# systolic_feeder

--- src/rtl/systolic_pkg.sv ---
// Shared types and constants for the systolic array feed stage.
package systolic_pkg;
  localparam int N         = 4;
  localparam int DW        = 5;
  localparam int DRAIN_CYC = 2*N - 1;

  typedef enum logic [2:0] {
    IDLE  = 3'd0,
    CLEAR = 3'd1,
    LOAD  = 3'd2,
    DRAIN = 3'd3,
    DONE  = 3'd4
  } feeder_state_t;
endpackage

--- src/rtl/skew_delay_line.sv ---
// DEPTH-stage registered delay for one edge lane; flush zeroes every stage.
module skew_delay_line #(
  parameter int DEPTH = 1,
  parameter int DW    = 5
) (
  input  logic          clk,
  input  logic          reset_n,
  input  logic          flush,
  input  logic [DW-1:0] din,
  output logic [DW-1:0] dout
);
  logic [DEPTH-1:0][DW-1:0] r_pipe;

  always_ff @(posedge clk or negedge reset_n) begin
    if (!reset_n) begin
      r_pipe <= '0;
    end else if (flush) begin
      r_pipe <= '0;
    end else begin
      r_pipe[0] <= din;
      for (int k = 1; k < DEPTH; k++) r_pipe[k] <= r_pipe[k-1];
    end
  end

  assign dout = r_pipe[DEPTH-1];
endmodule

--- src/rtl/systolic_feeder.sv ---
// Job sequencer and diagonal skew for the NxN systolic array edges.
// Optional stall counter port enabled by SYSTOLIC_FEEDER_STALLCNT_EN.
module systolic_feeder #(
  parameter int N  = systolic_pkg::N,
  parameter int DW = systolic_pkg::DW,
  parameter int KW = 8
) (
  input  logic            clk,
  input  logic            reset_n,
  input  logic            start,
  input  logic [KW-1:0]   k_len,
  input  logic            in_valid,
  output logic            in_ready,
  input  logic [N*DW-1:0] a_col,
  input  logic [N*DW-1:0] b_row,
  output logic [N*DW-1:0] left_out,
  output logic [N*DW-1:0] top_out,
  output logic            array_clr,
  output logic            busy,
  output logic            done
`ifdef SYSTOLIC_FEEDER_STALLCNT_EN
  ,
  output logic [15:0]     stall_cnt
`endif
);
  import systolic_pkg::*;

  localparam int             DCW     = $clog2(2*N);
  localparam logic [DCW-1:0] L_DRAIN = DCW'(2*N - 1);

  feeder_state_t  r_state, w_next;
  logic [KW-1:0]  r_k_rem;
  logic [DCW-1:0] r_drain;
  logic           r_clr, r_done;
  logic           w_acc, w_flush;

  logic [N-1:0][DW-1:0] w_a_din, w_b_din, w_left, w_top;

  always_ff @(posedge clk or negedge reset_n) begin
    if (!reset_n) r_state <= IDLE;
    else          r_state <= w_next;
  end

  always_comb begin
    w_next = r_state;
    case (r_state)
      IDLE:  if (start) w_next = CLEAR;
      CLEAR: w_next = (r_k_rem == '0) ? DONE : LOAD;
      LOAD:  if (w_acc && r_k_rem == KW'(1)) w_next = DRAIN;
      DRAIN: if (r_drain == DCW'(1)) w_next = DONE;
      DONE:  w_next = IDLE;
      default: w_next = IDLE;
    endcase
  end

  always_comb begin
    in_ready = (r_state == LOAD);
    busy     = (r_state != IDLE);
    w_flush  = (r_state == CLEAR);
    w_acc    = in_ready && in_valid;
  end

  always_ff @(posedge clk or negedge reset_n) begin
    if (!reset_n) begin
      r_k_rem <= '0;
      r_drain <= '0;
      r_clr   <= 1'b0;
      r_done  <= 1'b0;
    end else begin
      r_clr  <= (r_state == IDLE) && start;
      r_done <= (w_next == DONE);
      if (r_state == IDLE && start)
        r_k_rem <= k_len;
      else if (w_acc && r_k_rem != '0)
        r_k_rem <= r_k_rem - KW'(1);
      if (r_state == LOAD && w_next == DRAIN)
        r_drain <= L_DRAIN;
      else if (r_state == DRAIN)
        r_drain <= r_drain - DCW'(1);
    end
  end

  assign array_clr = r_clr;
  assign done      = r_done;

`ifdef SYSTOLIC_FEEDER_STALLCNT_EN
  logic [15:0] r_stall;
  always_ff @(posedge clk or negedge reset_n) begin
    if (!reset_n)
      r_stall <= '0;
    else if (r_state == CLEAR)
      r_stall <= '0;
    else if (r_state == LOAD && !in_valid && r_stall != 16'hFFFF)
      r_stall <= r_stall + 16'd1;
  end
  assign stall_cnt = r_stall;
`endif

  // Unaccepted cycles feed zeros so bubbles and drain add nothing downstream.
  for (genvar i = 0; i < N; i++) begin : g_lane
    assign w_a_din[i] = w_acc ? a_col[i*DW +: DW] : '0;
    assign w_b_din[i] = w_acc ? b_row[i*DW +: DW] : '0;

    skew_delay_line #(.DEPTH(i+1), .DW(DW)) u_left (
      .clk(clk), .reset_n(reset_n), .flush(w_flush),
      .din(w_a_din[i]), .dout(w_left[i])
    );
    skew_delay_line #(.DEPTH(i+1), .DW(DW)) u_top (
      .clk(clk), .reset_n(reset_n), .flush(w_flush),
      .din(w_b_din[i]), .dout(w_top[i])
    );
  end

  assign left_out = w_left;
  assign top_out  = w_top;
endmodule
--- config.mk ---
export PLATFORM = sky130hd
export DESIGN_NAME = systolic_feeder
export DESIGN_NICKNAME = d
export VERILOG_FILES = /design/src/rtl/systolic_pkg.sv /design/src/rtl/skew_delay_line.sv /design/src/rtl/systolic_feeder.sv
export SDC_FILE = /design/constraint.sdc
export NUM_CORES = 1
export LEC_CHECK = 0
export ABC_AREA = 1
export CAP_MARGIN = 20
export CORE_ASPECT_RATIO = 1.1
export CORE_UTILIZATION = 51
export DETAILED_ROUTE_END_ITERATION = 8
export GPL_TIMING_DRIVEN = 0
export PLACE_DENSITY_LB_ADDON = 0.05
export SYNTH_ARGS = -nofsm -noshare
export SYNTH_HDL_FRONTEND = slang
export SYNTH_SLANG_ARGS = --single-unit
export TNS_END_PERCENT = 30
--- constraint.sdc ---
create_clock -name clk -period 2.1 [get_ports clk]
set_clock_uncertainty 0.2 [all_clocks]
set_input_delay 0.21 -clock clk [delete_from_list [all_inputs] [get_ports clk]]
set_output_delay 0.21 -clock clk [all_outputs]
set_load 0.01 [all_outputs]
# mem_wb_stage

<file path="config.mk">
export PLATFORM = sky130hd
export DESIGN_NAME = mem_wb_stage
export DESIGN_NICKNAME = d
export VERILOG_FILES = /design/src/rtl/mem_wb_stage.sv
export SDC_FILE = /design/constraint.sdc
export NUM_CORES = 1
export LEC_CHECK = 0
export CAP_MARGIN = 30
export CORE_AREA = 2 2 159 161
export DETAILED_ROUTE_END_ITERATION = 10
export DIE_AREA = 0 0 161 163
export PLACE_DENSITY = 0.72
export SYNTH_ARGS = -nofsm -noshare
export SYNTH_HDL_FRONTEND = slang
export SYNTH_SLANG_ARGS = --single-unit
</file>
<file path="constraint.sdc">
create_clock -name CLK -period 4.1 [get_ports CLK]
set_input_delay 0.82 -clock CLK [delete_from_list [all_inputs] [get_ports CLK]]
set_output_delay 0.82 -clock CLK [all_outputs]
set_load 0.1 [all_outputs]
</file>
<file path="src/rtl/mem_wb_stage.sv">
`default_nettype none
// ============================================================================
// Module   : mem_wb_stage
// Purpose  : Memory stage of the 5-stage MIPS pipeline. Drives data-memory
//            loads/stores over the dcache request/ack handshake, resolves
//            branch and jump PC redirects, owns the MEM/WB pipeline register
//            and raises the memory-stall request for the hazard unit.
// Revision : 1.0 - initial release
// ----------------------------------------------------------------------------
// Parameters
//   WAIT_LIMIT : consecutive WAIT cycles before mem_timeout sets (0 = off)
//   JAL_REG    : destination register written by jal
// Build options
//   MEM_PERF_CNT_EN : when defined, perf_stall_cnt / perf_mem_ops count
//                     memory stall cycles and accepted dcache acks; when
//                     undefined both outputs are tied to zero.
// Ports
//   CLK, nRST                 clock (rising edge), synchronous active-low reset
//   ex_*                      EX/MEM register contents for this instruction
//   ext_stall                 non-memory freeze from the hazard unit
//   dhit, dmemload            dcache ack and load data
//   dmemREN/WEN/addr/store    dcache request
//   mem_stall                 request outstanding without ack
//   pc_redirect, pc_target    taken branch / jump this cycle
//   wb_regWrite/wsel/wdat     MEM/WB register outputs
//   wb_halt                   sticky halt
//   mem_timeout               sticky wait-limit violation
//   perf_stall_cnt/mem_ops    optional performance counters
// ============================================================================
module mem_wb_stage #(
   parameter int unsigned WAIT_LIMIT = 0,
   parameter logic [4:0]  JAL_REG    = 5'd31
) (
   input  logic        CLK,
   input  logic        nRST,
   // EX/MEM register contents
   input  logic [31:0] ex_cpc,
   input  logic        ex_regWrite,
   input  logic        ex_memtoReg,
   input  logic        ex_halt,
   input  logic        ex_branch,
   input  logic        ex_zflag,
   input  logic        ex_dren,
   input  logic        ex_dwen,
   input  logic [1:0]  ex_jump,
   input  logic [31:0] ex_aluout,
   input  logic [31:0] ex_writeData,
   input  logic [31:0] ex_imm,
   input  logic [4:0]  ex_wsel,
   input  logic [25:0] ex_jaddr,
   // hazard unit
   input  logic        ext_stall,
   // dcache
   input  logic        dhit,
   input  logic [31:0] dmemload,
   output logic        dmemREN,
   output logic        dmemWEN,
   output logic [31:0] dmemaddr,
   output logic [31:0] dmemstore,
   // pipeline control
   output logic        mem_stall,
   output logic        pc_redirect,
   output logic [31:0] pc_target,
   // MEM/WB register
   output logic        wb_regWrite,
   output logic [4:0]  wb_wsel,
   output logic [31:0] wb_wdat,
   output logic        wb_halt,
   // status / performance
   output logic        mem_timeout,
   output logic [31:0] perf_stall_cnt,
   output logic [31:0] perf_mem_ops
);

   // ------------------------------------------------------------------------
   // Encodings
   // ------------------------------------------------------------------------
   typedef enum logic [1:0] {
      ST_IDLE = 2'd0,   // no request outstanding
      ST_WAIT = 2'd1,   // request issued, waiting for dhit
      ST_DONE = 2'd2    // data acked while frozen; result parked in hold_q
   } state_t;

   localparam logic [1:0] JMP_NONE = 2'b00;
   localparam logic [1:0] JMP_J    = 2'b01;
   localparam logic [1:0] JMP_JR   = 2'b10;
   localparam logic [1:0] JMP_JAL  = 2'b11;

   // ------------------------------------------------------------------------
   // State
   // ------------------------------------------------------------------------
   state_t      state_q,       state_d;
   logic [31:0] hold_q,        hold_d;
   logic        wb_regWrite_q, wb_regWrite_d;
   logic [4:0]  wb_wsel_q,     wb_wsel_d;
   logic [31:0] wb_wdat_q,     wb_wdat_d;
   logic        wb_halt_q,     wb_halt_d;

   // ------------------------------------------------------------------------
   // Request / stall qualification
   // ------------------------------------------------------------------------
   logic w_req;      // instruction wants the data memory
   logic w_active;   // FSM may present a request (not parked in DONE)
   logic w_stall;    // request outstanding and not yet acked
   logic w_adv;      // MEM/WB may accept this instruction
   logic w_is_jal;

   // A halted core must never touch memory again, so halt gates the request.
   assign w_req    = (ex_dren | ex_dwen) & ~wb_halt_q;
   assign w_active = (state_q != ST_DONE);
   assign w_stall  = w_req & ~dhit & w_active;
   assign w_adv    = ~w_stall & ~ext_stall;
   assign w_is_jal = (ex_jump == JMP_JAL);

   // Store takes priority when both enables are set.
   assign dmemWEN   = ex_dwen & w_req & w_active;
   assign dmemREN   = ex_dren & ~ex_dwen & w_req & w_active;
   assign dmemaddr  = ex_aluout;
   assign dmemstore = ex_writeData;
   assign mem_stall = w_stall;

   // ------------------------------------------------------------------------
   // Memory handshake FSM
   // ------------------------------------------------------------------------
   always_ff @(posedge CLK) begin
      if (!nRST) begin
         state_q <= ST_IDLE;
         hold_q  <= '0;
      end else begin
         state_q <= state_d;
         hold_q  <= hold_d;
      end
   end

   // An ack that arrives while the hazard unit freezes us cannot be written
   // back yet, and dmemload is not guaranteed to stay valid; park it in
   // hold_q and stop requesting until the freeze lifts.
   always_comb begin
      state_d = state_q;
      hold_d  = hold_q;
      case (state_q)
         ST_IDLE: begin
            if (w_req) begin
               if (!dhit) begin
                  state_d = ST_WAIT;
               end else if (ext_stall) begin
                  state_d = ST_DONE;
                  hold_d  = dmemload;
               end
            end
         end
         ST_WAIT: begin
            if (dhit) begin
               if (ext_stall) begin
                  state_d = ST_DONE;
                  hold_d  = dmemload;
               end else begin
                  state_d = ST_IDLE;
               end
            end
         end
         ST_DONE: begin
            if (!ext_stall) begin
               state_d = ST_IDLE;
            end
         end
         default: begin
            state_d = ST_IDLE;
         end
      endcase
   end

   // ------------------------------------------------------------------------
   // PC redirect
   // ------------------------------------------------------------------------
   // Only an instruction actually leaving the stage may steer fetch; a
   // stalled one would otherwise redirect repeatedly.
   always_comb begin
      pc_redirect = 1'b0;
      pc_target   = '0;
      if (w_adv && !wb_halt_q) begin
         case (ex_jump)
            JMP_J, JMP_JAL: begin
               pc_redirect = 1'b1;
               pc_target   = {ex_cpc[31:28], ex_jaddr, 2'b00};
            end
            JMP_JR: begin
               pc_redirect = 1'b1;
               pc_target   = ex_aluout;
            end
            default: begin
               if (ex_branch && ex_zflag) begin
                  pc_redirect = 1'b1;
                  pc_target   = ex_cpc + (ex_imm << 2);
               end
            end
         endcase
      end
   end

   // ------------------------------------------------------------------------
   // MEM/WB pipeline register
   // ------------------------------------------------------------------------
   always_ff @(posedge CLK) begin
      if (!nRST) begin
         wb_regWrite_q <= 1'b0;
         wb_wsel_q     <= '0;
         wb_wdat_q     <= '0;
         wb_halt_q     <= 1'b0;
      end else begin
         wb_regWrite_q <= wb_regWrite_d;
         wb_wsel_q     <= wb_wsel_d;
         wb_wdat_q     <= wb_wdat_d;
         wb_halt_q     <= wb_halt_d;
      end
   end

   always_comb begin
      wb_regWrite_d = wb_regWrite_q;
      wb_wsel_d     = wb_wsel_q;
      wb_wdat_d     = wb_wdat_q;
      wb_halt_d     = wb_halt_q;
      if (w_adv) begin
         wb_regWrite_d = (ex_regWrite | w_is_jal) & ~wb_halt_q;
         wb_wsel_d     = w_is_jal ? JAL_REG : ex_wsel;
         if (w_is_jal) begin
            wb_wdat_d = ex_cpc;
         end else if (ex_memtoReg) begin
            // In DONE the live bus may already carry unrelated data.
            wb_wdat_d = (state_q == ST_DONE) ? hold_q : dmemload;
         end else begin
            wb_wdat_d = ex_aluout;
         end
         if (ex_halt) begin
            wb_halt_d = 1'b1;
         end
      end else if (w_stall && !ext_stall) begin
         // Downstream keeps flowing while memory stalls: feed it a bubble.
         wb_regWrite_d = 1'b0;
         wb_wsel_d     = '0;
         wb_wdat_d     = '0;
      end
   end

   assign wb_regWrite = wb_regWrite_q;
   assign wb_wsel     = wb_wsel_q;
   assign wb_wdat     = wb_wdat_q;
   assign wb_halt     = wb_halt_q;

   // ------------------------------------------------------------------------
   // Wait-limit watchdog
   // ------------------------------------------------------------------------
   generate
      if (WAIT_LIMIT != 0) begin : g_timeout
         logic [31:0] wait_cnt_q, wait_cnt_d;
         logic [31:0] w_cnt_inc;
         logic        timeout_q,  timeout_d;

         // Saturate so a hung bus never wraps the count back below the limit.
         assign w_cnt_inc = (wait_cnt_q == '1) ? wait_cnt_q : wait_cnt_q + 32'd1;

         always_comb begin
            wait_cnt_d = '0;
            timeout_d  = timeout_q;
            if (state_q == ST_WAIT) begin
               if (w_cnt_inc >= WAIT_LIMIT) begin
                  timeout_d = 1'b1;
               end
               if (state_d == ST_WAIT) begin
                  wait_cnt_d = w_cnt_inc;
               end
            end
         end

         always_ff @(posedge CLK) begin
            if (!nRST) begin
               wait_cnt_q <= '0;
               timeout_q  <= 1'b0;
            end else begin
               wait_cnt_q <= wait_cnt_d;
               timeout_q  <= timeout_d;
            end
         end

         assign mem_timeout = timeout_q;
      end else begin : g_no_timeout
         assign mem_timeout = 1'b0;
      end
   endgenerate

   // ------------------------------------------------------------------------
   // Performance counters
   // ------------------------------------------------------------------------
`ifdef MEM_PERF_CNT_EN
   logic [31:0] perf_stall_q, perf_stall_d;
   logic [31:0] perf_ops_q,   perf_ops_d;

   always_comb begin
      perf_stall_d = perf_stall_q;
      perf_ops_d   = perf_ops_q;
      if (w_stall) begin
         perf_stall_d = perf_stall_q + 32'd1;
      end
      // An ack only counts when a request was actually on the bus.
      if (dhit && w_req && w_active) begin
         perf_ops_d = perf_ops_q + 32'd1;
      end
   end

   always_ff @(posedge CLK) begin
      if (!nRST) begin
         perf_stall_q <= '0;
         perf_ops_q   <= '0;
      end else begin
         perf_stall_q <= perf_stall_d;
         perf_ops_q   <= perf_ops_d;
      end
   end

   assign perf_stall_cnt = perf_stall_q;
   assign perf_mem_ops   = perf_ops_q;
`else
   assign perf_stall_cnt = '0;
   assign perf_mem_ops   = '0;
`endif

endmodule
`default_nettype wire

</file>

==> gallery <==
Sequential cells colored by netlist name.
image #1
Bar = 50 um.
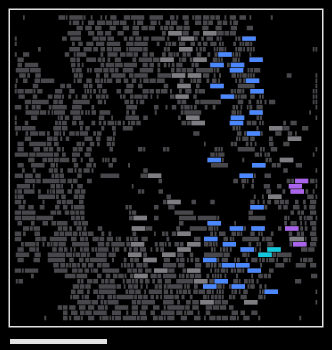
image #2
Bar = 20 um.
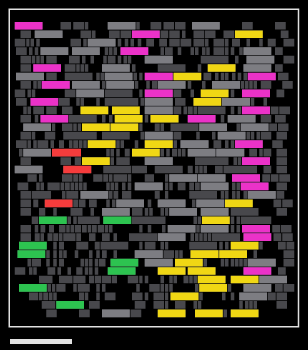
image #1 -> mem_wb_stage
image #2 -> systolic_feeder
- largest die: image #1
- most cells: image #1

Key to image #1:
| color | signal | flops |
|---|---|---|
| purple | wb_wsel | 5 |
| cyan | state_q | 2 |
| blue | hold_q | 32 |
not colored: 34

systolic_feeder/m3.png
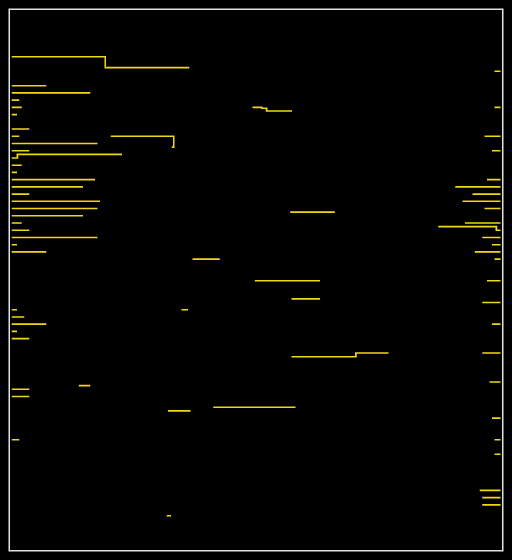
wire length on this layer: 406 um
longest straight run: 19.5 um
main direction: horizontal
share of all routed wire: 5.2%

==> notes.md, systolic_feeder <==
Flow results are below.

- Yosys mapped a number of flops with a built-in enable equal to 0.
- For this block, the initial DRC count from the detailed router was 135.
- The predominant post-synthesis flop cell is sky130_fd_sc_hd__dfrtp_1, for reference.
- For this design the total switching power over the nets is 2.37 mW.
- The family of cells with the greatest summed delay on the critical path is buffers and inverters, for reference.
- The final timing report lists a hold violation count of 0.
- The commonest cells after synthesis are 118 x sky130_fd_sc_hd__inv_1, 116 x sky130_fd_sc_hd__dfrtp_1, 107 x sky130_fd_sc_hd__nor2_1.
- Per the detail_route log, the uppermost layer with routed signals is met4.
- Of the total power, registers draw 35.9%.
- The number of global-route vias before repair came to between 3000 and 4000.
- Sorting the synthesized cells by area gives the leading types as sky130_fd_sc_hd__dfrtp_1 63%, sky130_fd_sc_hd__inv_1 9.6%, sky130_fd_sc_hd__nor2_1 8.7%.
- IR analysis of the VDD net gives a maximum drop of 857 uV.
- The number of logic gates is 196, for reference.
- The endpoint of the worst hold-timing path is g_lane[3].u_top.r_pipe[3], for reference.
- The combinational-cell power consumption is 2.20 mW, for reference.
- The run finished with clean final reports.
- STA classifies the critical path startpoint as a flip-flop.
- Summing all flip-flop and latch instances after layout gives 2900 um^2.
- In this run the vertical extent of the chip is 102 um.
- The number of clock buffers inserted by TritonCTS is 17, for reference.
[systolic_feeder: worst max path at each step]
stage	endpoint	slack (ps)	cells past startpoint
6_report	busy	80	3
5_1_grt	busy	10	3
4_1_cts	busy	30	3
3_5_place_dp	r_k_rem[6]	380	10
3_3_place_gp	g_lane[0].u_left.dout[1]	-3630	1
2_1_floorplan	r_k_rem[1]	530	10
[systolic_feeder: logic make-up (layout without fill, tap and decap cells)]
| logic type | Yosys count | after routing |
|---|---|---|
| AOI/OAI and AO/OA | 12 | 12 |
| xor gates and xnor gates | 1 | 1 |
| adders and majority gates | 5 | 5 |
| buffers and inverters | 166 | 294 |
| DFF | 116 | 116 |
| and+or+nand+nor | 178 | 178 |
[systolic_feeder: through the flow]
step | cell area [um^2] | utilization [%] | hold slack [ps] | setup TNS, ps | setup slack [ps]
after floorplan | 4600 | - | -286 | 0 | 527
after global placement | 5690 | 66.3 | 249 | -420300 | -3630
after detailed placement | 5720 | 66.6 | 185 | 0 | 385
after CTS | 6360 | 74.1 | 2.58 | 0 | 27.8
after global routing | 6360 | 74.1 | 14.8 | 0 | 10.9
final | 6360 | 74.1 | 25.0 | 0 | 81.8
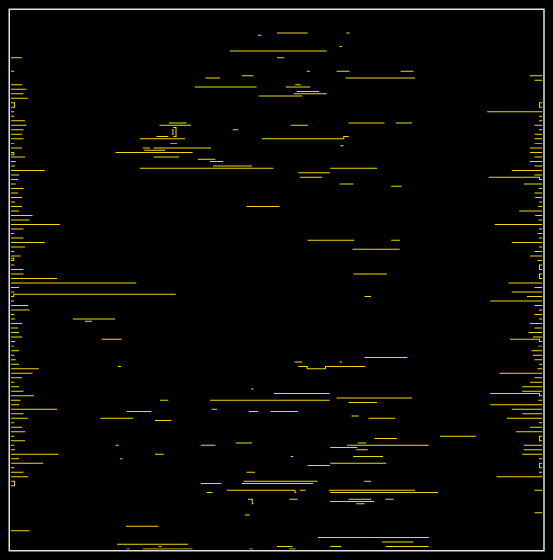
mem_wb_stage/m3.png
share of all routed wire: 5.7%
wire length on this layer: 1730 um
nets with wire on the layer: 248
main direction: horizontal
longest straight run: 48.8 um

==> notes.md, mem_wb_stage <==
Flow results are below.

- The synthesized area divided by synthesized cell count is a little under 7 um^2, for reference.
- The setup-violating endpoint count in the final report is 0, for reference.
- The cell count along the critical path is 10, for reference.
- Signal nets in the final route climb as high as met4.
- VDD sags by at most 165 uV.
- The die is 161 um wide.
- For this block, the routed nets add up to 30600 um of wire.
- The met3 layer wire length in the routed design is 1730 um, for reference.
- The run finished with clean final reports.
- After the last flow step, the layout net total stands at 1535.
- The antenna diode count is 0, for reference.
- Global routing consumed, on the met2 layer, 37.3% of the routing resources.
- Per the final layout report, the fraction of cells sized above drive strength 1 comes to 25.4%.
- According to the floorplan report, the placeable core area is 24700 um^2.
- The setup path with the least slack is of type primary input to output pin.
- The met1 global-route usage is 30.0%, for reference.
- The overall track demand over capacity in global routing is 22.4%, for reference.
- Grouping stages by cell kind, the critical path spends the most delay in buffers and inverters.
- The first global-routing pass estimated 45600 um of wire.
- The timing report gives the clock slew at the launch and capture registers of the worst setup and hold paths as 60 ps.
- The capture point of the worst register-to-register path is recorded as wb_wdat[16].
- The final clock skew is 9.01 ps, for reference.
- The distinct cell type count after synthesis is 54, for reference.
- The first routing iteration left 626 violations.
- Synthesis produced 1023 cells.
- The synthesized design contains 0 enable-type register cells.
- The largest fanout of any net on the critical path is 4, for reference.
- In the Yosys report the total cell count is 1023.
- The end point of the critical path is pc_target[24], for reference.
==> mem_wb_stage: area by class of cell <==
class	count	area [um^2]	area share, %
clock buffer	9	225	1.98
sequential	73	1460	12.8
timing repair buffer	397	3950	34.7
multi-input combinational	810	5240	45.9
inverter	10	37.5	0.329
clock inverter	6	70.1	0.615
tap	330	413	3.62
==> mem_wb_stage: cells by family (layout without fill, tap and decap cells) <==
family / count (synthesis) / count (layout) / synth area share [%]
flops: 73 / 73 / 20.9
xor+xnor: 26 / 26 / 3.25
fa+ha+maj: 30 / 30 / 5.47
mux: 1 / 1 / 0.143
simple gates: 380 / 380 / 24.6
compound gates: 308 / 308 / 27.7
buf+inv: 204 / 422 / 17.9
other cells: 1 / 65 / 0.0536
==> mem_wb_stage: power by group <==
part / leakage, nW / switching, mW / internal [mW] / total (mW)
Combinational: 3.77 / 1.35 / 0.683 / 2.03
Clock: 0.134 / 0.319 / 0.470 / 0.789
Sequential: 0.597 / 0.0225 / 0.750 / 0.773
==> mem_wb_stage: worst min-delay path: cells and delay by family (launching register included) <==
kind            cells  cell delay [ps]
simple gates        1               50
flops               1              310
compound gates      1               60

# btn_uart_tx

[src/rtl/uart_pkg.sv]
// Shared types and constants for the button-triggered UART transmitter.
package uart_pkg;

    typedef enum logic [1:0] {
        IDLE  = 2'd0,
        START = 2'd1,
        DATA  = 2'd2,
        STOP  = 2'd3
    } tx_state_t;

    localparam int unsigned DEFAULT_CLKS_PER_BIT = 10416;
    localparam int unsigned FRAME_BITS           = 10;
    // One start bit and one stop bit frame the payload.
    localparam int unsigned DATA_BITS            = FRAME_BITS - 2;

endpackage

[src/rtl/btn_edge_detect.sv]
// Rising-edge detector for the debounced button level.
// Ports:
//   clk_100MHz - system clock
//   reset      - synchronous active-high reset
//   btn_in     - debounced button level
//   press_c    - combinational one-shot, high in the first cycle btn_in is seen high
module btn_edge_detect (
    input  logic clk_100MHz,
    input  logic reset,
    input  logic btn_in,
    output logic press_c
);

    logic btn_prev_q;

    // Resets high so a button held through reset is not seen as a press.
    always_ff @(posedge clk_100MHz) begin
        if (reset) begin
            btn_prev_q <= 1'b1;
        end else begin
            btn_prev_q <= btn_in;
        end
    end

    assign press_c = btn_in & ~btn_prev_q;

endmodule

[src/rtl/btn_uart_tx.sv]
// Sends the switch byte as one UART 8N1 frame per button press, with a
// one-entry pending slot for a press that arrives while a frame is in flight.
// Ports:
//   clk_100MHz - system clock
//   reset      - synchronous active-high reset
//   btn_in     - debounced button level
//   data_in    - switch byte, captured on the press cycle
//   tx         - serial line, idle high
//   tx_busy    - high while a frame is on the line
//   tx_done    - one-cycle pulse after each stop bit completes
//   drop_pulse - one-cycle pulse when a press is discarded
module btn_uart_tx
    import uart_pkg::*;
#(
    parameter int unsigned CLKS_PER_BIT = DEFAULT_CLKS_PER_BIT,
    parameter int unsigned CNT_W        = 14
) (
    input  logic                 clk_100MHz,
    input  logic                 reset,
    input  logic                 btn_in,
    input  logic [DATA_BITS-1:0] data_in,
    output logic                 tx,
    output logic                 tx_busy,
    output logic                 tx_done,
    output logic                 drop_pulse
);

    localparam int unsigned IDX_W = $clog2(DATA_BITS);

    tx_state_t            state_q, state_d;
    logic [CNT_W-1:0]     cnt_q, cnt_d;
    logic [IDX_W-1:0]     bit_idx_q, bit_idx_d;
    logic [DATA_BITS-1:0] shift_q, shift_d;
    logic [DATA_BITS-1:0] pend_q, pend_d;
    logic                 pend_valid_q, pend_valid_d;
    logic                 tx_q, tx_d;
    logic                 busy_q, busy_d;
    logic                 done_q, done_d;
    logic                 drop_q, drop_d;
    logic                 press_c;
    logic                 bit_end_c;
    logic                 stop_end_c;

    btn_edge_detect u_edge (
        .clk_100MHz (clk_100MHz),
        .reset      (reset),
        .btn_in     (btn_in),
        .press_c    (press_c)
    );

    // State and datapath registers.
    always_ff @(posedge clk_100MHz) begin
        if (reset) begin
            state_q      <= IDLE;
            cnt_q        <= '0;
            bit_idx_q    <= '0;
            shift_q      <= '0;
            pend_q       <= '0;
            pend_valid_q <= 1'b0;
            tx_q         <= 1'b1;
            busy_q       <= 1'b0;
            done_q       <= 1'b0;
            drop_q       <= 1'b0;
        end else begin
            state_q      <= state_d;
            cnt_q        <= cnt_d;
            bit_idx_q    <= bit_idx_d;
            shift_q      <= shift_d;
            pend_q       <= pend_d;
            pend_valid_q <= pend_valid_d;
            tx_q         <= tx_d;
            busy_q       <= busy_d;
            done_q       <= done_d;
            drop_q       <= drop_d;
        end
    end

    assign bit_end_c  = (cnt_q == CNT_W'(CLKS_PER_BIT - 1));
    assign stop_end_c = (state_q == STOP) && bit_end_c;

    // Next-state, datapath and registered-output logic. tx_d is the line
    // value for the coming cycle, so a press shows on tx one cycle later.
    always_comb begin
        state_d      = state_q;
        cnt_d        = cnt_q + CNT_W'(1);
        bit_idx_d    = bit_idx_q;
        shift_d      = shift_q;
        pend_d       = pend_q;
        pend_valid_d = pend_valid_q;
        tx_d         = tx_q;
        done_d       = 1'b0;
        drop_d       = 1'b0;

        case (state_q)
            IDLE: begin
                cnt_d = '0;
                tx_d  = 1'b1;
                if (press_c) begin
                    state_d = START;
                    shift_d = data_in;
                    tx_d    = 1'b0;
                end
            end
            START: begin
                if (bit_end_c) begin
                    state_d   = DATA;
                    cnt_d     = '0;
                    bit_idx_d = '0;
                    tx_d      = shift_q[0];
                end
            end
            DATA: begin
                if (bit_end_c) begin
                    cnt_d = '0;
                    if (bit_idx_q == IDX_W'(DATA_BITS - 1)) begin
                        state_d = STOP;
                        tx_d    = 1'b1;
                    end else begin
                        bit_idx_d = bit_idx_q + IDX_W'(1);
                        shift_d   = {1'b0, shift_q[DATA_BITS-1:1]};
                        tx_d      = shift_q[1];
                    end
                end
            end
            STOP: begin
                if (bit_end_c) begin
                    done_d = 1'b1;
                    cnt_d  = '0;
                    // Pending byte wins over a fresh press; start bit follows with no gap.
                    if (pend_valid_q) begin
                        state_d      = START;
                        shift_d      = pend_q;
                        pend_valid_d = 1'b0;
                        tx_d         = 1'b0;
                    end else if (press_c) begin
                        state_d = START;
                        shift_d = data_in;
                        tx_d    = 1'b0;
                    end else begin
                        state_d = IDLE;
                        tx_d    = 1'b1;
                    end
                end
            end
            default: begin
                state_d = IDLE;
                cnt_d   = '0;
                tx_d    = 1'b1;
            end
        endcase

        // Press while busy: fill the pending slot, or drop if it is full.
        // At end of stop the slot is being emptied, so a press refills it.
        if (press_c && (state_q != IDLE)) begin
            if (stop_end_c) begin
                if (pend_valid_q) begin
                    pend_d       = data_in;
                    pend_valid_d = 1'b1;
                end
            end else if (!pend_valid_q) begin
                pend_d       = data_in;
                pend_valid_d = 1'b1;
            end else begin
                drop_d = 1'b1;
            end
        end

        busy_d = (state_d != IDLE);
    end

    assign tx         = tx_q;
    assign tx_busy    = busy_q;
    assign tx_done    = done_q;
    assign drop_pulse = drop_q;

endmodule
[config.mk]
export PLATFORM = sky130hd
export DESIGN_NAME = btn_uart_tx
export DESIGN_NICKNAME = d
export VERILOG_FILES = /design/src/rtl/uart_pkg.sv /design/src/rtl/btn_edge_detect.sv /design/src/rtl/btn_uart_tx.sv
export SDC_FILE = /design/constraint.sdc
export NUM_CORES = 1
export LEC_CHECK = 0
export ABC_AREA = 1
export CAP_MARGIN = 0
export CORE_ASPECT_RATIO = 1.75
export CORE_MARGIN = 3
export CORE_UTILIZATION = 45
export DETAILED_ROUTE_END_ITERATION = 8
export MAX_ROUTING_LAYER = met4
export PLACE_DENSITY_LB_ADDON = 0.3
export SLEW_MARGIN = 10
export SYNTH_ARGS = -nofsm -noshare
export SYNTH_HDL_FRONTEND = slang
export SYNTH_HIERARCHICAL = 1
export SYNTH_SLANG_ARGS = --single-unit
[constraint.sdc]
create_clock -name clk_100MHz -period 2 [get_ports clk_100MHz]
set_input_delay 0.6 -clock clk_100MHz [delete_from_list [all_inputs] [get_ports clk_100MHz]]
set_output_delay 0.6 -clock clk_100MHz [all_outputs]
set_load 0.1 [all_outputs]
# shift_controller

File: config.mk
export PLATFORM = sky130hd
export DESIGN_NAME = shift_controller
export DESIGN_NICKNAME = d
export VERILOG_FILES = /design/src/rtl/shift_pkg.sv /design/src/rtl/shift_step.sv /design/src/rtl/shift_controller.sv
export SDC_FILE = /design/constraint.sdc
export NUM_CORES = 1
export LEC_CHECK = 0
export CAP_MARGIN = 20
export CORE_MARGIN = 4
export CORE_UTILIZATION = 45
export DETAILED_ROUTE_END_ITERATION = 16
export PLACE_DENSITY = 0.66
export SYNTH_ARGS = -nofsm -noshare
export SYNTH_HDL_FRONTEND = slang
export SYNTH_SLANG_ARGS = --single-unit
File: constraint.sdc
create_clock -name clk_i -period 3.6 [get_ports clk_i]
set_input_delay 0.54 -clock clk_i [delete_from_list [all_inputs] [get_ports clk_i]]
set_output_delay 0.54 -clock clk_i [all_outputs]
set_load 0.02 [all_outputs]
File: src/rtl/shift_pkg.sv
// rtl/shift_pkg.sv - shared op encodings, FSM states and stage count for the shift controller
package shift_pkg;

  typedef enum logic [1:0] {
    OP_SLL  = 2'b00,
    OP_SRL  = 2'b01,
    OP_SRA  = 2'b10,
    OP_PASS = 2'b11
  } shift_op_e;

  typedef enum logic [1:0] {
    ST_IDLE  = 2'b00,
    ST_SHIFT = 2'b01,
    ST_RESP  = 2'b10
  } state_e;

  localparam int STAGES = 5;
  // Counter starts at the top stage and walks down to bit 0 of shamt.
  localparam logic [2:0] CNT_LOAD = 3'(STAGES - 1);

endpackage

File: src/rtl/shift_step.sv
// rtl/shift_step.sv - one conditional shift stage: shift by 2^k when en, fill chosen by op
module shift_step
  import shift_pkg::*;
(
  input  logic [31:0] data,
  input  logic [1:0]  op,
  input  logic [2:0]  k,
  input  logic        en,
  output logic [31:0] result
);

  logic [4:0] amt;

  always_comb begin
    amt    = 5'd1 << k;
    result = data;
    if (en) begin
      case (shift_op_e'(op))
        OP_SLL:  result = data << amt;
        OP_SRL:  result = data >> amt;
        OP_SRA:  result = 32'($signed(data) >>> amt);
        default: result = data;
      endcase
    end
  end

endmodule

File: src/rtl/shift_controller.sv
// rtl/shift_controller.sv - two-port arbitrated, fixed-latency bit-serial-by-stage shifter
module shift_controller
  import shift_pkg::*;
#(
  parameter int RR_EN = 1
) (
  input  logic        clk_i,
  input  logic        rst_i,
  input  logic        req0_valid_i,
  output logic        req0_ready_o,
  input  logic [1:0]  req0_op_i,
  input  logic [31:0] req0_data_i,
  input  logic [4:0]  req0_shamt_i,
  input  logic        req1_valid_i,
  output logic        req1_ready_o,
  input  logic [1:0]  req1_op_i,
  input  logic [31:0] req1_data_i,
  input  logic [4:0]  req1_shamt_i,
  output logic        resp_valid_o,
  input  logic        resp_ready_i,
  output logic        resp_id_o,
  output logic [31:0] resp_data_o
);

  state_e      state, state_nx;
  logic [1:0]  op_q;
  logic [31:0] work_q;
  logic [4:0]  shamt_q;
  logic [2:0]  cnt_q;
  logic        last_grant_q;
  logic        id_q;
  logic [31:0] resp_data_q;
  logic        grant0, grant1;
  logic        accept0, accept1, accept;
  logic [31:0] step_out;

  // last_grant_q == 1 means port 1 won last time, so port 0 gets the tie.
  always_comb begin
    grant0 = 1'b0;
    grant1 = 1'b0;
    if ((RR_EN != 0) && req0_valid_i && req1_valid_i) begin
      grant0 = last_grant_q;
      grant1 = ~last_grant_q;
    end else if (req0_valid_i) begin
      grant0 = 1'b1;
    end else if (req1_valid_i) begin
      grant1 = 1'b1;
    end
  end

  always_ff @(posedge clk_i or posedge rst_i) begin
    if (rst_i) begin
      state <= ST_IDLE;
    end else begin
      state <= state_nx;
    end
  end

  always_comb begin
    state_nx     = state;
    req0_ready_o = 1'b0;
    req1_ready_o = 1'b0;
    resp_valid_o = 1'b0;
    case (state)
      ST_IDLE: begin
        req0_ready_o = grant0 & ~rst_i;
        req1_ready_o = grant1 & ~rst_i;
        if ((req0_valid_i & req0_ready_o) | (req1_valid_i & req1_ready_o)) begin
          state_nx = ST_SHIFT;
        end
      end
      ST_SHIFT: begin
        if (cnt_q == 3'd0) begin
          state_nx = ST_RESP;
        end
      end
      ST_RESP: begin
        resp_valid_o = 1'b1;
        if (resp_ready_i) begin
          state_nx = ST_IDLE;
        end
      end
      default: state_nx = ST_IDLE;
    endcase
  end

  assign accept0 = req0_valid_i & req0_ready_o;
  assign accept1 = req1_valid_i & req1_ready_o;
  assign accept  = accept0 | accept1;

  shift_step u_step (
    .data   (work_q),
    .op     (op_q),
    .k      (cnt_q),
    .en     (shamt_q[cnt_q]),
    .result (step_out)
  );

  always_ff @(posedge clk_i or posedge rst_i) begin
    if (rst_i) begin
      op_q         <= 2'b00;
      work_q       <= 32'd0;
      shamt_q      <= 5'd0;
      cnt_q        <= 3'd0;
      last_grant_q <= 1'b1;
      id_q         <= 1'b0;
      resp_data_q  <= 32'd0;
    end else if (accept) begin
      op_q         <= accept1 ? req1_op_i : req0_op_i;
      work_q       <= accept1 ? req1_data_i : req0_data_i;
      shamt_q      <= accept1 ? req1_shamt_i : req0_shamt_i;
      id_q         <= accept1;
      last_grant_q <= accept1;
      cnt_q        <= CNT_LOAD;
    end else if (state == ST_SHIFT) begin
      work_q <= step_out;
      // The last stage result goes straight into the response register.
      if (cnt_q == 3'd0) begin
        resp_data_q <= step_out;
      end else begin
        cnt_q <= cnt_q - 3'd1;
      end
    end
  end

  assign resp_data_o = resp_data_q;
  assign resp_id_o   = id_q;

endmodule

# fir_sample_feeder

<file path="src/rtl/fir_sample_feeder.sv">
// fir_sample_feeder: paces ADC samples from a small FIFO into the time-multiplexed
// FIR filter and captures each filter result a fixed latency after its strobe.
// Optional build macro FEEDER_ZERO_STUFF_EN: underrun ticks issue a zero sample
// so the filter cadence never breaks.
module fir_sample_feeder #(
    parameter int unsigned N       = 16,
    parameter int unsigned DEPTH   = 4,
    parameter int unsigned MIN_GAP = 8,
    parameter int unsigned RES_LAT = 6
) (
    input  logic         clk,
    input  logic         rst,
    input  logic         run,
    input  logic [15:0]  div,
    input  logic         s_valid,
    input  logic [N-1:0] s_data,
    output logic         s_ready,
    output logic         fir_en,
    output logic [N-1:0] fir_x,
    input  logic [N-1:0] fir_y,
    output logic         y_valid,
    output logic [N-1:0] y_data,
    output logic [7:0]   underrun_cnt
);

    localparam int unsigned AW = (DEPTH > 1) ? $clog2(DEPTH) : 1;
    localparam int unsigned OW = AW + 1;
    localparam int unsigned DW = 16;
    localparam int unsigned TW = $clog2(RES_LAT + 1);

    typedef enum logic [1:0] {
        S_IDLE = 2'd0,
        S_WAIT = 2'd1,
        S_DONE = 2'd2
    } cap_state_t;

    logic [DW-1:0] eff_div;
    logic [DW-1:0] reload;
    logic [DW-1:0] cnt;
    logic          tick;

    logic [N-1:0]  mem [DEPTH];
    logic [AW-1:0] wr_ptr;
    logic [AW-1:0] rd_ptr;
    logic [OW-1:0] occ;
    logic [OW-1:0] occ_next;
    logic          empty;
    logic          push;
    logic          pop;
    logic          issue;

    cap_state_t    state;
    cap_state_t    state_next;
    logic [TW-1:0] timer;
    logic [TW-1:0] timer_next;
    logic          capture_c;

    // Effective period clamps short divisors so strobes never outrun the filter
    always_comb begin
        eff_div = (div < DW'(MIN_GAP)) ? DW'(MIN_GAP) : div;
        reload  = eff_div - DW'(1);
    end

    // Period counter: held at reload while paused, reloads after each tick
    always_ff @(posedge clk) begin
        if (rst) begin
            cnt <= reload;
        end else if (!run) begin
            cnt <= reload;
        end else if (cnt == '0) begin
            cnt <= reload;
        end else begin
            cnt <= cnt - DW'(1);
        end
    end

    // Tick, FIFO handshake and issue decisions
    always_comb begin
        tick  = run && (cnt == '0);
        empty = (occ == '0);
        push  = s_valid && s_ready;
        pop   = tick && !empty;
`ifdef FEEDER_ZERO_STUFF_EN
        issue = tick;
`else
        issue = pop;
`endif
    end

    // Occupancy after this cycle's push/pop
    always_comb begin
        occ_next = occ;
        case ({push, pop})
            2'b10:   occ_next = occ + OW'(1);
            2'b01:   occ_next = occ - OW'(1);
            default: occ_next = occ;
        endcase
    end

    // FIFO storage
    always_ff @(posedge clk) begin
        if (push) begin
            mem[wr_ptr] <= s_data;
        end
    end

    // FIFO pointers, occupancy and registered ready
    always_ff @(posedge clk) begin
        if (rst) begin
            wr_ptr  <= '0;
            rd_ptr  <= '0;
            occ     <= '0;
            s_ready <= 1'b1;
        end else begin
            if (push) begin
                wr_ptr <= wr_ptr + AW'(1);
            end
            if (pop) begin
                rd_ptr <= rd_ptr + AW'(1);
            end
            occ     <= occ_next;
            s_ready <= (occ_next != OW'(DEPTH));
        end
    end

    // Filter strobe and sample register; sample holds between issues
    always_ff @(posedge clk) begin
        if (rst) begin
            fir_en <= 1'b0;
            fir_x  <= '0;
        end else begin
            fir_en <= issue;
            if (pop) begin
                fir_x <= mem[rd_ptr];
            end else if (issue) begin
                fir_x <= '0;
            end
        end
    end

    // Saturating underrun counter
    always_ff @(posedge clk) begin
        if (rst) begin
            underrun_cnt <= '0;
        end else if (tick && empty && (underrun_cnt != 8'hFF)) begin
            underrun_cnt <= underrun_cnt + 8'd1;
        end
    end

    // Capture FSM state register
    always_ff @(posedge clk) begin
        if (rst) begin
            state <= S_IDLE;
            timer <= '0;
        end else begin
            state <= state_next;
            timer <= timer_next;
        end
    end

    // Capture FSM next state; triggered by the strobe as it is registered,
    // so DONE lines up exactly RES_LAT cycles after fir_en is seen
    always_comb begin
        state_next = state;
        timer_next = timer;
        case (state)
            S_IDLE: begin
                if (issue) begin
                    state_next = S_WAIT;
                    timer_next = TW'(RES_LAT - 1);
                end
            end
            S_WAIT: begin
                if (issue) begin
                    timer_next = TW'(RES_LAT - 1);
                end else if (timer == '0) begin
                    state_next = S_DONE;
                end else begin
                    timer_next = timer - TW'(1);
                end
            end
            S_DONE: begin
                if (issue) begin
                    state_next = S_WAIT;
                    timer_next = TW'(RES_LAT - 1);
                end else begin
                    state_next = S_IDLE;
                end
            end
            default: begin
                state_next = S_IDLE;
                timer_next = '0;
            end
        endcase
    end

    // Capture FSM outputs
    always_comb begin
        y_valid   = (state == S_DONE);
        capture_c = (state == S_WAIT) && (timer == '0) && !issue;
    end

    // Result register loaded on entry to DONE
    always_ff @(posedge clk) begin
        if (rst) begin
            y_data <= '0;
        end else if (capture_c) begin
            y_data <= fir_y;
        end
    end

endmodule

</file>
<file path="config.mk">
export PLATFORM = sky130hd
export DESIGN_NAME = fir_sample_feeder
export DESIGN_NICKNAME = d
export VERILOG_FILES = /design/src/rtl/fir_sample_feeder.sv
export SDC_FILE = /design/constraint.sdc
export NUM_CORES = 1
export LEC_CHECK = 0
export CAP_MARGIN = 5
export CORE_MARGIN = 2
export CORE_UTILIZATION = 53
export DETAILED_ROUTE_END_ITERATION = 12
export PLACE_DENSITY = 0.8
export SLEW_MARGIN = 10
export SYNTH_ARGS = -nofsm -noshare
export SYNTH_HDL_FRONTEND = slang
export SYNTH_SLANG_ARGS = --single-unit
</file>
<file path="constraint.sdc">
create_clock -name clk -period 3.4 [get_ports clk]
set_input_delay 0.68 -clock clk [delete_from_list [all_inputs] [get_ports clk]]
set_output_delay 0.68 -clock clk [all_outputs]
set_load 0.03 [all_outputs]
</file>
# ex_issue_ctrl

**src/rtl/ex_issue_ctrl.sv**
```systemverilog
// EX-stage issue controller: registers ID micro-ops into EX, decodes operand/forwarding selects,
// stalls on load-use (or on any RAW hazard when forwarding is off) and sequences multi-cycle MULDIV ops.
module ex_issue_ctrl #(
  parameter int MD_LAT = 4,
  parameter bit FWD_EN = 1'b1
) (
  input  logic       clk,
  input  logic       rst,
  input  logic       id_valid,
  output logic       id_ready,
  input  logic [2:0] id_opClass,
  input  logic [4:0] id_rs1,
  input  logic [4:0] id_rs2,
  input  logic       id_useRs1,
  input  logic       id_useRs2,
  input  logic [4:0] id_rd,
  input  logic       id_regWrite,
  input  logic       id_isLoad,
  input  logic [4:0] mem_rd,
  input  logic       mem_regWrite,
  input  logic       ex_ready,
  input  logic       flush,
  output logic       ex_valid,
  output logic       ex_busy,
  output logic       ex_selA,
  output logic [1:0] ex_selB,
  output logic [1:0] ex_fwdA,
  output logic [1:0] ex_fwdB,
  output logic [4:0] ex_rd,
  output logic       ex_regWrite,
  output logic       ex_isLoad
);

  typedef enum logic [1:0] {IDLE, EXEC, BUSY, DONE} state_t;

  localparam logic [3:0] CNT_INIT = 4'(MD_LAT - 2);

  state_t     state, state_nxt;
  logic [3:0] cnt, cnt_nxt;

  logic       occupied, slot_free, accept, is_md;
  logic       rs1_live, rs2_live, rs1_ex, rs2_ex, rs1_mem, rs2_mem;
  logic       load_use, raw_stall, hazard;
  logic       sel_a, rw_dec;
  logic [1:0] sel_b, fwd_a, fwd_b;

  assign occupied  = (state != IDLE);
  assign slot_free = (state == IDLE) || (((state == EXEC) || (state == DONE)) && ex_ready);

  // x0 is never a real dependency, so it is filtered before any match
  assign rs1_live = id_useRs1 && (id_rs1 != 5'd0);
  assign rs2_live = id_useRs2 && (id_rs2 != 5'd0);
  assign rs1_ex   = rs1_live && occupied && ex_regWrite && (id_rs1 == ex_rd);
  assign rs2_ex   = rs2_live && occupied && ex_regWrite && (id_rs2 == ex_rd);
  assign rs1_mem  = rs1_live && mem_regWrite && (id_rs1 == mem_rd);
  assign rs2_mem  = rs2_live && mem_regWrite && (id_rs2 == mem_rd);

  assign load_use  = ex_isLoad && (rs1_ex || rs2_ex);
  assign raw_stall = !FWD_EN && (rs1_ex || rs2_ex || rs1_mem || rs2_mem);
  assign hazard    = load_use || raw_stall;

  assign id_ready = !rst && !flush && !hazard && slot_free;
  assign accept   = id_valid && id_ready;
  assign is_md    = (id_opClass == 3'd5);

  // EX match wins: that op is the younger producer
  assign fwd_a = !FWD_EN ? 2'b00 : rs1_ex ? 2'b01 : rs1_mem ? 2'b10 : 2'b00;
  assign fwd_b = !FWD_EN ? 2'b00 : rs2_ex ? 2'b01 : rs2_mem ? 2'b10 : 2'b00;

  always_comb begin
    sel_a  = 1'b0;
    sel_b  = 2'b00;
    rw_dec = id_regWrite;
    case (id_opClass)
      3'd0: ;
      3'd1: sel_b = 2'b01;
      3'd2: begin sel_a = 1'b1; sel_b = 2'b01; end
      3'd3: begin sel_a = 1'b1; sel_b = 2'b10; end
      3'd4: sel_b = 2'b01;
      3'd5: ;
      default: rw_dec = 1'b0;
    endcase
  end

  always_comb begin
    state_nxt = state;
    cnt_nxt   = cnt;
    if (flush) begin
      state_nxt = IDLE;
      cnt_nxt   = 4'd0;
    end else begin
      case (state)
        BUSY: begin
          if (cnt == 4'd0) state_nxt = DONE;
          else             cnt_nxt   = cnt - 4'd1;
        end
        default: begin
          if (slot_free) begin
            state_nxt = IDLE;
            if (accept) begin
              state_nxt = is_md ? BUSY : EXEC;
              cnt_nxt   = is_md ? CNT_INIT : 4'd0;
            end
          end
        end
      endcase
    end
  end

  always_ff @(posedge clk) begin
    if (rst) begin
      state       <= IDLE;
      cnt         <= 4'd0;
      ex_selA     <= 1'b0;
      ex_selB     <= 2'b00;
      ex_fwdA     <= 2'b00;
      ex_fwdB     <= 2'b00;
      ex_rd       <= 5'd0;
      ex_regWrite <= 1'b0;
      ex_isLoad   <= 1'b0;
    end else begin
      state <= state_nxt;
      cnt   <= cnt_nxt;
      if (flush) begin
        ex_regWrite <= 1'b0;
        ex_isLoad   <= 1'b0;
      end else if (accept) begin
        ex_selA     <= sel_a;
        ex_selB     <= sel_b;
        ex_fwdA     <= fwd_a;
        ex_fwdB     <= fwd_b;
        ex_rd       <= id_rd;
        ex_regWrite <= rw_dec;
        ex_isLoad   <= id_isLoad;
      end
    end
  end

  assign ex_valid = (state == EXEC) || (state == DONE);
  assign ex_busy  = (state == BUSY);

endmodule

```
**config.mk**
```make
export PLATFORM = sky130hd
export DESIGN_NAME = ex_issue_ctrl
export DESIGN_NICKNAME = d
export VERILOG_FILES = /design/src/rtl/ex_issue_ctrl.sv
export SDC_FILE = /design/constraint.sdc
export NUM_CORES = 1
export LEC_CHECK = 0
export CAP_MARGIN = 10
export CORE_MARGIN = 3
export CORE_UTILIZATION = 39
export DETAILED_ROUTE_END_ITERATION = 7
export PLACE_DENSITY_LB_ADDON = 0.08
export SYNTH_ARGS = -nofsm -noshare
export SYNTH_HDL_FRONTEND = slang
export SYNTH_SLANG_ARGS = --single-unit
```
**constraint.sdc**
```tcl
create_clock -name clk -period 1.9 [get_ports clk]
set_input_delay 0.38 -clock clk [delete_from_list [all_inputs] [get_ports clk]]
set_output_delay 0.38 -clock clk [all_outputs]
set_load 0.02 [all_outputs]
```
# fetch_stage

===== src/rtl/fetch_stage.sv =====
// Instruction-fetch stage: owns the PC, runs the instruction-memory read handshake
// and feeds the IF/ID register, with a one-entry skid buffer for stalled responses.
module fetch_stage #(
    parameter int                   WORD_SIZE = 16,
    parameter logic [WORD_SIZE-1:0] RESET_PC  = '0
) (
    input  logic                 clk,
    input  logic                 reset_n,
    output logic                 i_readM,
    output logic [WORD_SIZE-1:0] i_address,
    input  logic [WORD_SIZE-1:0] i_data,
    input  logic                 i_ready,
    input  logic                 stall,
    input  logic                 flush,
    input  logic                 redirect,
    input  logic [WORD_SIZE-1:0] redirect_pc,
    output logic [WORD_SIZE-1:0] if_id_instr,
    output logic [WORD_SIZE-1:0] if_id_pc,
    output logic                 if_id_valid
);

    typedef enum logic [1:0] {IDLE, FETCH, HOLD, DRAIN} state_e;

    state_e                 state_q, state_d;
    logic [WORD_SIZE-1:0]   pc_q, pc_d;
    logic [WORD_SIZE-1:0]   pending_q, pending_d;
    logic [WORD_SIZE-1:0]   holdInstr_q, holdInstr_d;
    logic [WORD_SIZE-1:0]   holdPc_q, holdPc_d;
    logic [WORD_SIZE-1:0]   ifInstr_q, ifInstr_d;
    logic [WORD_SIZE-1:0]   ifPc_q, ifPc_d;
    logic                   ifValid_q, ifValid_d;

    logic                   loadValid;
    logic [WORD_SIZE-1:0]   loadInstr;
    logic [WORD_SIZE-1:0]   loadPc;

    always_ff @(posedge clk or negedge reset_n) begin
        if (!reset_n) begin
            state_q     <= IDLE;
            pc_q        <= RESET_PC;
            pending_q   <= '0;
            holdInstr_q <= '0;
            holdPc_q    <= '0;
            ifInstr_q   <= '0;
            ifPc_q      <= '0;
            ifValid_q   <= 1'b0;
        end else begin
            state_q     <= state_d;
            pc_q        <= pc_d;
            pending_q   <= pending_d;
            holdInstr_q <= holdInstr_d;
            holdPc_q    <= holdPc_d;
            ifInstr_q   <= ifInstr_d;
            ifPc_q      <= ifPc_d;
            ifValid_q   <= ifValid_d;
        end
    end

    // A redirect without a response parks its target in DRAIN so the address stays put.
    always_comb begin
        state_d     = state_q;
        pc_d        = pc_q;
        pending_d   = pending_q;
        holdInstr_d = holdInstr_q;
        holdPc_d    = holdPc_q;
        loadValid   = 1'b0;
        loadInstr   = holdInstr_q;
        loadPc      = holdPc_q;

        case (state_q)
            IDLE: state_d = FETCH;
            FETCH: begin
                if (redirect) begin
                    if (i_ready) begin
                        pc_d = redirect_pc;
                    end else begin
                        pending_d = redirect_pc;
                        state_d   = DRAIN;
                    end
                end else if (i_ready) begin
                    pc_d = pc_q + WORD_SIZE'(1);
                    if (!stall || !ifValid_q) begin
                        loadValid = 1'b1;
                        loadInstr = i_data;
                        loadPc    = pc_q;
                    end else begin
                        holdInstr_d = i_data;
                        holdPc_d    = pc_q;
                        state_d     = HOLD;
                    end
                end
            end
            HOLD: begin
                if (redirect) begin
                    pc_d    = redirect_pc;
                    state_d = FETCH;
                end else if (!stall) begin
                    loadValid = 1'b1;
                    state_d   = FETCH;
                end
            end
            DRAIN: begin
                if (redirect) begin
                    pending_d = redirect_pc;
                end
                if (i_ready) begin
                    pc_d    = redirect ? redirect_pc : pending_q;
                    state_d = FETCH;
                end
            end
            default: state_d = IDLE;
        endcase
    end

    // Squash beats hold, hold beats load, and anything else is a bubble.
    always_comb begin
        ifInstr_d = ifInstr_q;
        ifPc_d    = ifPc_q;
        ifValid_d = 1'b0;
        if (redirect || flush) begin
            ifValid_d = 1'b0;
        end else if (stall && ifValid_q) begin
            ifValid_d = 1'b1;
        end else if (loadValid) begin
            ifValid_d = 1'b1;
            ifInstr_d = loadInstr;
            ifPc_d    = loadPc;
        end
    end

    assign i_readM     = (state_q == FETCH) || (state_q == DRAIN);
    assign i_address   = pc_q;
    assign if_id_instr = ifInstr_q;
    assign if_id_pc    = ifPc_q;
    assign if_id_valid = ifValid_q;

endmodule


===== config.mk =====
export PLATFORM = sky130hd
export DESIGN_NAME = fetch_stage
export DESIGN_NICKNAME = d
export VERILOG_FILES = /design/src/rtl/fetch_stage.sv
export SDC_FILE = /design/constraint.sdc
export NUM_CORES = 1
export LEC_CHECK = 0
export CORE_UTILIZATION = 50
export DETAILED_ROUTE_END_ITERATION = 16
export GPL_TIMING_DRIVEN = 0
export MAX_ROUTING_LAYER = met4
export PLACE_DENSITY = 0.76
export SYNTH_ARGS = -nofsm -noshare
export SYNTH_HDL_FRONTEND = slang
export SYNTH_SLANG_ARGS = --single-unit

===== constraint.sdc =====
create_clock -name clk -period 2.6 [get_ports clk]
set_clock_uncertainty 0.2 [all_clocks]
set_input_delay 0.52 -clock clk [delete_from_list [all_inputs] [get_ports clk]]
set_output_delay 0.52 -clock clk [all_outputs]
set_load 0.01 [all_outputs]

shift_controller/m2.png
Bar = 50 um.
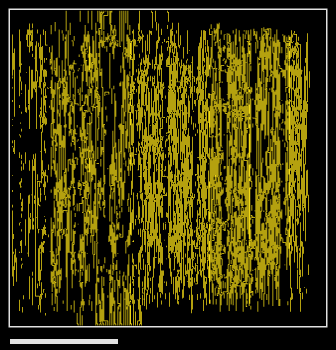
longest straight run: 77.9 um
nets with wire on the layer: 1053

==> notes.md, shift_controller <==
Flow results are below.

- Per STA, the library cell used most along the worst path is sky130_fd_sc_hd__o21ai_1.
- met3 track demand over resource after global routing is 9.06%.
- The global routing met2 resource utilization is 54.2%, for reference.
- The worst setup path is launched from a flip-flop.
- In this run the vertical extent of the chip is roughly 150 um.
- For reference, the top cells by count after synthesis are 100 x sky130_fd_sc_hd__nor2_1, 92 x sky130_fd_sc_hd__nand2_1, 86 x sky130_fd_sc_hd__a21oi_1.
- Summing every instance area after synthesis gives 8600 um^2.
- The capture point of the worst reg-to-reg path is resp_data_o[1], for reference.
- The wire length reported by the detailed router is 41900 um, for reference.
- The count of filler cells inserted in the layout is between 1500 and 2000, for reference.
- The overall track demand over capacity in global routing is ~38%, for reference.
- After layout, the worst setup slack is 108 ps.
- The number of nets in the synthesized netlist is 1208.
- The total overflow left after global routing is 0.
- The proportion of layout cells with a drive suffix above 1 is between 10% and 20%, for reference.
- In the hold timing report, the worst path depth is 1.
- The setup-violating endpoint count in the final report is 0, for reference.
- Per the TritonCTS log, the buffer count is 9.
- Final hold analysis gives a worst-case slack of 479 ps.
- The main area contributors are sky130_fd_sc_hd__dfrtp_1 22%, sky130_fd_sc_hd__a21oi_1 5.0%, sky130_fd_sc_hd__mux2i_1 4.7%.
- The launching instance or port of the critical path is cnt_q[0], for reference.
- The flow ran to the end, and the final reports show no timing, DRC or antenna violations.
shift_controller: kinds of logic (layout without fill, tap and decap cells):
family | Yosys count | count (layout) | synth area share, %
multiplexers | 86 | 86 | 12.2
buffers and inverters | 163 | 246 | 9.19
AND-OR/OR-AND | 455 | 455 | 36.2
AND/OR/NAND/NOR | 331 | 331 | 18.8
adder cells (fa/ha/maj) | 5 | 5 | 0.727
flip-flops | 78 | 78 | 22.7
XOR/XNOR | 2 | 2 | 0.204
shift_controller: final cells by class:
type | instances | share of cell area [%]
inverters | 19 | 0.688
multi-input cells | 879 | 56.0
well taps | 234 | 2.78
clock inverters | 7 | 0.997
repair buffers | 211 | 18.9
flip-flops and latches | 78 | 18.5
clock buffers | 9 | 2.14
shift_controller: state kept, by name, summed over array words and instances (netlist names):
register / count
cnt_q: 3
op_q: 2
state: 2
resp_id_o: 1
resp_data_o: 32
work_q: 32
last_grant_q: 1
shamt_q: 5
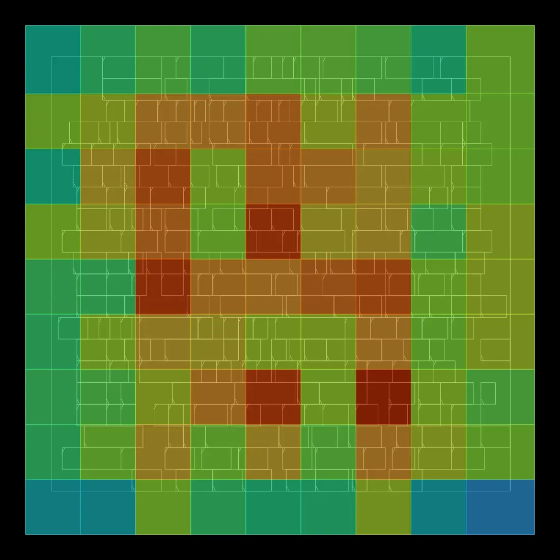
ex_issue_ctrl/congestion_map.png
Finished Core Util: 74.4%
met1 Use GR: 27.9%
wire per inst: 15.9 um

==> notes.md, ex_issue_ctrl <==
Flow results are below.

- The sum of negative setup slack is -385 ps, for reference.
- The clock tree root driver cell is sky130_fd_sc_hd__clkbuf_4, for reference.
- In the post-route analysis, the smallest setup slack over all paths is -217 ps.
- The synthesized area divided by synthesized cell count is 8.50 um^2, for reference.
- The synthesized-area fraction occupied by xor and xnor cells is 14.1%, for reference.
- The cell area that synthesis handed to floorplanning was 1300 um^2.
- The run finished, with violations left.
- The checks that failed: setup timing.
- After detailed routing, the met2 layer carries 2210 um of wire.
- The global routing met2 resource utilization is between 30% and 40%, for reference.
- STA puts the critical path data arrival time at roughly 1700 ps.
- The required time of the critical path is 1520 ps, for reference.
- The report puts the hold buffer count at CTS at 0.
- Ranked by instance count, the synthesized netlist is headed by 20 x sky130_fd_sc_hd__dfxtp_1, 13 x sky130_fd_sc_hd__a21oi_1.
- The first global-routing pass estimated 7020 um of wire.
- After floorplanning, the core was sized to cover 3130 um^2.
- The most used standard cell by instance count after synthesis is sky130_fd_sc_hd__dfxtp_1, for reference.
- Per the finish-stage timing summary, setup violations number 7.
- The uppermost metal layer occupied by signal nets is met4, for reference.
- On the worst path, the slowest cell contributes a delay of 360 ps.
-- ex_issue_ctrl: sequential cells by signal, summed over array words and instances, names as in the netlist --
signal and flops:
ex_isLoad 1, ex_regWrite 1, ex_fwdA 2, ex_selB 2, ex_rd 5, ex_fwdB 2, cnt 4, ex_selA 1
state 2
-- ex_issue_ctrl: worst min-delay path, cell delays in order (launching register included) --
cell and delay (ps):
sky130_fd_sc_hd__dfxtp_1 330, sky130_fd_sc_hd__o21ai_1 70, sky130_fd_sc_hd__a21oi_1 60
-- ex_issue_ctrl: worst paths after layout --
| check | slack, ps | to | start | depth (start not counted) |
|---|---|---|---|---|
| hold / removal | 500 | ex_selB[1] | ex_selB[1] | 2 |
| setup reg to reg | -30 | cnt[1] | ex_rd[2] | 7 |
| setup / recovery | -220 | id_ready | id_rs1[0] | 7 |
| hold reg to reg | 500 | ex_selB[1] | ex_selB[1] | 2 |
-- ex_issue_ctrl: cell type report --
class	count	area share, %
clock buffers	4	1.56
multi-input cells	123	43.2
repair buffers	88	34.8
inverters	3	0.484
well taps	44	2.36
flip-flops and latches	20	17.6
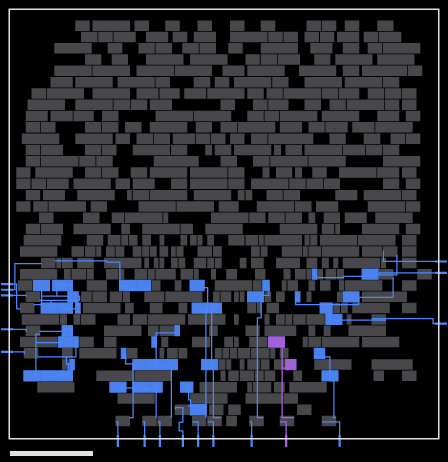
fetch_stage/port_trees.png
Bar = 20 um.
| color | port | bits | direction | edge | end cells | buffers | wire |
|---|---|---|---|---|---|---|---|
| blue | redirect_pc | 16 | input | 8 bottom, 5 left, 3 right | 43 | 16 | 511 um |
| purple | flush | 1 | input | bottom | 2 | 1 | 28.0 um |

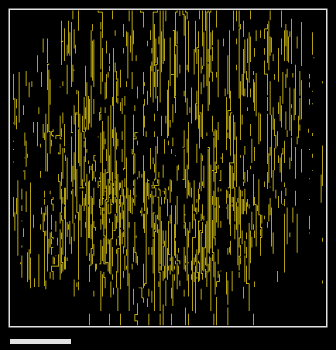
fetch_stage/m2.png
Bar = 20 um.
nets with wire on the layer: 508
wire length on this layer: 5500 um
longest straight run: 34.5 um
share of all routed wire: 48%

==> notes.md, fetch_stage <==
Flow results are below.

- The largest fanout of any net on the critical path is 8, for reference.
- The run finished with clean final reports.
- After synthesis, the largest family of logic cells by area is multiplexers.
- Yosys printed 0 warnings.
- STA lists the startpoint of the worst register-to-register path as state_q[0].
- The number of flip-flops and latches in the synthesized netlist is 99, for reference.
- Counting instances in the post-synthesis netlist gives the leading cell types as 99 x sky130_fd_sc_hd__dfrtp_1, 65 x sky130_fd_sc_hd__mux2_2, 29 x sky130_fd_sc_hd__mux2_4.
- The fraction of synthesized cell area taken by the top area cell type is 48.5%, for reference.
- In the layout the commonest cells are 99 x sky130_fd_sc_hd__dfrtp_1, 84 x sky130_fd_sc_hd__clkdlybuf4s50_1, 65 x sky130_fd_sc_hd__mux2_2, 29 x sky130_fd_sc_hd__mux2_4, 26 x sky130_fd_sc_hd__nand2_1.
- The number of standard cells in the layout, taps in and fillers out is 643, for reference.
- The total cell area at the placement stage is 6160 um^2, for reference.
- In this run the tool buffered the top-level ports with ~86 buffer cells.
- The final timing report lists a hold violation count of 0.
- By instance count after routing, the leading logic cell type is sky130_fd_sc_hd__dfrtp_1.
- The flow reports an fmax of slightly above 400 MHz.
- The number of antenna violations at the first check in global routing is 0, for reference.
- The critical path is of the flip-flop to output pin type.
- Each instance of the synthesized netlist takes up on average approximately 13 um^2.
- Yosys attributes the largest share of cell area to sky130_fd_sc_hd__dfrtp_1 49%, sky130_fd_sc_hd__mux2_2 14%, sky130_fd_sc_hd__mux2_4 8.5%.
- The cell family contributing the most delay on the critical path is buffers and inverters.
- The antenna diode count is 0, for reference.
- The final layout net count is between 500 and 600, for reference.
fetch_stage: path summary, 6_finish.rpt:
kind                                endpoint  slack, ps  depth (start not counted)
worst max-delay path                 i_readM        190                          4
worst min-delay path            holdPc_q[12]        290                          1
worst max register to register  pending_q[5]        220                          6
worst min register to register  holdPc_q[12]        290                          1
max in group asynchronous       if_id_pc[15]       1090                          3
min in group asynchronous         state_q[1]        430                          2
fetch_stage: registers in the layout (all words and copies together), names as in the netlist:
register	count
i_address	16
holdInstr_q	16
if_id_instr	16
holdPc_q	16
pending_q	16
if_id_valid	1
if_id_pc	16
state_q	2
fetch_stage: area by class of cell:
cell class / count / area share [%]
flip-flops and latches: 99 / 38.4
repair buffers: 88 / 13.9
plain buffers: 28 / 2.41
well taps: 133 / 2.58
inverters: 5 / 0.291
clock buffers: 10 / 2.14
clock inverters: 6 / 2.08
multi-input cells: 274 / 38.2
fetch_stage: timing repair:
action | in CTS | in global routing
resized | 1 | 1
hold buffers | 1 | 0
hold endpoints to repair | 31 | 0
setup endpoints to repair | 1 | 6
setup buffers | 0 | 0
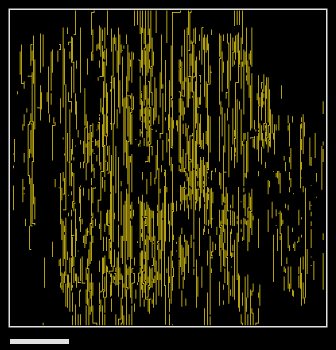
fir_sample_feeder/m2.png
Bar = 20 um.
longest straight run: 42.8 um
share of all routed wire: 52%

==> notes.md, fir_sample_feeder <==
Flow results are below.

- The largest fanout of any net on the critical path is 5, for reference.
- The yosys synthesis chip area is between 5000 and 6000 um^2, for reference.
- The number of clock buffers in the layout is 18, for reference.
- The run finished with clean final reports.
- The tap cell count is 136, for reference.
- Of the total standard cell area in the layout, the multi-input combinational portion is between 30% and 40%.
- Setup repair after global routing left no endpoint under its margin.
- The setup slack of the worst register-to-register path is 490 ps, for reference.
- Per the detail_route log, met2 wirelength is 6440 um.
- The worst register-to-register path has a depth of 11.
- The startpoint of the worst-slack reg-to-reg timing path is cnt[6], for reference.
- In the final routed layout, each cell accounts on average for 17.1 um.
- The fraction of final cell area spent on non-clock buffers in this run is 14.1%.
- The iteration-0 DRC count of the detailed router is 261, for reference.
- The number of instances in the synthesized netlist is between 400 and 500, for reference.
- Entering global routing, the biggest net connects about 52 pins.
- The number of flip-flops and latches in the synthesized netlist is 134, for reference.
-- fir_sample_feeder: cells by family after synthesis --
logic type                 Yosys count  synth area share [%]
muxes                               43                  11.0
and+or+nand+nor                    166                  14.9
buffers and inverters               30                  2.58
AOI/OAI and AO/OA                   57                  6.76
DFF                                134                  58.1
xor gates and xnor gates            27                  4.13
adders and majority gates           11                  2.54
-- fir_sample_feeder: worst max path at each step --
stage,end,slack (ps),cells past startpoint
global route,s_ready,300,11
detailed placement,cnt[12],-50,10
finish,cnt[12],400,10
CTS,cnt[12],450,10
global placement,cnt[12],190,10
floorplan,s_ready,560,10
-- fir_sample_feeder: stage by stage --
step	cells
after global placement	694
after CTS	726
after global routing	726
after floorplan	468
after detailed placement	694
final	726
-- fir_sample_feeder: critical path, delay by kind of cell --
| family | cells | cell delay [ps] |
|---|---|---|
| buf+inv | 1 | 470 |
| simple gates | 6 | 1670 |
| mux | 2 | 340 |
| fa+ha+maj | 1 | 230 |
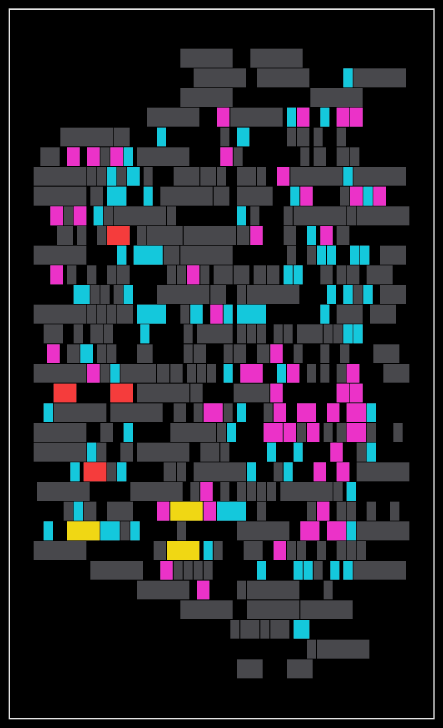
btn_uart_tx/gates.png
| color | family | cells | most used |
|---|---|---|---|
| magenta | aoi and oai cells | 49 | a21oi_1 |
| yellow | fa/ha/maj cells | 3 | ha_1 |
| red | xor and xnor cells | 4 | xor2_1 |
| cyan | nor cells | 68 | nor2_1 |

==> notes.md, btn_uart_tx <==
Flow results are below.

- The flow ran to the end, and the final reports show no timing, DRC or antenna violations.
- The highest-delay cell along the critical path is sky130_fd_sc_hd__clkdlybuf4s50_1, for reference.
- The critical path's largest stage delay is approximately 450 ps, for reference.
- Per the timing report, the most critical flop-to-flop path finishes at shift_q[7].
- The global routing met2 resource utilization is 31.9%, for reference.
- Of the total synthesized cell area, the portion taken by AND, OR, NAND and NOR gates is 36.1%.
- The count of port buffers added during placement is 14, for reference.
- The cell sequence reported for the critical path is clkdlybuf4s50_1 -> inv_1 -> nor2_2 -> buf_12 -> o21ai_0 -> o21ai_0 -> o211ai_1 -> nor2_1 -> nor2_1.
- In this run the deepest clock path goes through 2 buffers.
- The overall track demand over capacity in global routing is 18.2%, for reference.
- The tightest slew margin relative to the limit is 77.1%, for reference.
- The run reported a max-capacitance violation count of 0.
- The number of flip-flops and latches in the synthesized netlist is between 40 and 50, for reference.
- Yosys printed 6 warnings.
- The iteration tally of the first detailed-router pass is 4, for reference.
- Post-CTS repair changed the size of 0 cells.
- The worst setup path is launched from a primary input.
- The count of final max-slew check failures is 0, for reference.
- Among cell families on the critical path, the largest total delay comes from buffers and inverters.
- The met3 capacity usage during global routing is 2.91%, for reference.
- The total length of routed met2 wires is 2470 um, for reference.
- The startpoint of the worst hold path is cnt_q[0], for reference.
- After its last routability iteration, the placer logged a weighted congestion of 0.911.
- The tool warning count for the run is 26.
- The path category of the worst min-delay check is flip-flop to flip-flop, for reference.
- The number of rows in the core area is 32, for reference.
[btn_uart_tx: flip-flops by register name (all words and copies together), names as in the netlist]
signal             flops
pend_q                 8
bit_idx_q              3
pend_valid_q           1
shift_q                8
tx                     1
u_edge/btn_prev_q      1
cnt_q                 14
drop_pulse             1
tx_done                1
state_q                2
tx_busy                1
[btn_uart_tx: cells in the mapped netlist (all sizes together), types with 3 or more instances]
| master | instances | area, um^2 |
|---|---|---|
| o21ai | 20 | 100 |
| nand2 | 77 | 302 |
| ha | 3 | 37.5 |
| xor2 | 3 | 26.3 |
| o211ai | 7 | 52.6 |
| clkinv | 5 | 20.0 |
| inv | 37 | 139 |
| nor3 | 4 | 20.0 |
| dfxtp | 41 | 821 |
| a21oi | 21 | 105 |
| nor2 | 62 | 268 |
| buf | 6 | 42.5 |
| nand4 | 4 | 25.0 |
| nand3 | 26 | 153 |
[btn_uart_tx: area by class of cell]
cell class                      count  area [um^2]
Clock inverter                      2         10.0
Multi-Input combinational cell    233         1140
Timing Repair Buffer               23          285
Tap cell                           51         63.8
Sequential cell                    41          821
Inverter                           42          159
Clock buffer                        6         72.6
Fill cell                         435         1980

# block_dispatcher

block_dispatcher/m2.png
Bar = 20 um.
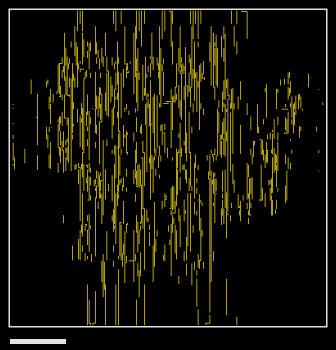

--- config.mk ---
export PLATFORM = sky130hd
export DESIGN_NAME = block_dispatcher
export DESIGN_NICKNAME = d
export VERILOG_FILES = /design/src/rtl/block_dispatcher_pkg.sv /design/src/rtl/block_dispatcher_picker.sv /design/src/rtl/block_dispatcher.sv
export SDC_FILE = /design/constraint.sdc
export NUM_CORES = 1
export LEC_CHECK = 0
export CORE_MARGIN = 2
export CORE_UTILIZATION = 29
export CTS_BUF_LIST = sky130_fd_sc_hd__clkbuf_4 sky130_fd_sc_hd__clkbuf_8
export DETAILED_ROUTE_END_ITERATION = 10
export GPL_ROUTABILITY_DRIVEN = 0
export PLACE_DENSITY = 0.54
export SYNTH_ARGS = -nofsm -noshare
export SYNTH_HDL_FRONTEND = slang
export SYNTH_SLANG_ARGS = --single-unit
--- constraint.sdc ---
create_clock -name clk -period 3.8 [get_ports clk]
set_input_delay 0.38 -clock clk [delete_from_list [all_inputs] [get_ports clk]]
set_output_delay 0.38 -clock clk [all_outputs]
set_load 0.03 [all_outputs]
--- src/rtl/block_dispatcher_pkg.sv ---
// gpu_pkg: shared types and defaults for the minigpu kernel dispatcher.
//   disp_state_t - global kernel FSM (IDLE / RUN / DONE)
//   slot_state_t - per-core slot FSM (FREE / RST / BUSY)
//   DEFAULT_THREADS_PER_BLOCK - threads per full block, equal to threads per core
//   min_width() - index width helper that never returns 0
package gpu_pkg;

   typedef enum logic [1:0] {
      IDLE = 2'd0,
      RUN  = 2'd1,
      DONE = 2'd2
   } disp_state_t;

   typedef enum logic [1:0] {
      FREE = 2'd0,
      RST  = 2'd1,
      BUSY = 2'd2
   } slot_state_t;

   localparam int DEFAULT_THREADS_PER_BLOCK = 4;

   function automatic int min_width(input int n);
      return (n > 1) ? $clog2(n) : 1;
   endfunction

endpackage

--- src/rtl/block_dispatcher_picker.sv ---
// free_core_picker: combinational lowest-index priority encoder over the
// FREE-slot vector.
//   free_mask - bit i set when core i is FREE
//   valid     - at least one core is FREE
//   idx       - index of the lowest FREE core (0 when none)
module free_core_picker #(
   parameter int NUM_CORES = 4,
   parameter int IDX_W     = gpu_pkg::min_width(NUM_CORES)
) (
   input  logic [NUM_CORES-1:0] free_mask,
   output logic                 valid,
   output logic [IDX_W-1:0]     idx
);

   // Scanning downward lets the lowest set bit be the last one written.
   always_comb begin
      valid = 1'b0;
      idx   = '0;
      for (int i = NUM_CORES - 1; i >= 0; i--) begin
         if (free_mask[i]) begin
            valid = 1'b1;
            idx   = IDX_W'(i);
         end
      end
   end

endmodule

--- src/rtl/block_dispatcher.sv ---
// block_dispatcher: splits a kernel launch of thread_count threads into
// blocks of THREADS_PER_BLOCK and hands them to NUM_CORES compute units,
// reusing a core as soon as it reports completion.
//   clk, reset        - clock, synchronous active-high reset
//   kernel_start      - launch pulse, only honoured in IDLE
//   thread_count      - total threads, captured with an accepted start
//   core_done         - per-core level, block finished
//   core_reset        - per-core one-cycle reset pulse (slot in RST)
//   core_enable       - per-core run enable (slot in BUSY)
//   core_block_id     - packed per-core block index
//   core_thread_count - packed per-core active thread count
//   kernel_busy       - high from accepted start until completion
//   kernel_done       - one-cycle completion pulse
//   kernel_cycles     - RUN cycle counter, only with BLOCK_DISPATCHER_PERF_EN
// Handshake: a core owns a block from its RST cycle until core_done is
// sampled high while BUSY; core_done is ignored in FREE and RST.
// All outputs come straight from flops.
module block_dispatcher #(
   parameter int  NUM_CORES         = 4,
   parameter int  THREADS_PER_BLOCK = gpu_pkg::DEFAULT_THREADS_PER_BLOCK,
   parameter int  MAX_THREADS       = 64,
   localparam int TC_W       = $clog2(MAX_THREADS + 1),
   localparam int MAX_BLOCKS = (MAX_THREADS + THREADS_PER_BLOCK - 1) / THREADS_PER_BLOCK,
   localparam int BID_W      = (MAX_BLOCKS > 1) ? $clog2(MAX_BLOCKS) : 1,
   localparam int BT_W       = $clog2(THREADS_PER_BLOCK + 1)
) (
   input  logic                       clk,
   input  logic                       reset,
   input  logic                       kernel_start,
   input  logic [TC_W-1:0]            thread_count,
   input  logic [NUM_CORES-1:0]       core_done,
   output logic [NUM_CORES-1:0]       core_reset,
   output logic [NUM_CORES-1:0]       core_enable,
   output logic [NUM_CORES*BID_W-1:0] core_block_id,
   output logic [NUM_CORES*BT_W-1:0]  core_thread_count,
   output logic                       kernel_busy,
   output logic                       kernel_done
`ifdef BLOCK_DISPATCHER_PERF_EN
   ,
   output logic [31:0]                kernel_cycles
`endif
);

   import gpu_pkg::*;

   localparam int IDX_W = min_width(NUM_CORES);

   disp_state_t          state_q, state_d;
   slot_state_t          slot_q [NUM_CORES];
   slot_state_t          slot_d [NUM_CORES];
   logic [TC_W-1:0]      tc_q, tc_d;
   logic [TC_W-1:0]      total_q, total_d;
   logic [TC_W-1:0]      next_q, next_d;
   logic [TC_W-1:0]      done_cnt_q, done_cnt_d;
   logic [BID_W-1:0]     bid_q [NUM_CORES];
   logic [BID_W-1:0]     bid_d [NUM_CORES];
   logic [BT_W-1:0]      bt_q [NUM_CORES];
   logic [BT_W-1:0]      bt_d [NUM_CORES];
   logic [NUM_CORES-1:0] core_reset_q, core_reset_d;
   logic [NUM_CORES-1:0] core_enable_q, core_enable_d;
   logic                 kernel_busy_q, kernel_busy_d;
   logic                 kernel_done_q, kernel_done_d;

   logic [NUM_CORES-1:0] free_mask;
   logic [NUM_CORES-1:0] assign_vec;
   logic                 pick_valid;
   logic [IDX_W-1:0]     pick_idx;
   logic                 assign_en;
   logic [TC_W-1:0]      n_done;
   logic [TC_W:0]        tc_round;
   logic [TC_W-1:0]      remaining;
   logic [BT_W-1:0]      blk_threads;

   always_comb begin
      for (int i = 0; i < NUM_CORES; i++) free_mask[i] = (slot_q[i] == FREE);
   end

   free_core_picker #(
      .NUM_CORES (NUM_CORES),
      .IDX_W     (IDX_W)
   ) u_picker (
      .free_mask (free_mask),
      .valid     (pick_valid),
      .idx       (pick_idx)
   );

   // One block per cycle at most, and never past the last block id.
   assign assign_en = (state_q == RUN) && pick_valid && (next_q < total_q);

   always_comb begin
      assign_vec = '0;
      if (assign_en) assign_vec[pick_idx] = 1'b1;
   end

   // Ceiling division is done one bit wider so MAX_THREADS cannot overflow.
   assign tc_round    = {1'b0, thread_count} + (TC_W + 1)'(THREADS_PER_BLOCK - 1);
   assign remaining   = tc_q - TC_W'(next_q * TC_W'(THREADS_PER_BLOCK));
   assign blk_threads = (remaining > TC_W'(THREADS_PER_BLOCK)) ? BT_W'(THREADS_PER_BLOCK)
                                                              : BT_W'(remaining);

   // Completions counted this edge; several cores may finish together.
   always_comb begin
      n_done = '0;
      for (int i = 0; i < NUM_CORES; i++) begin
         if ((slot_q[i] == BUSY) && core_done[i]) n_done = n_done + TC_W'(1);
      end
   end

   // Global next state. A zero-thread launch spends one cycle in RUN with
   // total_blocks == blocks_done == 0, so it reports busy for one cycle and
   // completes without assigning any core.
   always_comb begin
      state_d    = state_q;
      tc_d       = tc_q;
      total_d    = total_q;
      next_d     = next_q;
      done_cnt_d = done_cnt_q + n_done;
      if (assign_en) next_d = next_q + TC_W'(1);
      case (state_q)
         IDLE: begin
            if (kernel_start) begin
               state_d    = RUN;
               tc_d       = thread_count;
               total_d    = TC_W'(tc_round / (TC_W + 1)'(THREADS_PER_BLOCK));
               next_d     = '0;
               done_cnt_d = '0;
            end
         end
         RUN:     if (done_cnt_q == total_q) state_d = DONE;
         DONE:    state_d = IDLE;
         default: state_d = IDLE;
      endcase
   end

   // Slot next state.
   always_comb begin
      for (int i = 0; i < NUM_CORES; i++) begin
         slot_d[i] = slot_q[i];
         case (slot_q[i])
            FREE:    if (assign_vec[i]) slot_d[i] = RST;
            RST:     slot_d[i] = BUSY;
            BUSY:    if (core_done[i]) slot_d[i] = FREE;
            default: slot_d[i] = FREE;
         endcase
      end
   end

   // Outputs are decoded from next state so that they leave the flops in
   // step with the state they describe.
   always_comb begin
      for (int i = 0; i < NUM_CORES; i++) begin
         core_reset_d[i]  = (slot_d[i] == RST);
         core_enable_d[i] = (slot_d[i] == BUSY);
         bid_d[i]         = bid_q[i];
         bt_d[i]          = bt_q[i];
         if (assign_vec[i]) begin
            bid_d[i] = BID_W'(next_q);
            bt_d[i]  = blk_threads;
         end
      end
      kernel_busy_d = (state_d == RUN);
      kernel_done_d = (state_d == DONE);
   end

   always_ff @(posedge clk) begin
      if (reset) begin
         state_q       <= IDLE;
         tc_q          <= '0;
         total_q       <= '0;
         next_q        <= '0;
         done_cnt_q    <= '0;
         core_reset_q  <= '0;
         core_enable_q <= '0;
         kernel_busy_q <= 1'b0;
         kernel_done_q <= 1'b0;
         for (int i = 0; i < NUM_CORES; i++) begin
            slot_q[i] <= FREE;
            bid_q[i]  <= '0;
            bt_q[i]   <= '0;
         end
      end else begin
         state_q       <= state_d;
         tc_q          <= tc_d;
         total_q       <= total_d;
         next_q        <= next_d;
         done_cnt_q    <= done_cnt_d;
         core_reset_q  <= core_reset_d;
         core_enable_q <= core_enable_d;
         kernel_busy_q <= kernel_busy_d;
         kernel_done_q <= kernel_done_d;
         for (int i = 0; i < NUM_CORES; i++) begin
            slot_q[i] <= slot_d[i];
            bid_q[i]  <= bid_d[i];
            bt_q[i]   <= bt_d[i];
         end
      end
   end

   assign core_reset  = core_reset_q;
   assign core_enable = core_enable_q;
   assign kernel_busy = kernel_busy_q;
   assign kernel_done = kernel_done_q;

   for (genvar g = 0; g < NUM_CORES; g++) begin : g_pack
      assign core_block_id[g*BID_W +: BID_W]    = bid_q[g];
      assign core_thread_count[g*BT_W +: BT_W]  = bt_q[g];
   end

`ifdef BLOCK_DISPATCHER_PERF_EN
   // Cleared on an accepted start, counts RUN cycles, holds otherwise.
   logic [31:0] cycles_q;

   always_ff @(posedge clk) begin
      if (reset) begin
         cycles_q <= '0;
      end else if ((state_q == IDLE) && kernel_start) begin
         cycles_q <= '0;
      end else if (state_q == RUN) begin
         cycles_q <= cycles_q + 32'd1;
      end
   end

   assign kernel_cycles = cycles_q;
`endif

endmodule

# fifo_pkt_sched

File: src/rtl/fifo_pkt_sched.sv
// -----------------------------------------------------------------------------
// fifo_pkt_sched
//
// Packet-level scheduler that sits beside a word FIFO (fifo_2048) and drives
// its writeReq/readReq enables. It watches both AXIS-style handshakes and
// keeps word and complete-packet occupancy counters.
//
// Write side: whole packets are admitted only while cfg_enable is set, the
// FIFO is not full and the packet limit allows it. Once a packet has started
// it is never truncated; backpressure then comes only from writeDataReady.
//
// Read side: store-and-forward (release only complete packets) or
// cut-through (release as soon as any word is stored).
//
// Ports:
//   clk, reset                  clock, synchronous active-high reset
//   cfg_enable                  admit new packets
//   cfg_store_fwd               1 = store-and-forward, 0 = cut-through
//   cfg_max_pkts                complete-packet limit, 0 = unlimited
//   writeDataValid/Ready/Last   write-side handshake observed
//   readDataValid/Ready/Last    read-side handshake observed
//   full, empty                 FIFO status flags
//   writeReq, readReq           registered FIFO enables
//   word_count, pkt_count       occupancy counters
//   wr_busy, rd_busy            FSMs are inside a packet
//   err                         sticky protocol error
// -----------------------------------------------------------------------------
module fifo_pkt_sched #(
  parameter int DataWidth   = 32,
  parameter int Depth       = 2048,
  parameter int PktCntWidth = 8
) (
  input  logic                     clk,
  input  logic                     reset,
  input  logic                     cfg_enable,
  input  logic                     cfg_store_fwd,
  input  logic [PktCntWidth-1:0]   cfg_max_pkts,
  input  logic                     writeDataValid,
  input  logic                     writeDataReady,
  input  logic                     writeDataLast,
  input  logic                     readDataValid,
  input  logic                     readDataReady,
  input  logic                     readDataLast,
  input  logic                     full,
  input  logic                     empty,
  output logic                     writeReq,
  output logic                     readReq,
  output logic [$clog2(Depth):0]   word_count,
  output logic [PktCntWidth-1:0]   pkt_count,
  output logic                     wr_busy,
  output logic                     rd_busy,
  output logic                     err
);

  localparam int CntW = $clog2(Depth) + 1;

  // Elaboration-time guard on the parameter set.
  if (DataWidth < 1 || (Depth & (Depth - 1)) != 0) begin : gParamCheck
    $error("fifo_pkt_sched: DataWidth must be >= 1 and Depth a power of two");
  end

  typedef enum logic {W_IDLE, W_PKT} wrState_t;
  typedef enum logic {R_IDLE, R_PKT} rdState_t;

  wrState_t          wrStateReg, wrStateNext;
  rdState_t          rdStateReg, rdStateNext;
  logic              writeReqNext, readReqNext;
  logic [CntW-1:0]   wordCountNext;
  logic [PktCntWidth-1:0] pktCountNext;
  logic              errNext;

  logic wbeat, rbeat;
  logic limitOk, admit, releaseOk;
  logic pktInc, pktDec, oldestCounted, pktSat;

  assign wbeat = writeReq & writeDataValid & writeDataReady;
  assign rbeat = readReq & readDataValid & readDataReady;

  assign limitOk   = (cfg_max_pkts == '0) | (pkt_count < cfg_max_pkts);
  assign admit     = cfg_enable & ~full & limitOk;
  assign releaseOk = cfg_store_fwd ? (pkt_count != '0) : (word_count != '0);

  // The oldest stored packet has been counted if any complete packet is held,
  // or if its final beat is being written in this very cycle (cut-through).
  assign pktInc        = wbeat & writeDataLast;
  assign oldestCounted = (pkt_count != '0) | pktInc;
  assign pktDec        = rbeat & readDataLast & oldestCounted;
  assign pktSat        = &pkt_count;

  assign wr_busy = (wrStateReg == W_PKT);
  assign rd_busy = (rdStateReg == R_PKT);

  // Write FSM. A packet's final beat always drops writeReq for one cycle so
  // admission is re-evaluated against the updated packet count.
  always_comb begin
    wrStateNext  = wrStateReg;
    writeReqNext = writeReq;
    unique case (wrStateReg)
      W_IDLE: begin
        if (wbeat) begin
          if (writeDataLast) begin
            writeReqNext = 1'b0;
          end else begin
            wrStateNext  = W_PKT;
            writeReqNext = 1'b1;
          end
        end else begin
          writeReqNext = admit;
        end
      end
      W_PKT: begin
        writeReqNext = 1'b1;
        if (wbeat && writeDataLast) begin
          wrStateNext  = W_IDLE;
          writeReqNext = 1'b0;
        end
      end
      default: begin
        wrStateNext  = W_IDLE;
        writeReqNext = 1'b0;
      end
    endcase
  end

  // Read FSM, same structure as the write side.
  always_comb begin
    rdStateNext = rdStateReg;
    readReqNext = readReq;
    unique case (rdStateReg)
      R_IDLE: begin
        if (rbeat) begin
          if (readDataLast) begin
            readReqNext = 1'b0;
          end else begin
            rdStateNext = R_PKT;
            readReqNext = 1'b1;
          end
        end else begin
          readReqNext = releaseOk;
        end
      end
      R_PKT: begin
        readReqNext = 1'b1;
        if (rbeat && readDataLast) begin
          rdStateNext = R_IDLE;
          readReqNext = 1'b0;
        end
      end
      default: begin
        rdStateNext = R_IDLE;
        readReqNext = 1'b0;
      end
    endcase
  end

  // Occupancy counters and error detection.
  always_comb begin
    wordCountNext = word_count;
    if (wbeat && !rbeat && word_count != CntW'(Depth)) begin
      wordCountNext = word_count + 1'b1;
    end else if (rbeat && !wbeat && word_count != '0) begin
      wordCountNext = word_count - 1'b1;
    end

    pktCountNext = pkt_count;
    if (pktInc && !pktDec && !pktSat) begin
      pktCountNext = pkt_count + 1'b1;
    end else if (pktDec && !pktInc) begin
      pktCountNext = pkt_count - 1'b1;
    end

    // A read beat with nothing stored (by our count or by the FIFO's own
    // flag) covers the read-last-while-empty case as well.
    errNext = err
            | (wbeat & full)
            | (rbeat & ((word_count == '0) | empty))
            | (pktInc & ~pktDec & pktSat);
  end

  always_ff @(posedge clk) begin
    if (reset) begin
      wrStateReg <= W_IDLE;
      rdStateReg <= R_IDLE;
      writeReq   <= 1'b0;
      readReq    <= 1'b0;
      word_count <= '0;
      pkt_count  <= '0;
      err        <= 1'b0;
    end else begin
      wrStateReg <= wrStateNext;
      rdStateReg <= rdStateNext;
      writeReq   <= writeReqNext;
      readReq    <= readReqNext;
      word_count <= wordCountNext;
      pkt_count  <= pktCountNext;
      err        <= errNext;
    end
  end

endmodule

File: config.mk
export PLATFORM = sky130hd
export DESIGN_NAME = fifo_pkt_sched
export DESIGN_NICKNAME = d
export VERILOG_FILES = /design/src/rtl/fifo_pkt_sched.sv
export SDC_FILE = /design/constraint.sdc
export NUM_CORES = 1
export LEC_CHECK = 0
export CAP_MARGIN = 20
export CORE_ASPECT_RATIO = 1.4
export CORE_MARGIN = 3
export CORE_UTILIZATION = 38
export CTS_BUF_LIST = sky130_fd_sc_hd__clkbuf_16
export DETAILED_ROUTE_END_ITERATION = 16
export RECOVER_POWER = 100
export SYNTH_ARGS = -nofsm -noshare
export SYNTH_HDL_FRONTEND = slang
export SYNTH_SLANG_ARGS = --single-unit
export TNS_END_PERCENT = 20
File: constraint.sdc
create_clock -name clk -period 4.34 [get_ports clk]
set_input_delay 1.085 -clock clk [delete_from_list [all_inputs] [get_ports clk]]
set_output_delay 1.085 -clock clk [all_outputs]
set_load 0.005 [all_outputs]
fifo_pkt_sched/m3.png
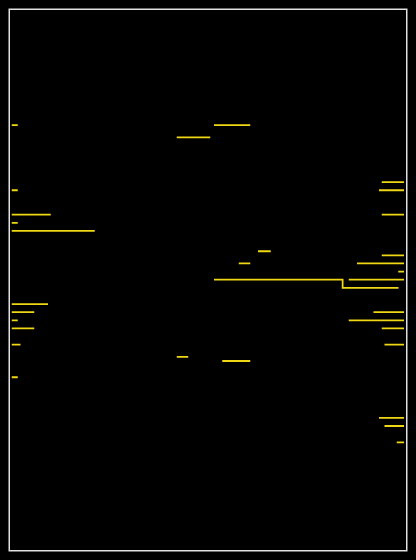
wire length on this layer: 149 um
nets with wire on the layer: 28
main direction: horizontal
share of all routed wire: 2.9%

==> notes.md, fifo_pkt_sched <==
Flow results are below.

- The power group with the largest share is combinational logic, for reference.
- In this run the critical path is formed by dlygate4sd3_1 -> and3_1 -> nand2_1 -> or3_1 -> ha_1 -> a21oi_1 -> o21ai_0 -> a2111o_1 -> nor3b_2 -> o21ai_0 -> nor3b_1.
- The power density over the cells is 308 nW/um^2, for reference.
- The total power draw is 0.770 mW, for reference.
- The nature of the critical path endpoint is a flip-flop, for reference.
- The switching share of power is 32.5%, for reference.
- STA puts the critical path data arrival time at around 4100 ps.
- The run finished, with violations left.
- The final timing summary puts the cycle share of the worst path at 89.6%.
- The final reports fail on capacitance limit, slew limit.
- In this run the horizontal extent of the chip is 66.2 um.
- At the end of routability-driven placement, the weighted congestion stood at 0.949.
- The path category of the worst min-delay check is flip-flop to flip-flop, for reference.
- In the hold timing report, the worst path depth is 1.
- The number of cells in the yosys synthesis report is 229, for reference.
- The data required time reported for the critical path is 4520 ps.
- The main area contributors are sky130_fd_sc_hd__dfxtp_1 26%, sky130_fd_sc_hd__ha_1 15%, sky130_fd_sc_hd__xnor2_1 5.9%.
- The number of maximum-capacitance violations recorded for the run is 1.
- The insertion delay to the later sink of the worst-skew pair is 260 ps, for reference.
- The highest-delay cell along the critical path is sky130_fd_sc_hd__dlygate4sd3_1, for reference.
- The startpoint of the worst hold path is err, for reference.
- Summed over all layers, the global routing overflow is 0.
- The final timing report lists a max-slew violation count of 15.
- The synthesized design contains 0 enable-type register cells.
- The total net switching power is 0.251 mW, for reference.
- The number of instances in the placed design is 335, for reference.
- The sum of negative setup slack is 0 ps, for reference.
-- fifo_pkt_sched: cell type report --
| cell class | count | area, um^2 |
|---|---|---|
| flip-flops and latches | 25 | 500 |
| fillers | 478 | 2380 |
| inverters | 12 | 45.0 |
| clock inverters | 1 | 3.75 |
| multi-input cells | 188 | 1350 |
| clock buffers | 3 | 75.1 |
| well taps | 64 | 80.1 |
| repair buffers | 46 | 448 |
-- fifo_pkt_sched: synthesized netlist by cell type (all sizes together), types with 3 or more instances --
cell type	number
nor2	23
xnor2	13
nor3	3
a21oi	19
ha	23
nand3	16
inv	12
o21bai	3
dfxtp	25
mux2i	10
a211oi	4
nand2	16
nor3b	3
a21o	10
nand4	3
nor4	6
o21ai	8
-- fifo_pkt_sched: cells by family after synthesis --
| kind of cell | share of synthesized area, % |
|---|---|
| muxes | 5.18 |
| DFF | 25.9 |
| adders and majority gates | 17.0 |
| xor gates and xnor gates | 6.81 |
| AOI/OAI and AO/OA | 21.3 |
| and+or+nand+nor | 20.2 |
| buffers and inverters | 3.69 |
-- fifo_pkt_sched: flip-flops by register name, indices dropped and copies added (netlist names), named ones only --
name and count:
writeReq 1, pkt_count 8, word_count 12, err 1, readReq 1
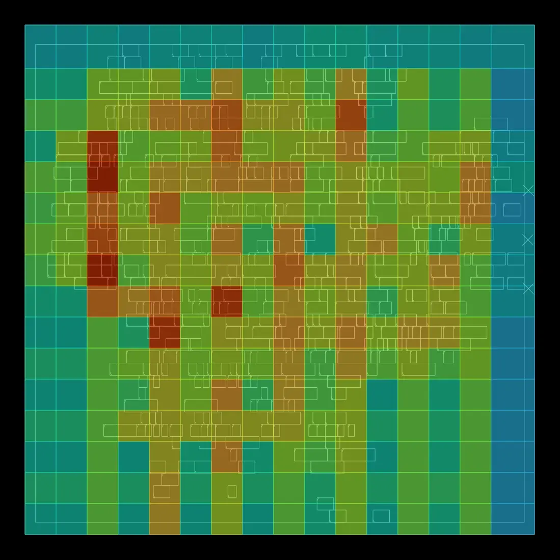
block_dispatcher/congestion_map.png
most used routing layer in global routing: met2
overall fraction of global-route tracks in use: 13.6%
met1 Use GR: 18.5%
global routing usage on met2: 21.8%

Notes on block_dispatcher/m2.png above:
wire length on this layer: 4040 um
share of all routed wire: 48%
nets with wire on the layer: 404
longest straight run: 42.5 um
main direction: vertical

==> notes.md, block_dispatcher <==
Flow results are below.

- The number of antenna violations at the first check in global routing is 0, for reference.
- The die outline width is 113 um, for reference.
- The required time of the critical path is 4030 ps, for reference.
- The number of enable flip-flop cells is 0, for reference.
- The routed design could run at a clock period as short as approximately 3200 ps.
- The iteration tally of the first detailed-router pass is 7, for reference.
- The number of cells in the yosys synthesis report is 402, for reference.
- The synthesized netlist occupies a cell area of 3450 um^2.
- In the synthesized netlist the async set-or-reset flop fraction comes to 0%.
- Input and output buffers added on the ports amount to approximately 51.
- Per the final report, max-transition violations number 0.
- A synthesized cell averages about 8.6 um^2.
- The top cell type by area accounts for 43.5% of the synthesized area.
- The final reports fail on DRC.
- The critical path data arrival time is 3410 ps, for reference.
- The total of max-cap violations is 0, for reference.
- The flow ran to the end, but the final reports show violations.
- In the post-route analysis, the smallest setup slack over all paths is roughly 620 ps.
- The simple-gate share of the synthesized area is 21.0%, for reference.
- The number of design rule violations left after detail routing is 3, for reference.
- The average detailed-routed wire length per instance is roughly 14 um, for reference.
- For this run, the chip area from Yosys synthesis comes to 3450 um^2.
[block_dispatcher: layout make-up]
cell class	instances	area [um^2]
Inverter	16	60.1
Timing Repair Buffer	54	528
Tap cell	143	179
Sequential cell	75	1500
Clock inverter	6	115
Clock buffer	9	124
Fill cell	1185	7210
Multi-Input combinational cell	291	1800
[block_dispatcher: stage by stage]
step	area, um^2	hold WS, ps	instances
finish	4310	467	594
global route	4310	483	594
global placement	4070	447	579
detailed placement	4070	456	579
CTS	4310	469	594
floorplan	3450	436	402
[block_dispatcher: power by group]
group	switching, mW	internal [mW]
clock	0.307	0.435
combinational	0.146	0.0856
sequential	0.0248	0.809
total	0.478	1.33
[block_dispatcher: cell families after synthesis]
kind of cell	Yosys count
buffers and inverters	36
and+or+nand+nor	142
xor gates and xnor gates	21
AOI/OAI and AO/OA	104
muxes	4
DFF	75
adders and majority gates	19
other	1
[block_dispatcher: registers in the layout, summed over array words and instances, names as in the netlist]
signal       count
bid_q           16
bt_q            12
core_enable      4
core_reset       4
done_cnt_q       7
kernel_busy      1
kernel_done      1
next_q           7
slot_q           8
state_q          2
tc_q             7
total_q          6

# vga_sync_gen

vga_sync_gen/congestion_map.png
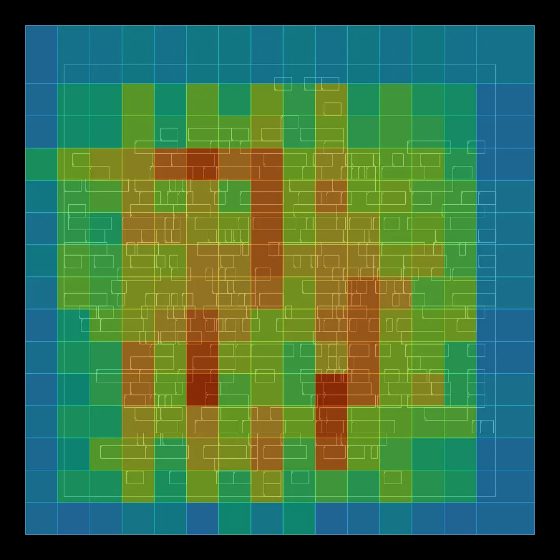

## src/rtl/vga_sync_gen.sv

```systemverilog
// VGA timing generator: horizontal and vertical counters, each with an
// ACTIVE/FRONT/SYNC/BACK state machine. All outputs are registered from the
// pre-advance counter/state values, so they appear one pixel_ce edge late
// and stay mutually aligned. Every porch/sync region is assumed to be at
// least one count long.
module vga_sync_gen #(
  parameter logic [11:0] h_disp   = 12'd640,
  parameter logic [11:0] h_front  = 12'd16,
  parameter logic [11:0] h_sync   = 12'd96,
  parameter logic [11:0] h_back   = 12'd48,
  parameter logic [11:0] v_disp   = 12'd480,
  parameter logic [11:0] v_front  = 12'd10,
  parameter logic [11:0] v_sync   = 12'd2,
  parameter logic [11:0] v_back   = 12'd33,
  parameter logic        sync_pol = 1'b0
) (
  input  logic        clk,
  input  logic        reset,
  input  logic        pixel_ce,
  output logic        o_hsync,
  output logic        o_vsync,
  output logic        display_enable,
  output logic [11:0] pixel_x,
  output logic [11:0] pixel_y,
  output logic        line_start,
  output logic        frame_start
);

  typedef enum logic [1:0] {ACTIVE, FRONT, SYNC, BACK} axis_state_t;

  // Totals may be exactly 4096, so they are formed in int and only the
  // last-count values (which always fit) are kept as 12-bit constants.
  localparam int H_TOTAL_I = int'(h_disp) + int'(h_front) + int'(h_sync) + int'(h_back);
  localparam int V_TOTAL_I = int'(v_disp) + int'(v_front) + int'(v_sync) + int'(v_back);

  localparam logic [11:0] H_ACT_LAST = 12'(int'(h_disp) - 1);
  localparam logic [11:0] H_FP_LAST  = 12'(int'(h_disp) + int'(h_front) - 1);
  localparam logic [11:0] H_SY_LAST  = 12'(int'(h_disp) + int'(h_front) + int'(h_sync) - 1);
  localparam logic [11:0] H_LAST     = 12'(H_TOTAL_I - 1);

  localparam logic [11:0] V_ACT_LAST = 12'(int'(v_disp) - 1);
  localparam logic [11:0] V_FP_LAST  = 12'(int'(v_disp) + int'(v_front) - 1);
  localparam logic [11:0] V_SY_LAST  = 12'(int'(v_disp) + int'(v_front) + int'(v_sync) - 1);
  localparam logic [11:0] V_LAST     = 12'(V_TOTAL_I - 1);

  logic [11:0] h_cnt_reg, h_cnt_next;
  logic [11:0] v_cnt_reg, v_cnt_next;
  axis_state_t h_state_reg, h_state_next;
  axis_state_t v_state_reg, v_state_next;
  logic        h_wrap, v_wrap;

  assign h_wrap = (h_cnt_reg == H_LAST);
  assign v_wrap = (v_cnt_reg == V_LAST);

  // Counter advance: h wraps at its last count, v steps only on an h wrap.
  always_comb begin
    h_cnt_next = h_wrap ? 12'd0 : h_cnt_reg + 12'd1;
    v_cnt_next = v_cnt_reg;
    if (h_wrap) begin
      v_cnt_next = v_wrap ? 12'd0 : v_cnt_reg + 12'd1;
    end
  end

  // Horizontal FSM: leave each region on its last pixel.
  always_comb begin
    h_state_next = h_state_reg;
    case (h_state_reg)
      ACTIVE:  if (h_cnt_reg == H_ACT_LAST) h_state_next = FRONT;
      FRONT:   if (h_cnt_reg == H_FP_LAST)  h_state_next = SYNC;
      SYNC:    if (h_cnt_reg == H_SY_LAST)  h_state_next = BACK;
      BACK:    if (h_cnt_reg == H_LAST)     h_state_next = ACTIVE;
      default: h_state_next = ACTIVE;
    endcase
  end

  // Vertical FSM: same walk, but only evaluated at the end of a line.
  always_comb begin
    v_state_next = v_state_reg;
    if (h_wrap) begin
      case (v_state_reg)
        ACTIVE:  if (v_cnt_reg == V_ACT_LAST) v_state_next = FRONT;
        FRONT:   if (v_cnt_reg == V_FP_LAST)  v_state_next = SYNC;
        SYNC:    if (v_cnt_reg == V_SY_LAST)  v_state_next = BACK;
        BACK:    if (v_cnt_reg == V_LAST)     v_state_next = ACTIVE;
        default: v_state_next = ACTIVE;
      endcase
    end
  end

  // State, counters and registered output decode; everything holds while
  // pixel_ce is low, which also stretches the pulses.
  always_ff @(posedge clk or negedge reset) begin
    if (!reset) begin
      h_cnt_reg      <= 12'd0;
      v_cnt_reg      <= 12'd0;
      h_state_reg    <= ACTIVE;
      v_state_reg    <= ACTIVE;
      pixel_x        <= 12'd0;
      pixel_y        <= 12'd0;
      display_enable <= 1'b0;
      line_start     <= 1'b0;
      frame_start    <= 1'b0;
      o_hsync        <= ~sync_pol;
      o_vsync        <= ~sync_pol;
    end else if (pixel_ce) begin
      h_cnt_reg      <= h_cnt_next;
      v_cnt_reg      <= v_cnt_next;
      h_state_reg    <= h_state_next;
      v_state_reg    <= v_state_next;
      pixel_x        <= h_cnt_reg;
      pixel_y        <= v_cnt_reg;
      display_enable <= (h_state_reg == ACTIVE) && (v_state_reg == ACTIVE);
      line_start     <= (h_cnt_reg == 12'd0);
      frame_start    <= (h_cnt_reg == 12'd0) && (v_cnt_reg == 12'd0);
      o_hsync        <= (h_state_reg == SYNC) ? sync_pol : ~sync_pol;
      o_vsync        <= (v_state_reg == SYNC) ? sync_pol : ~sync_pol;
    end
  end

endmodule
```

## config.mk

```make
export PLATFORM = sky130hd
export DESIGN_NAME = vga_sync_gen
export DESIGN_NICKNAME = d
export VERILOG_FILES = /design/src/rtl/vga_sync_gen.sv
export SDC_FILE = /design/constraint.sdc
export NUM_CORES = 1
export LEC_CHECK = 0
export CAP_MARGIN = 0
export CORE_MARGIN = 8
export CORE_UTILIZATION = 33
export CTS_CLUSTER_DIAMETER = 200
export DETAILED_ROUTE_END_ITERATION = 7
export PLACE_DENSITY = 0.55
export REMOVE_ABC_BUFFERS = 1
export SYNTH_ARGS = -nofsm -noshare
export SYNTH_HDL_FRONTEND = slang
export SYNTH_SLANG_ARGS = --single-unit
```

## constraint.sdc

```tcl
create_clock -name clk -period 4.9 [get_ports clk]
set_input_delay 0.98 -clock clk [delete_from_list [all_inputs] [get_ports clk]]
set_output_delay 0.98 -clock clk [all_outputs]
set_load 0.02 [all_outputs]
```

# sbox_ti_unmask

==> src/rtl/sbox_ti_pkg.sv <==
// Shared definitions for the 4-share threshold-implemented 4-bit S-box datapath.
package sbox_ti_pkg;

  localparam int unsigned NSHARE  = 4;
  localparam int unsigned NBIT    = 4;
  localparam int unsigned SHARE_W = NSHARE * NBIT;
  localparam int unsigned RND_W   = (NSHARE - 1) * NBIT;

  typedef logic [NBIT-1:0]    nibble_t;
  typedef logic [SHARE_W-1:0] shares_t;
  typedef logic [RND_W-1:0]   masks_t;

  // Recombine all shares into the plain nibble; callers must feed registers only.
  function automatic nibble_t share_xor(input shares_t shares);
    nibble_t acc;
    acc = '0;
    for (int unsigned k = 0; k < NSHARE; k++) begin
      acc = acc ^ shares[k*NBIT +: NBIT];
    end
    return acc;
  endfunction

endpackage

==> src/rtl/ti_ring_refresh.sv <==
// Combinational ring refresh: mask k is folded into shares k and k+1, so every
// mask appears exactly twice and the XOR of all shares is preserved.
module ti_ring_refresh #(
  parameter int unsigned NSHARE = 4,
  parameter int unsigned NBIT   = 4
) (
  input  logic [NSHARE*NBIT-1:0]     shares,
  input  logic [(NSHARE-1)*NBIT-1:0] masks,
  output logic [NSHARE*NBIT-1:0]     refreshed
);

  // Each share sees at most its two neighbouring masks; no two shares are mixed.
  always_comb begin
    refreshed = shares;
    for (int unsigned k = 0; k < NSHARE - 1; k++) begin
      refreshed[k*NBIT +: NBIT]     = refreshed[k*NBIT +: NBIT]     ^ masks[k*NBIT +: NBIT];
      refreshed[(k+1)*NBIT +: NBIT] = refreshed[(k+1)*NBIT +: NBIT] ^ masks[k*NBIT +: NBIT];
    end
  end

endmodule

==> src/rtl/sbox_ti_unmask.sv <==
// Receiving end of the TI S-box: capture shares (A), ring-refresh them (B),
// recombine into the plain nibble (C). Shares only meet after stage B's registers.
module sbox_ti_unmask #(
  parameter int unsigned NSHARE     = 4,
  parameter int unsigned NBIT       = 4,
  parameter int unsigned CNT_W      = 16,
  parameter bit          REFRESH_EN = 1'b1
) (
  input  logic                     clk,
  input  logic                     rst,
  input  logic [NSHARE*NBIT-1:0]   in_shares,
  input  logic                     in_valid,
  output logic                     in_ready,
  input  logic [(NSHARE-1)*NBIT-1:0] rnd,
  output logic                     rnd_ack,
  output logic [NBIT-1:0]          out_data,
  output logic                     out_valid,
  input  logic                     out_ready,
  output logic [CNT_W-1:0]         out_count
);

  import sbox_ti_pkg::*;

  localparam int unsigned SH_W = NSHARE * NBIT;

  logic            rdy_q;
  logic [SH_W-1:0] a_sh;
  logic            va;
  logic [SH_W-1:0] b_sh;
  logic            vb;
  logic [SH_W-1:0] ref_sh;
  logic [SH_W-1:0] b_next;
  logic            ready_a;
  logic            ready_b;
  logic            ready_c;

  assign ready_c  = !out_valid || out_ready;
  assign ready_b  = !vb || ready_c;
  assign ready_a  = !va || ready_b;
  assign in_ready = rdy_q && ready_a;
  assign rnd_ack  = va && ready_b;

  ti_ring_refresh #(
    .NSHARE (NSHARE),
    .NBIT   (NBIT)
  ) u_refresh (
    .shares    (a_sh),
    .masks     (rnd),
    .refreshed (ref_sh)
  );

  assign b_next = REFRESH_EN ? ref_sh : a_sh;

  // Hold in_ready low until the first clock after reset release.
  always_ff @(posedge clk or posedge rst) begin
    if (rst) rdy_q <= 1'b0;
    else     rdy_q <= 1'b1;
  end

  // Stage A: capture incoming shares; accept and drain may coincide.
  always_ff @(posedge clk or posedge rst) begin
    if (rst) begin
      a_sh <= '0;
      va   <= 1'b0;
    end else if (in_valid && in_ready) begin
      a_sh <= in_shares;
      va   <= 1'b1;
    end else if (ready_b) begin
      va   <= 1'b0;
    end
  end

  // Stage B: register refreshed shares; rnd is consumed on this transfer.
  always_ff @(posedge clk or posedge rst) begin
    if (rst) begin
      b_sh <= '0;
      vb   <= 1'b0;
    end else if (va && ready_b) begin
      b_sh <= b_next;
      vb   <= 1'b1;
    end else if (ready_c) begin
      vb   <= 1'b0;
    end
  end

  // Stage C: recombine from stage-B registers; data holds while stalled.
  always_ff @(posedge clk or posedge rst) begin
    if (rst) begin
      out_data  <= '0;
      out_valid <= 1'b0;
    end else if (vb && ready_c) begin
      out_data  <= share_xor(b_sh);
      out_valid <= 1'b1;
    end else if (out_ready) begin
      out_valid <= 1'b0;
    end
  end

  // Delivered-nibble counter, wraps naturally.
  always_ff @(posedge clk or posedge rst) begin
    if (rst)                        out_count <= '0;
    else if (out_valid && out_ready) out_count <= out_count + CNT_W'(1);
  end

endmodule

==> config.mk <==
export PLATFORM = sky130hd
export DESIGN_NAME = sbox_ti_unmask
export DESIGN_NICKNAME = d
export VERILOG_FILES = /design/src/rtl/sbox_ti_pkg.sv /design/src/rtl/ti_ring_refresh.sv /design/src/rtl/sbox_ti_unmask.sv
export SDC_FILE = /design/constraint.sdc
export NUM_CORES = 1
export LEC_CHECK = 0
export CORE_ASPECT_RATIO = 1.2
export CORE_MARGIN = 2
export CORE_UTILIZATION = 50
export CTS_CLUSTER_DIAMETER = 60
export DETAILED_ROUTE_END_ITERATION = 8
export PLACE_DENSITY = 0.79
export SLEW_MARGIN = 20
export SYNTH_ARGS = -nofsm -noshare
export SYNTH_HDL_FRONTEND = slang
export SYNTH_SLANG_ARGS = --single-unit
export TNS_END_PERCENT = 1
==> constraint.sdc <==
create_clock -name clk -period 1.82 [get_ports clk]
set_input_delay 0.273 -clock clk [delete_from_list [all_inputs] [get_ports clk]]
set_output_delay 0.273 -clock clk [all_outputs]
set_load 0.02 [all_outputs]
# perm_nibble_streamer

==> src/rtl/perm_nibble_streamer.sv <==
// perm_nibble_streamer: ping-pong buffered word-to-nibble streamer that drives the upstream permutation select.
// Define PERM_CHECK_EN to flag accepted words that are not a permutation of lane values (sticky perm_err).
module perm_nibble_streamer #(
  parameter int NLANE = 16,
  parameter int LW    = 4,
  parameter int NPERM = 8
) (
  input  logic                      clk,
  input  logic                      rst,
  input  logic                      in_valid,
  output logic                      in_ready,
  input  logic [NLANE*LW-1:0]       in_data,
  output logic [$clog2(NPERM)-1:0]  perm_sel,
  output logic                      out_valid,
  input  logic                      out_ready,
  output logic [LW-1:0]             out_data,
  output logic [$clog2(NLANE)-1:0]  out_idx,
  output logic                      out_last,
  output logic [15:0]               seq_count,
  output logic                      perm_err
);
  localparam int IW = $clog2(NLANE);
  localparam int PW = $clog2(NPERM);
  typedef enum logic [1:0] {EMPTY = 2'd0, ONE = 2'd1, FULL = 2'd2} state_t;
  state_t               state_q, state_d;
  logic [NLANE*LW-1:0]  buf_q [2];
  logic                 wr_q, rd_q;
  logic [IW-1:0]        lane_q, lane_d;
  logic [PW-1:0]        psel_q;
  logic [15:0]          seq_q;
  logic                 acc, fire, pop;
  assign in_ready  = state_q != FULL;
  assign out_valid = state_q != EMPTY;
  assign acc       = in_valid && in_ready;
  assign fire      = out_valid && out_ready;
  assign pop       = fire && lane_q == IW'(NLANE - 1);
  assign out_data  = buf_q[rd_q][lane_q*LW +: LW];
  assign out_idx   = lane_q;
  assign out_last  = out_valid && lane_q == IW'(NLANE - 1);
  assign perm_sel  = psel_q;
  assign seq_count = seq_q;
  // occupancy only moves when exactly one of accept / final-lane pop happens
  assign state_d = (acc && !pop) ? (state_q == EMPTY ? ONE : FULL) :
                   (pop && !acc) ? (state_q == FULL ? ONE : EMPTY) : state_q;
  assign lane_d  = fire ? lane_q + 1'b1 : lane_q;
  always_ff @(posedge clk) begin
    if (!rst) begin
      state_q  <= EMPTY;
      buf_q[0] <= '0;
      buf_q[1] <= '0;
      wr_q     <= 1'b0;
      rd_q     <= 1'b0;
      lane_q   <= '0;
      psel_q   <= '0;
      seq_q    <= '0;
    end else begin
      state_q <= state_d;
      lane_q  <= lane_d;
      if (acc) begin
        buf_q[wr_q] <= in_data;
        wr_q        <= ~wr_q;
        psel_q      <= psel_q + 1'b1;
      end
      if (pop) begin
        rd_q  <= ~rd_q;
        seq_q <= seq_q + 16'd1;
      end
    end
  end
`ifdef PERM_CHECK_EN
  logic             err_q;
  logic [NLANE-1:0] seen;
  if (LW == IW) begin : g_chk
    always_comb begin
      seen = '0;
      for (int i = 0; i < NLANE; i++) seen[in_data[i*LW +: LW]] = 1'b1;
    end
  end else begin : g_nochk
    assign seen = '1;
  end
  always_ff @(posedge clk) begin
    if (!rst) err_q <= 1'b0;
    else if (acc && !(&seen)) err_q <= 1'b1;
  end
  assign perm_err = err_q;
`else
  assign perm_err = 1'b0;
`endif
endmodule

==> config.mk <==
export PLATFORM = sky130hd
export DESIGN_NAME = perm_nibble_streamer
export DESIGN_NICKNAME = d
export VERILOG_FILES = /design/src/rtl/perm_nibble_streamer.sv
export SDC_FILE = /design/constraint.sdc
export NUM_CORES = 1
export LEC_CHECK = 0
export CAP_MARGIN = 25
export CORE_MARGIN = 10
export CORE_UTILIZATION = 30
export CTS_CLUSTER_DIAMETER = 50
export DETAILED_ROUTE_END_ITERATION = 12
export GPL_ROUTABILITY_DRIVEN = 0
export PLACE_DENSITY = 0.5
export SLEW_MARGIN = 20
export SYNTH_ARGS = -nofsm -noshare
export SYNTH_HDL_FRONTEND = slang
export SYNTH_SLANG_ARGS = --single-unit
==> constraint.sdc <==
create_clock -name clk -period 11 [get_ports clk]
set_clock_uncertainty 0.15 [all_clocks]
set_input_delay 3.3 -clock clk [delete_from_list [all_inputs] [get_ports clk]]
set_output_delay 3.3 -clock clk [all_outputs]
set_load 0.05 [all_outputs]
sbox_ti_unmask/ff_map.png
Bar = 20 um.
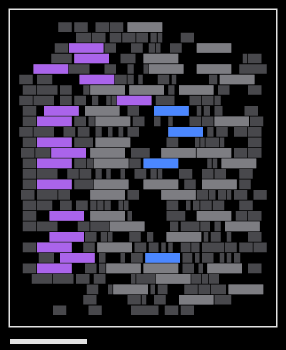
| color | signal | flops |
|---|---|---|
| blue | out_data | 4 |
| purple | a_sh | 16 |
not colored: 36

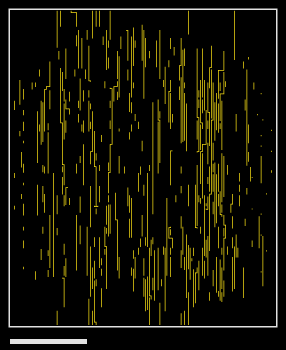
sbox_ti_unmask/m2.png
Bar = 20 um.
longest straight run: 28.9 um
wire length on this layer: 2030 um
share of all routed wire: 53%
main direction: vertical
nets with wire on the layer: 260

==> notes.md, sbox_ti_unmask <==
Flow results are below.

- The required time of the critical path is approximately 1600 ps, for reference.
- In this run the critical path is formed by clkdlybuf4s50_1 -> nand4b_1 -> and2_2 -> dlygate4sd2_1.
- The setup slack at placement is -132 ps, for reference.
- The peak clock frequency supported by timing is 579 MHz, for reference.
- In this run the critical register-to-register path is launched from out_valid.
- The number of clock sinks is about 56, for reference.
- The adder-cell share of the synthesized area is 0.494%, for reference.
- The end point of the critical path is in_ready, for reference.
- The overall track demand over capacity in global routing is between 10% and 20%, for reference.
- Per the detail_route log, met3 wirelength is 163 um.
- The total count of hold-check failures in the final report is 0, for reference.
- For reference, the mux area share after synthesis is between 9 and 10%.
- The number of clock buffers inserted by TritonCTS is 5, for reference.
- The top cell type in the final layout, fill and taps aside, is sky130_fd_sc_hd__dfrtp_1.
- In the final layout, the registers with the most flip-flops are a_sh x16, b_sh x16, out_count x16.
- The post-synth count of flops with an enable pin is 0.
- The area enclosed by the die boundary is 5650 um^2, for reference.
- The flow ran to the end, and the final reports show no timing, DRC or antenna violations.
- Walking the critical path from launch to capture passes 4 cell instances.
- The clock tree root driver cell is sky130_fd_sc_hd__clkbuf_8, for reference.
- Global routing finished with a remaining overflow of 0.
- The final worst-path cycle share is 94.9%, for reference.
- The final weighted congestion recorded by global placement is between 0.7 and 0.8.
sbox_ti_unmask: logic make-up after synthesis:
| group | after synthesis |
|---|---|
| compound gates | 20 |
| xor+xnor | 51 |
| fa+ha+maj | 1 |
| buf+inv | 8 |
| flops | 56 |
| mux | 17 |
| other cells | 1 |
| simple gates | 56 |
sbox_ti_unmask: final cells by class:
cell class / count / area, um^2
fill: 391 / 1620
sequential: 56 / 1400
multi-input combinational: 146 / 1080
timing repair buffer: 62 / 623
clock buffer: 7 / 96.3
tap: 60 / 75.1
inverter: 3 / 11.3
sbox_ti_unmask: power by group:
| group | switching (mW) | internal (mW) |
|---|---|---|
| sequential | 0.213 | 1.50 |
| combinational | 0.461 | 0.601 |
| clock | 0.345 | 0.339 |
sbox_ti_unmask: through the flow:
step | util, % | hold WS (ps) | cells | setup TNS (ps) | area (um^2)
5_1_grt | 66.9 | 379 | 334 | 0 | 3280
4_1_cts | 66.9 | 346 | 334 | 0 | 3280
3_3_place_gp | 65.0 | 462 | 327 | -175 | 3190
2_1_floorplan | - | 421 | 210 | 0 | 2530
3_5_place_dp | 65.0 | 466 | 327 | -294 | 3190
6_report | 66.9 | 332 | 334 | 0 | 3280
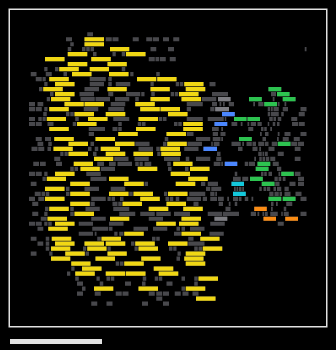
perm_nibble_streamer/ff_map.png
Bar = 50 um.
| color | signal | flops |
|---|---|---|
| yellow | buf_q | 128 |
| green | seq_count | 16 |
| cyan | state_q | 2 |
| blue | out_idx | 4 |
| orange | perm_sel | 3 |

==> notes.md, perm_nibble_streamer <==
Flow results are below.

- The total routed wire length on the met1 layer is around 7500 um, for reference.
- The die outline width is ~170 um, for reference.
- Timing analysis after detailed placement gives a worst setup slack of approximately 4600 ps.
- The average detailed-routed wire length per instance is between 15 and 20 um, for reference.
- The remaining antenna violation count after routing is 0, for reference.
- The family of cells with the greatest summed delay on the critical path is multiplexers, for reference.
- Hold analysis shows the worst path with a depth of 2.
- As logged by OpenROAD, the buffers inserted on ports number 97.
- The report counts max-capacitance violations totalling 0.
- Of all nets on the critical path, the largest fanout is 32.
- The peak clock frequency supported by timing is 147 MHz, for reference.
- Among the stages of the critical path, the cell type that occurs most often is sky130_fd_sc_hd__mux4_2.
- For this run, the detailed router's first-pass iteration total came to 4.
- The area of combinational cells with multiple inputs is about 2400 um^2, for reference.
- The number of logic inverters in the finished layout is 5, for reference.
- The insertion delay to the later sink of the worst-skew pair is between 400 and 500 ps, for reference.
- The top cell types in the final layout, fill and taps aside, are 128 x sky130_fd_sc_hd__and2_1, 128 x sky130_fd_sc_hd__edfxtp_1, 97 x sky130_fd_sc_hd__clkdlybuf4s50_1, 40 x sky130_fd_sc_hd__mux4_2, 26 x sky130_fd_sc_hd__dfxtp_1.
- The slew check shows that the tightest pin keeps a relative margin of around two fifths.
- The number of clock buffers inserted by TritonCTS is 17, for reference.
- The power density over the cells is 157 nW/um^2, for reference.
- The total power draw is 1.38 mW, for reference.
- Per the OpenROAD floorplan log, the area of the die is slightly below 30000 um^2.
- The tap cell count is 285, for reference.
- The flow ran to the end, and the final reports show no timing, DRC or antenna violations.
- The leakage power is 3.06 nW, for reference.
- For this run, the number of Yosys warnings is 0.
- Yosys reports that the leading cell type by area covers 55.2% of the netlist area.
## perm_nibble_streamer: cells by family (layout without fill, tap and decap cells)
group                      after synthesis  in the layout  synth area share [%]
buffers and inverters                   32            139                  2.19
other                                    1              1                0.0539
and+or+nand+nor                        193            193                  16.1
AOI/OAI and AO/OA                       21             21                  1.80
xor gates and xnor gates                17             17                  2.14
DFF                                    156            156                  63.3
adders and majority gates                4              4                 0.719
muxes                                   45             45                  13.7
## perm_nibble_streamer: where the power goes
part | total (mW) | leakage (nW) | switching (mW) | internal, mW
logic | 0.121 | 1.21 | 0.0606 | 0.0606
clock network | 0.556 | 0.261 | 0.259 | 0.298
registers | 0.699 | 1.59 | 0.0164 | 0.683
## perm_nibble_streamer: how the worst max path moves through the flow
stage | from | to
after floorplan | in_valid | buf_q[1][0]
after global placement | flip-flop | out_data[3]
after detailed placement | flip-flop | out_data[3]
after CTS | flip-flop | out_data[3]
after global routing | flip-flop | out_data[3]
final | flip-flop | out_data[3]
## perm_nibble_streamer: state kept, by name, indices dropped and copies added, names as in the netlist, named ones only
signal     cells
seq_count     16
state_q        2
wr_q           1
rd_q           1
out_idx        4
buf_q        128
perm_sel       3
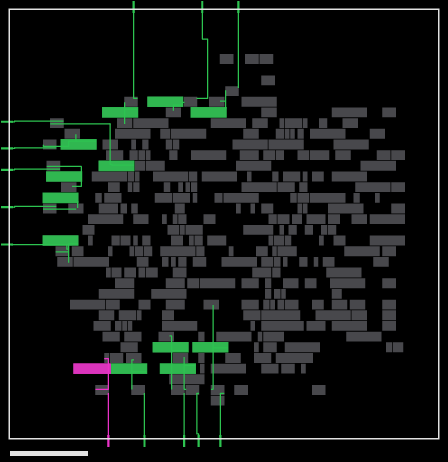
vga_sync_gen/port_trees.png
Bar = 20 um.
| color | port | bits | direction | edge | end cells | buffers | wire |
|---|---|---|---|---|---|---|---|
| green | pixel_y | 12 | output | 5 left, 4 bottom, 3 top | 12 | 12 | 351 um |
| magenta | o_vsync | 1 | output | bottom | 1 | 1 | 23.2 um |

## Picture notes: vga_sync_gen/congestion_map.png
overall fraction of global-route tracks in use: 11.0%
met3 GRT Util: 3.55%

==> notes.md, vga_sync_gen <==
Flow results are below.

- The flow ran to the end, and the final reports show no timing, DRC or antenna violations.
- The number of antenna violations at the first check in global routing is 0, for reference.
- The multi-input gate share of total cell area is around two fifths, for reference.
- Following the worst setup path forward leads to its endpoint at v_state_reg[1].
- The total count of hold-check failures in the final report is 0, for reference.
- The final timing report lists clock skew as 3.43 ps.
- The critical path is of the primary input to flip-flop type.
- The proportion of layout cells with a drive suffix above 1 is about a fifth, for reference.
- Counting flops and latches in the post-synthesis netlist gives 57.
- The global routing report lists met2 layer usage as 18.2%.
- The critical path's largest stage delay is roughly 570 ps, for reference.
- The script reports the combined buffer and inverter count of the critical path as 1.
- Per the detailed-route log, wirelength across all metal layers totals about 6000 um.
- The sequential cell count of the final layout is 57, for reference.
- The hold buffer count at CTS is 0, for reference.
- The script logs the ratio of routed vias to standard cells as approximately 4.9.
- The launch point of the worst min-delay path is recorded as o_hsync.
- The routability congestion estimate from global placement is around 0.78, for reference.
- The worst-margin pin slew is 779 ps, for reference.
- The final layout reports a setup TNS of 0 ps.
- STA shows the worst min-delay path finishing at o_hsync.
- In this run, placement finished with an instance count of around 380.
- The number of antenna diodes in the final layout is 0.
- The dominant non-sequential cell family after synthesis is simple AND/OR/NAND/NOR gates, for reference.
- Counting the buffers created by CTS gives 9.
-- vga_sync_gen: where the power goes --
part,total [mW],switching (mW),internal [mW]
combinational,0.206,0.102,0.104
clock,0.437,0.179,0.258
sequential,0.586,0.0635,0.523
total,1.23,0.345,0.885
-- vga_sync_gen: cell usage after synthesis (all sizes together), types with 5 or more instances --
cell type	instances	area, um^2
nand3	8	40.0
xnor2	11	96.3
mux2	26	297
inv	16	60.1
xor2	5	43.8
dfrtp	55	1380
ha	16	200
nand2	18	67.6
nor2	11	41.3
nor3	5	25.0
clkbuf	9	36.3
o21ai	10	50.1
nor4	6	58.8
-- vga_sync_gen: through the flow --
| step | area (um^2) | util [%] | worst slack, ps |
|---|---|---|---|
| 2_1_floorplan | 2810 | - | 2180 |
| 3_3_place_gp | 3270 | 38.2 | 1420 |
| 3_5_place_dp | 3270 | 38.2 | 1350 |
| 4_1_cts | 3460 | 40.5 | 1720 |
| 5_1_grt | 3460 | 40.5 | 1540 |
| 6_report | 3460 | 40.5 | 1720 |

==> gallery <==
Gate-type map.
shot_01.png
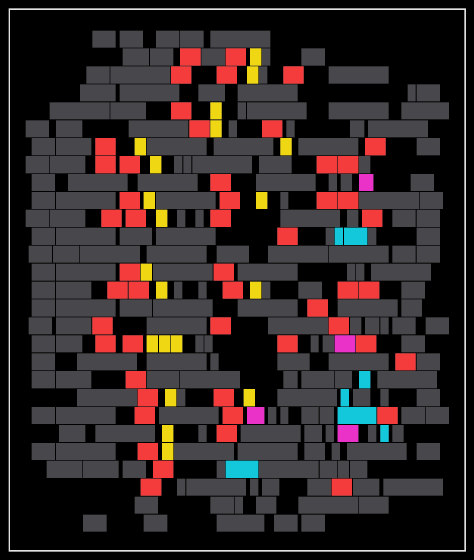
shot_02.png
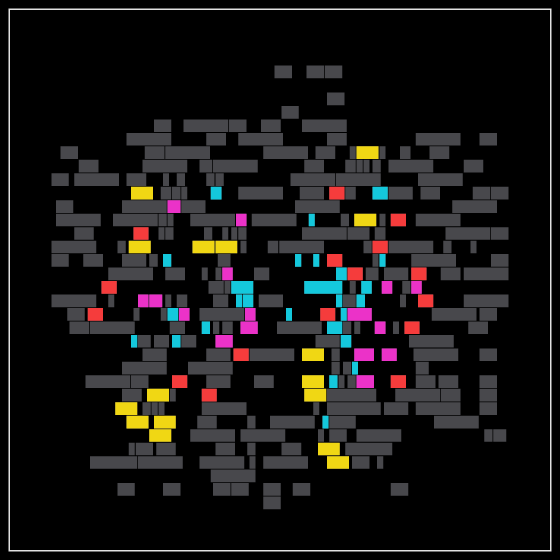
shot_03.png
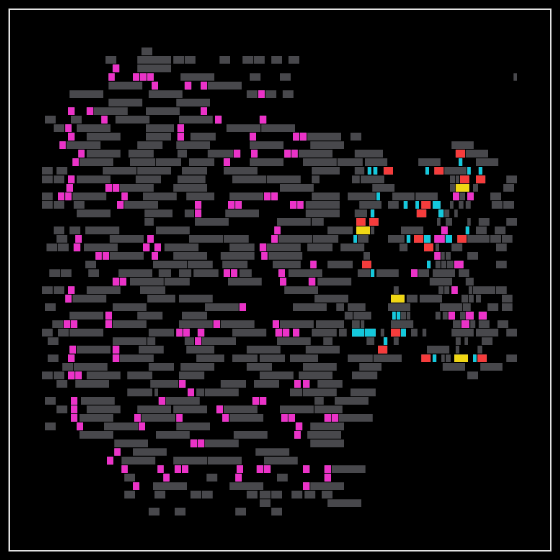
vga_sync_gen is shot_02.png.
sbox_ti_unmask is shot_01.png.
perm_nibble_streamer is shot_03.png.
The one with the fewest cells is shot_01.png.
The one with the most cells is shot_03.png.



==> notes/layouts.md <==
Pictures saved along the way, in no particular order.

Metal 2.
panel A
Bar = 20 um.
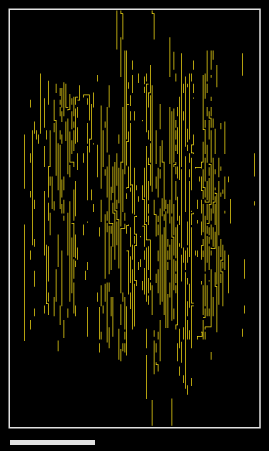
panel B
Bar = 20 um.
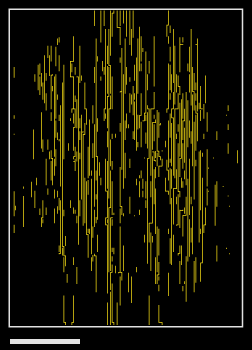
panel C
Bar = 50 um.
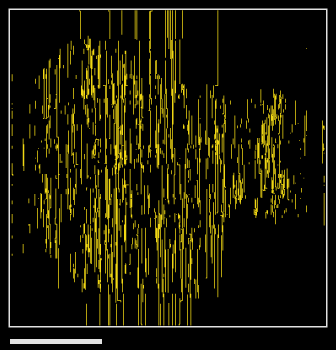
panel D
Bar = 20 um.
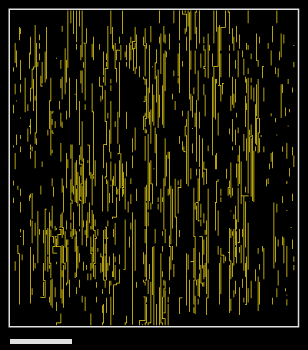
panel E
Bar = 20 um.
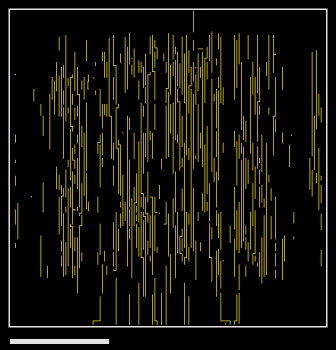
panel F
Bar = 50 um.
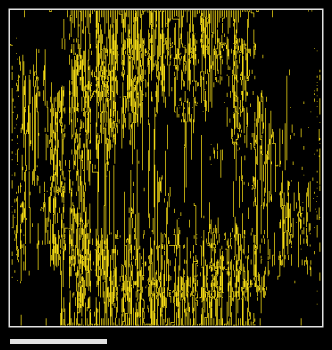
Of these, smallest die: panel E
Panel F comes from mem_wb_stage.
Panel B comes from fifo_pkt_sched.
Panel E comes from ex_issue_ctrl.
Panel D comes from systolic_feeder.
Panel C comes from perm_nibble_streamer.
Panel A comes from btn_uart_tx.


==> gallery <==
Gate-type map.
picture 1
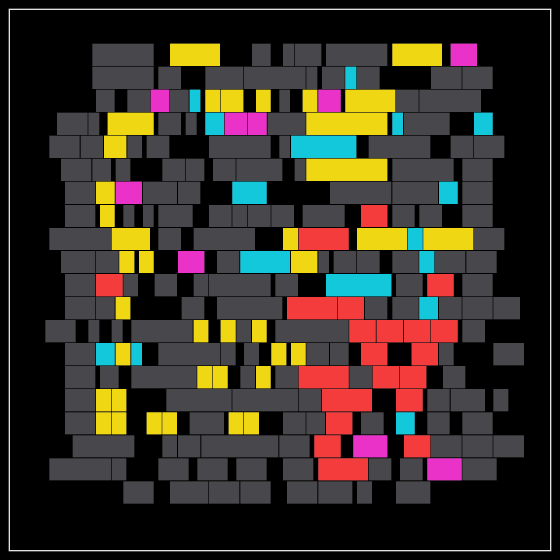
picture 2
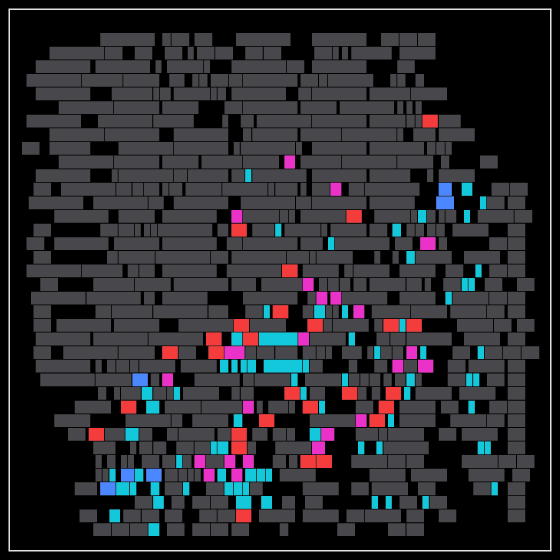
picture 3
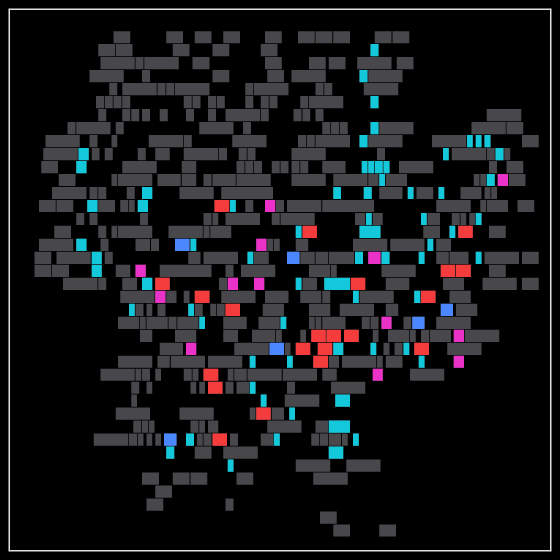
picture 4
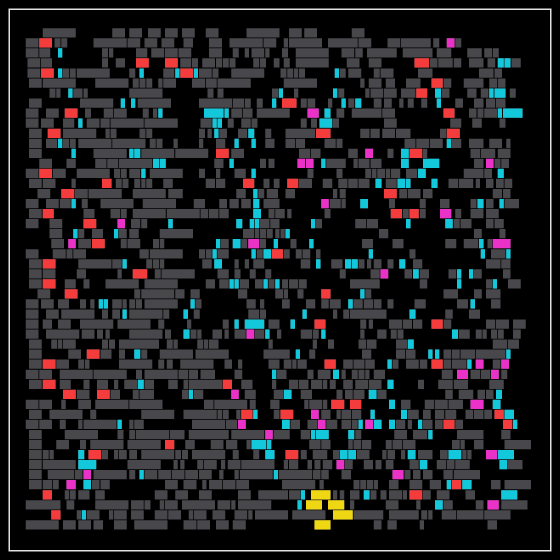
picture 5
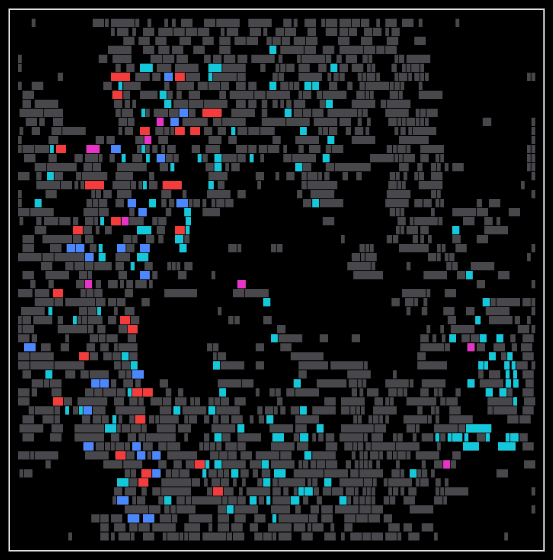
picture 6
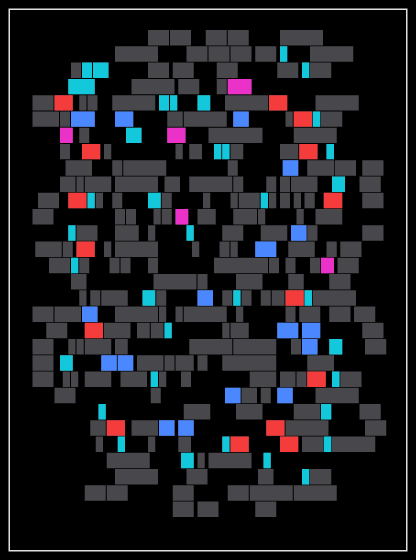
The one with the fewest cells is picture 1.
Picture 3 comes from block_dispatcher.
Picture 1 comes from ex_issue_ctrl.
Picture 6 comes from fifo_pkt_sched.
Picture 2 comes from fir_sample_feeder.
Picture 5 comes from mem_wb_stage.
Picture 4 comes from shift_controller.

Power figures rest on the tool's default switching activity, not on a simulated workload.
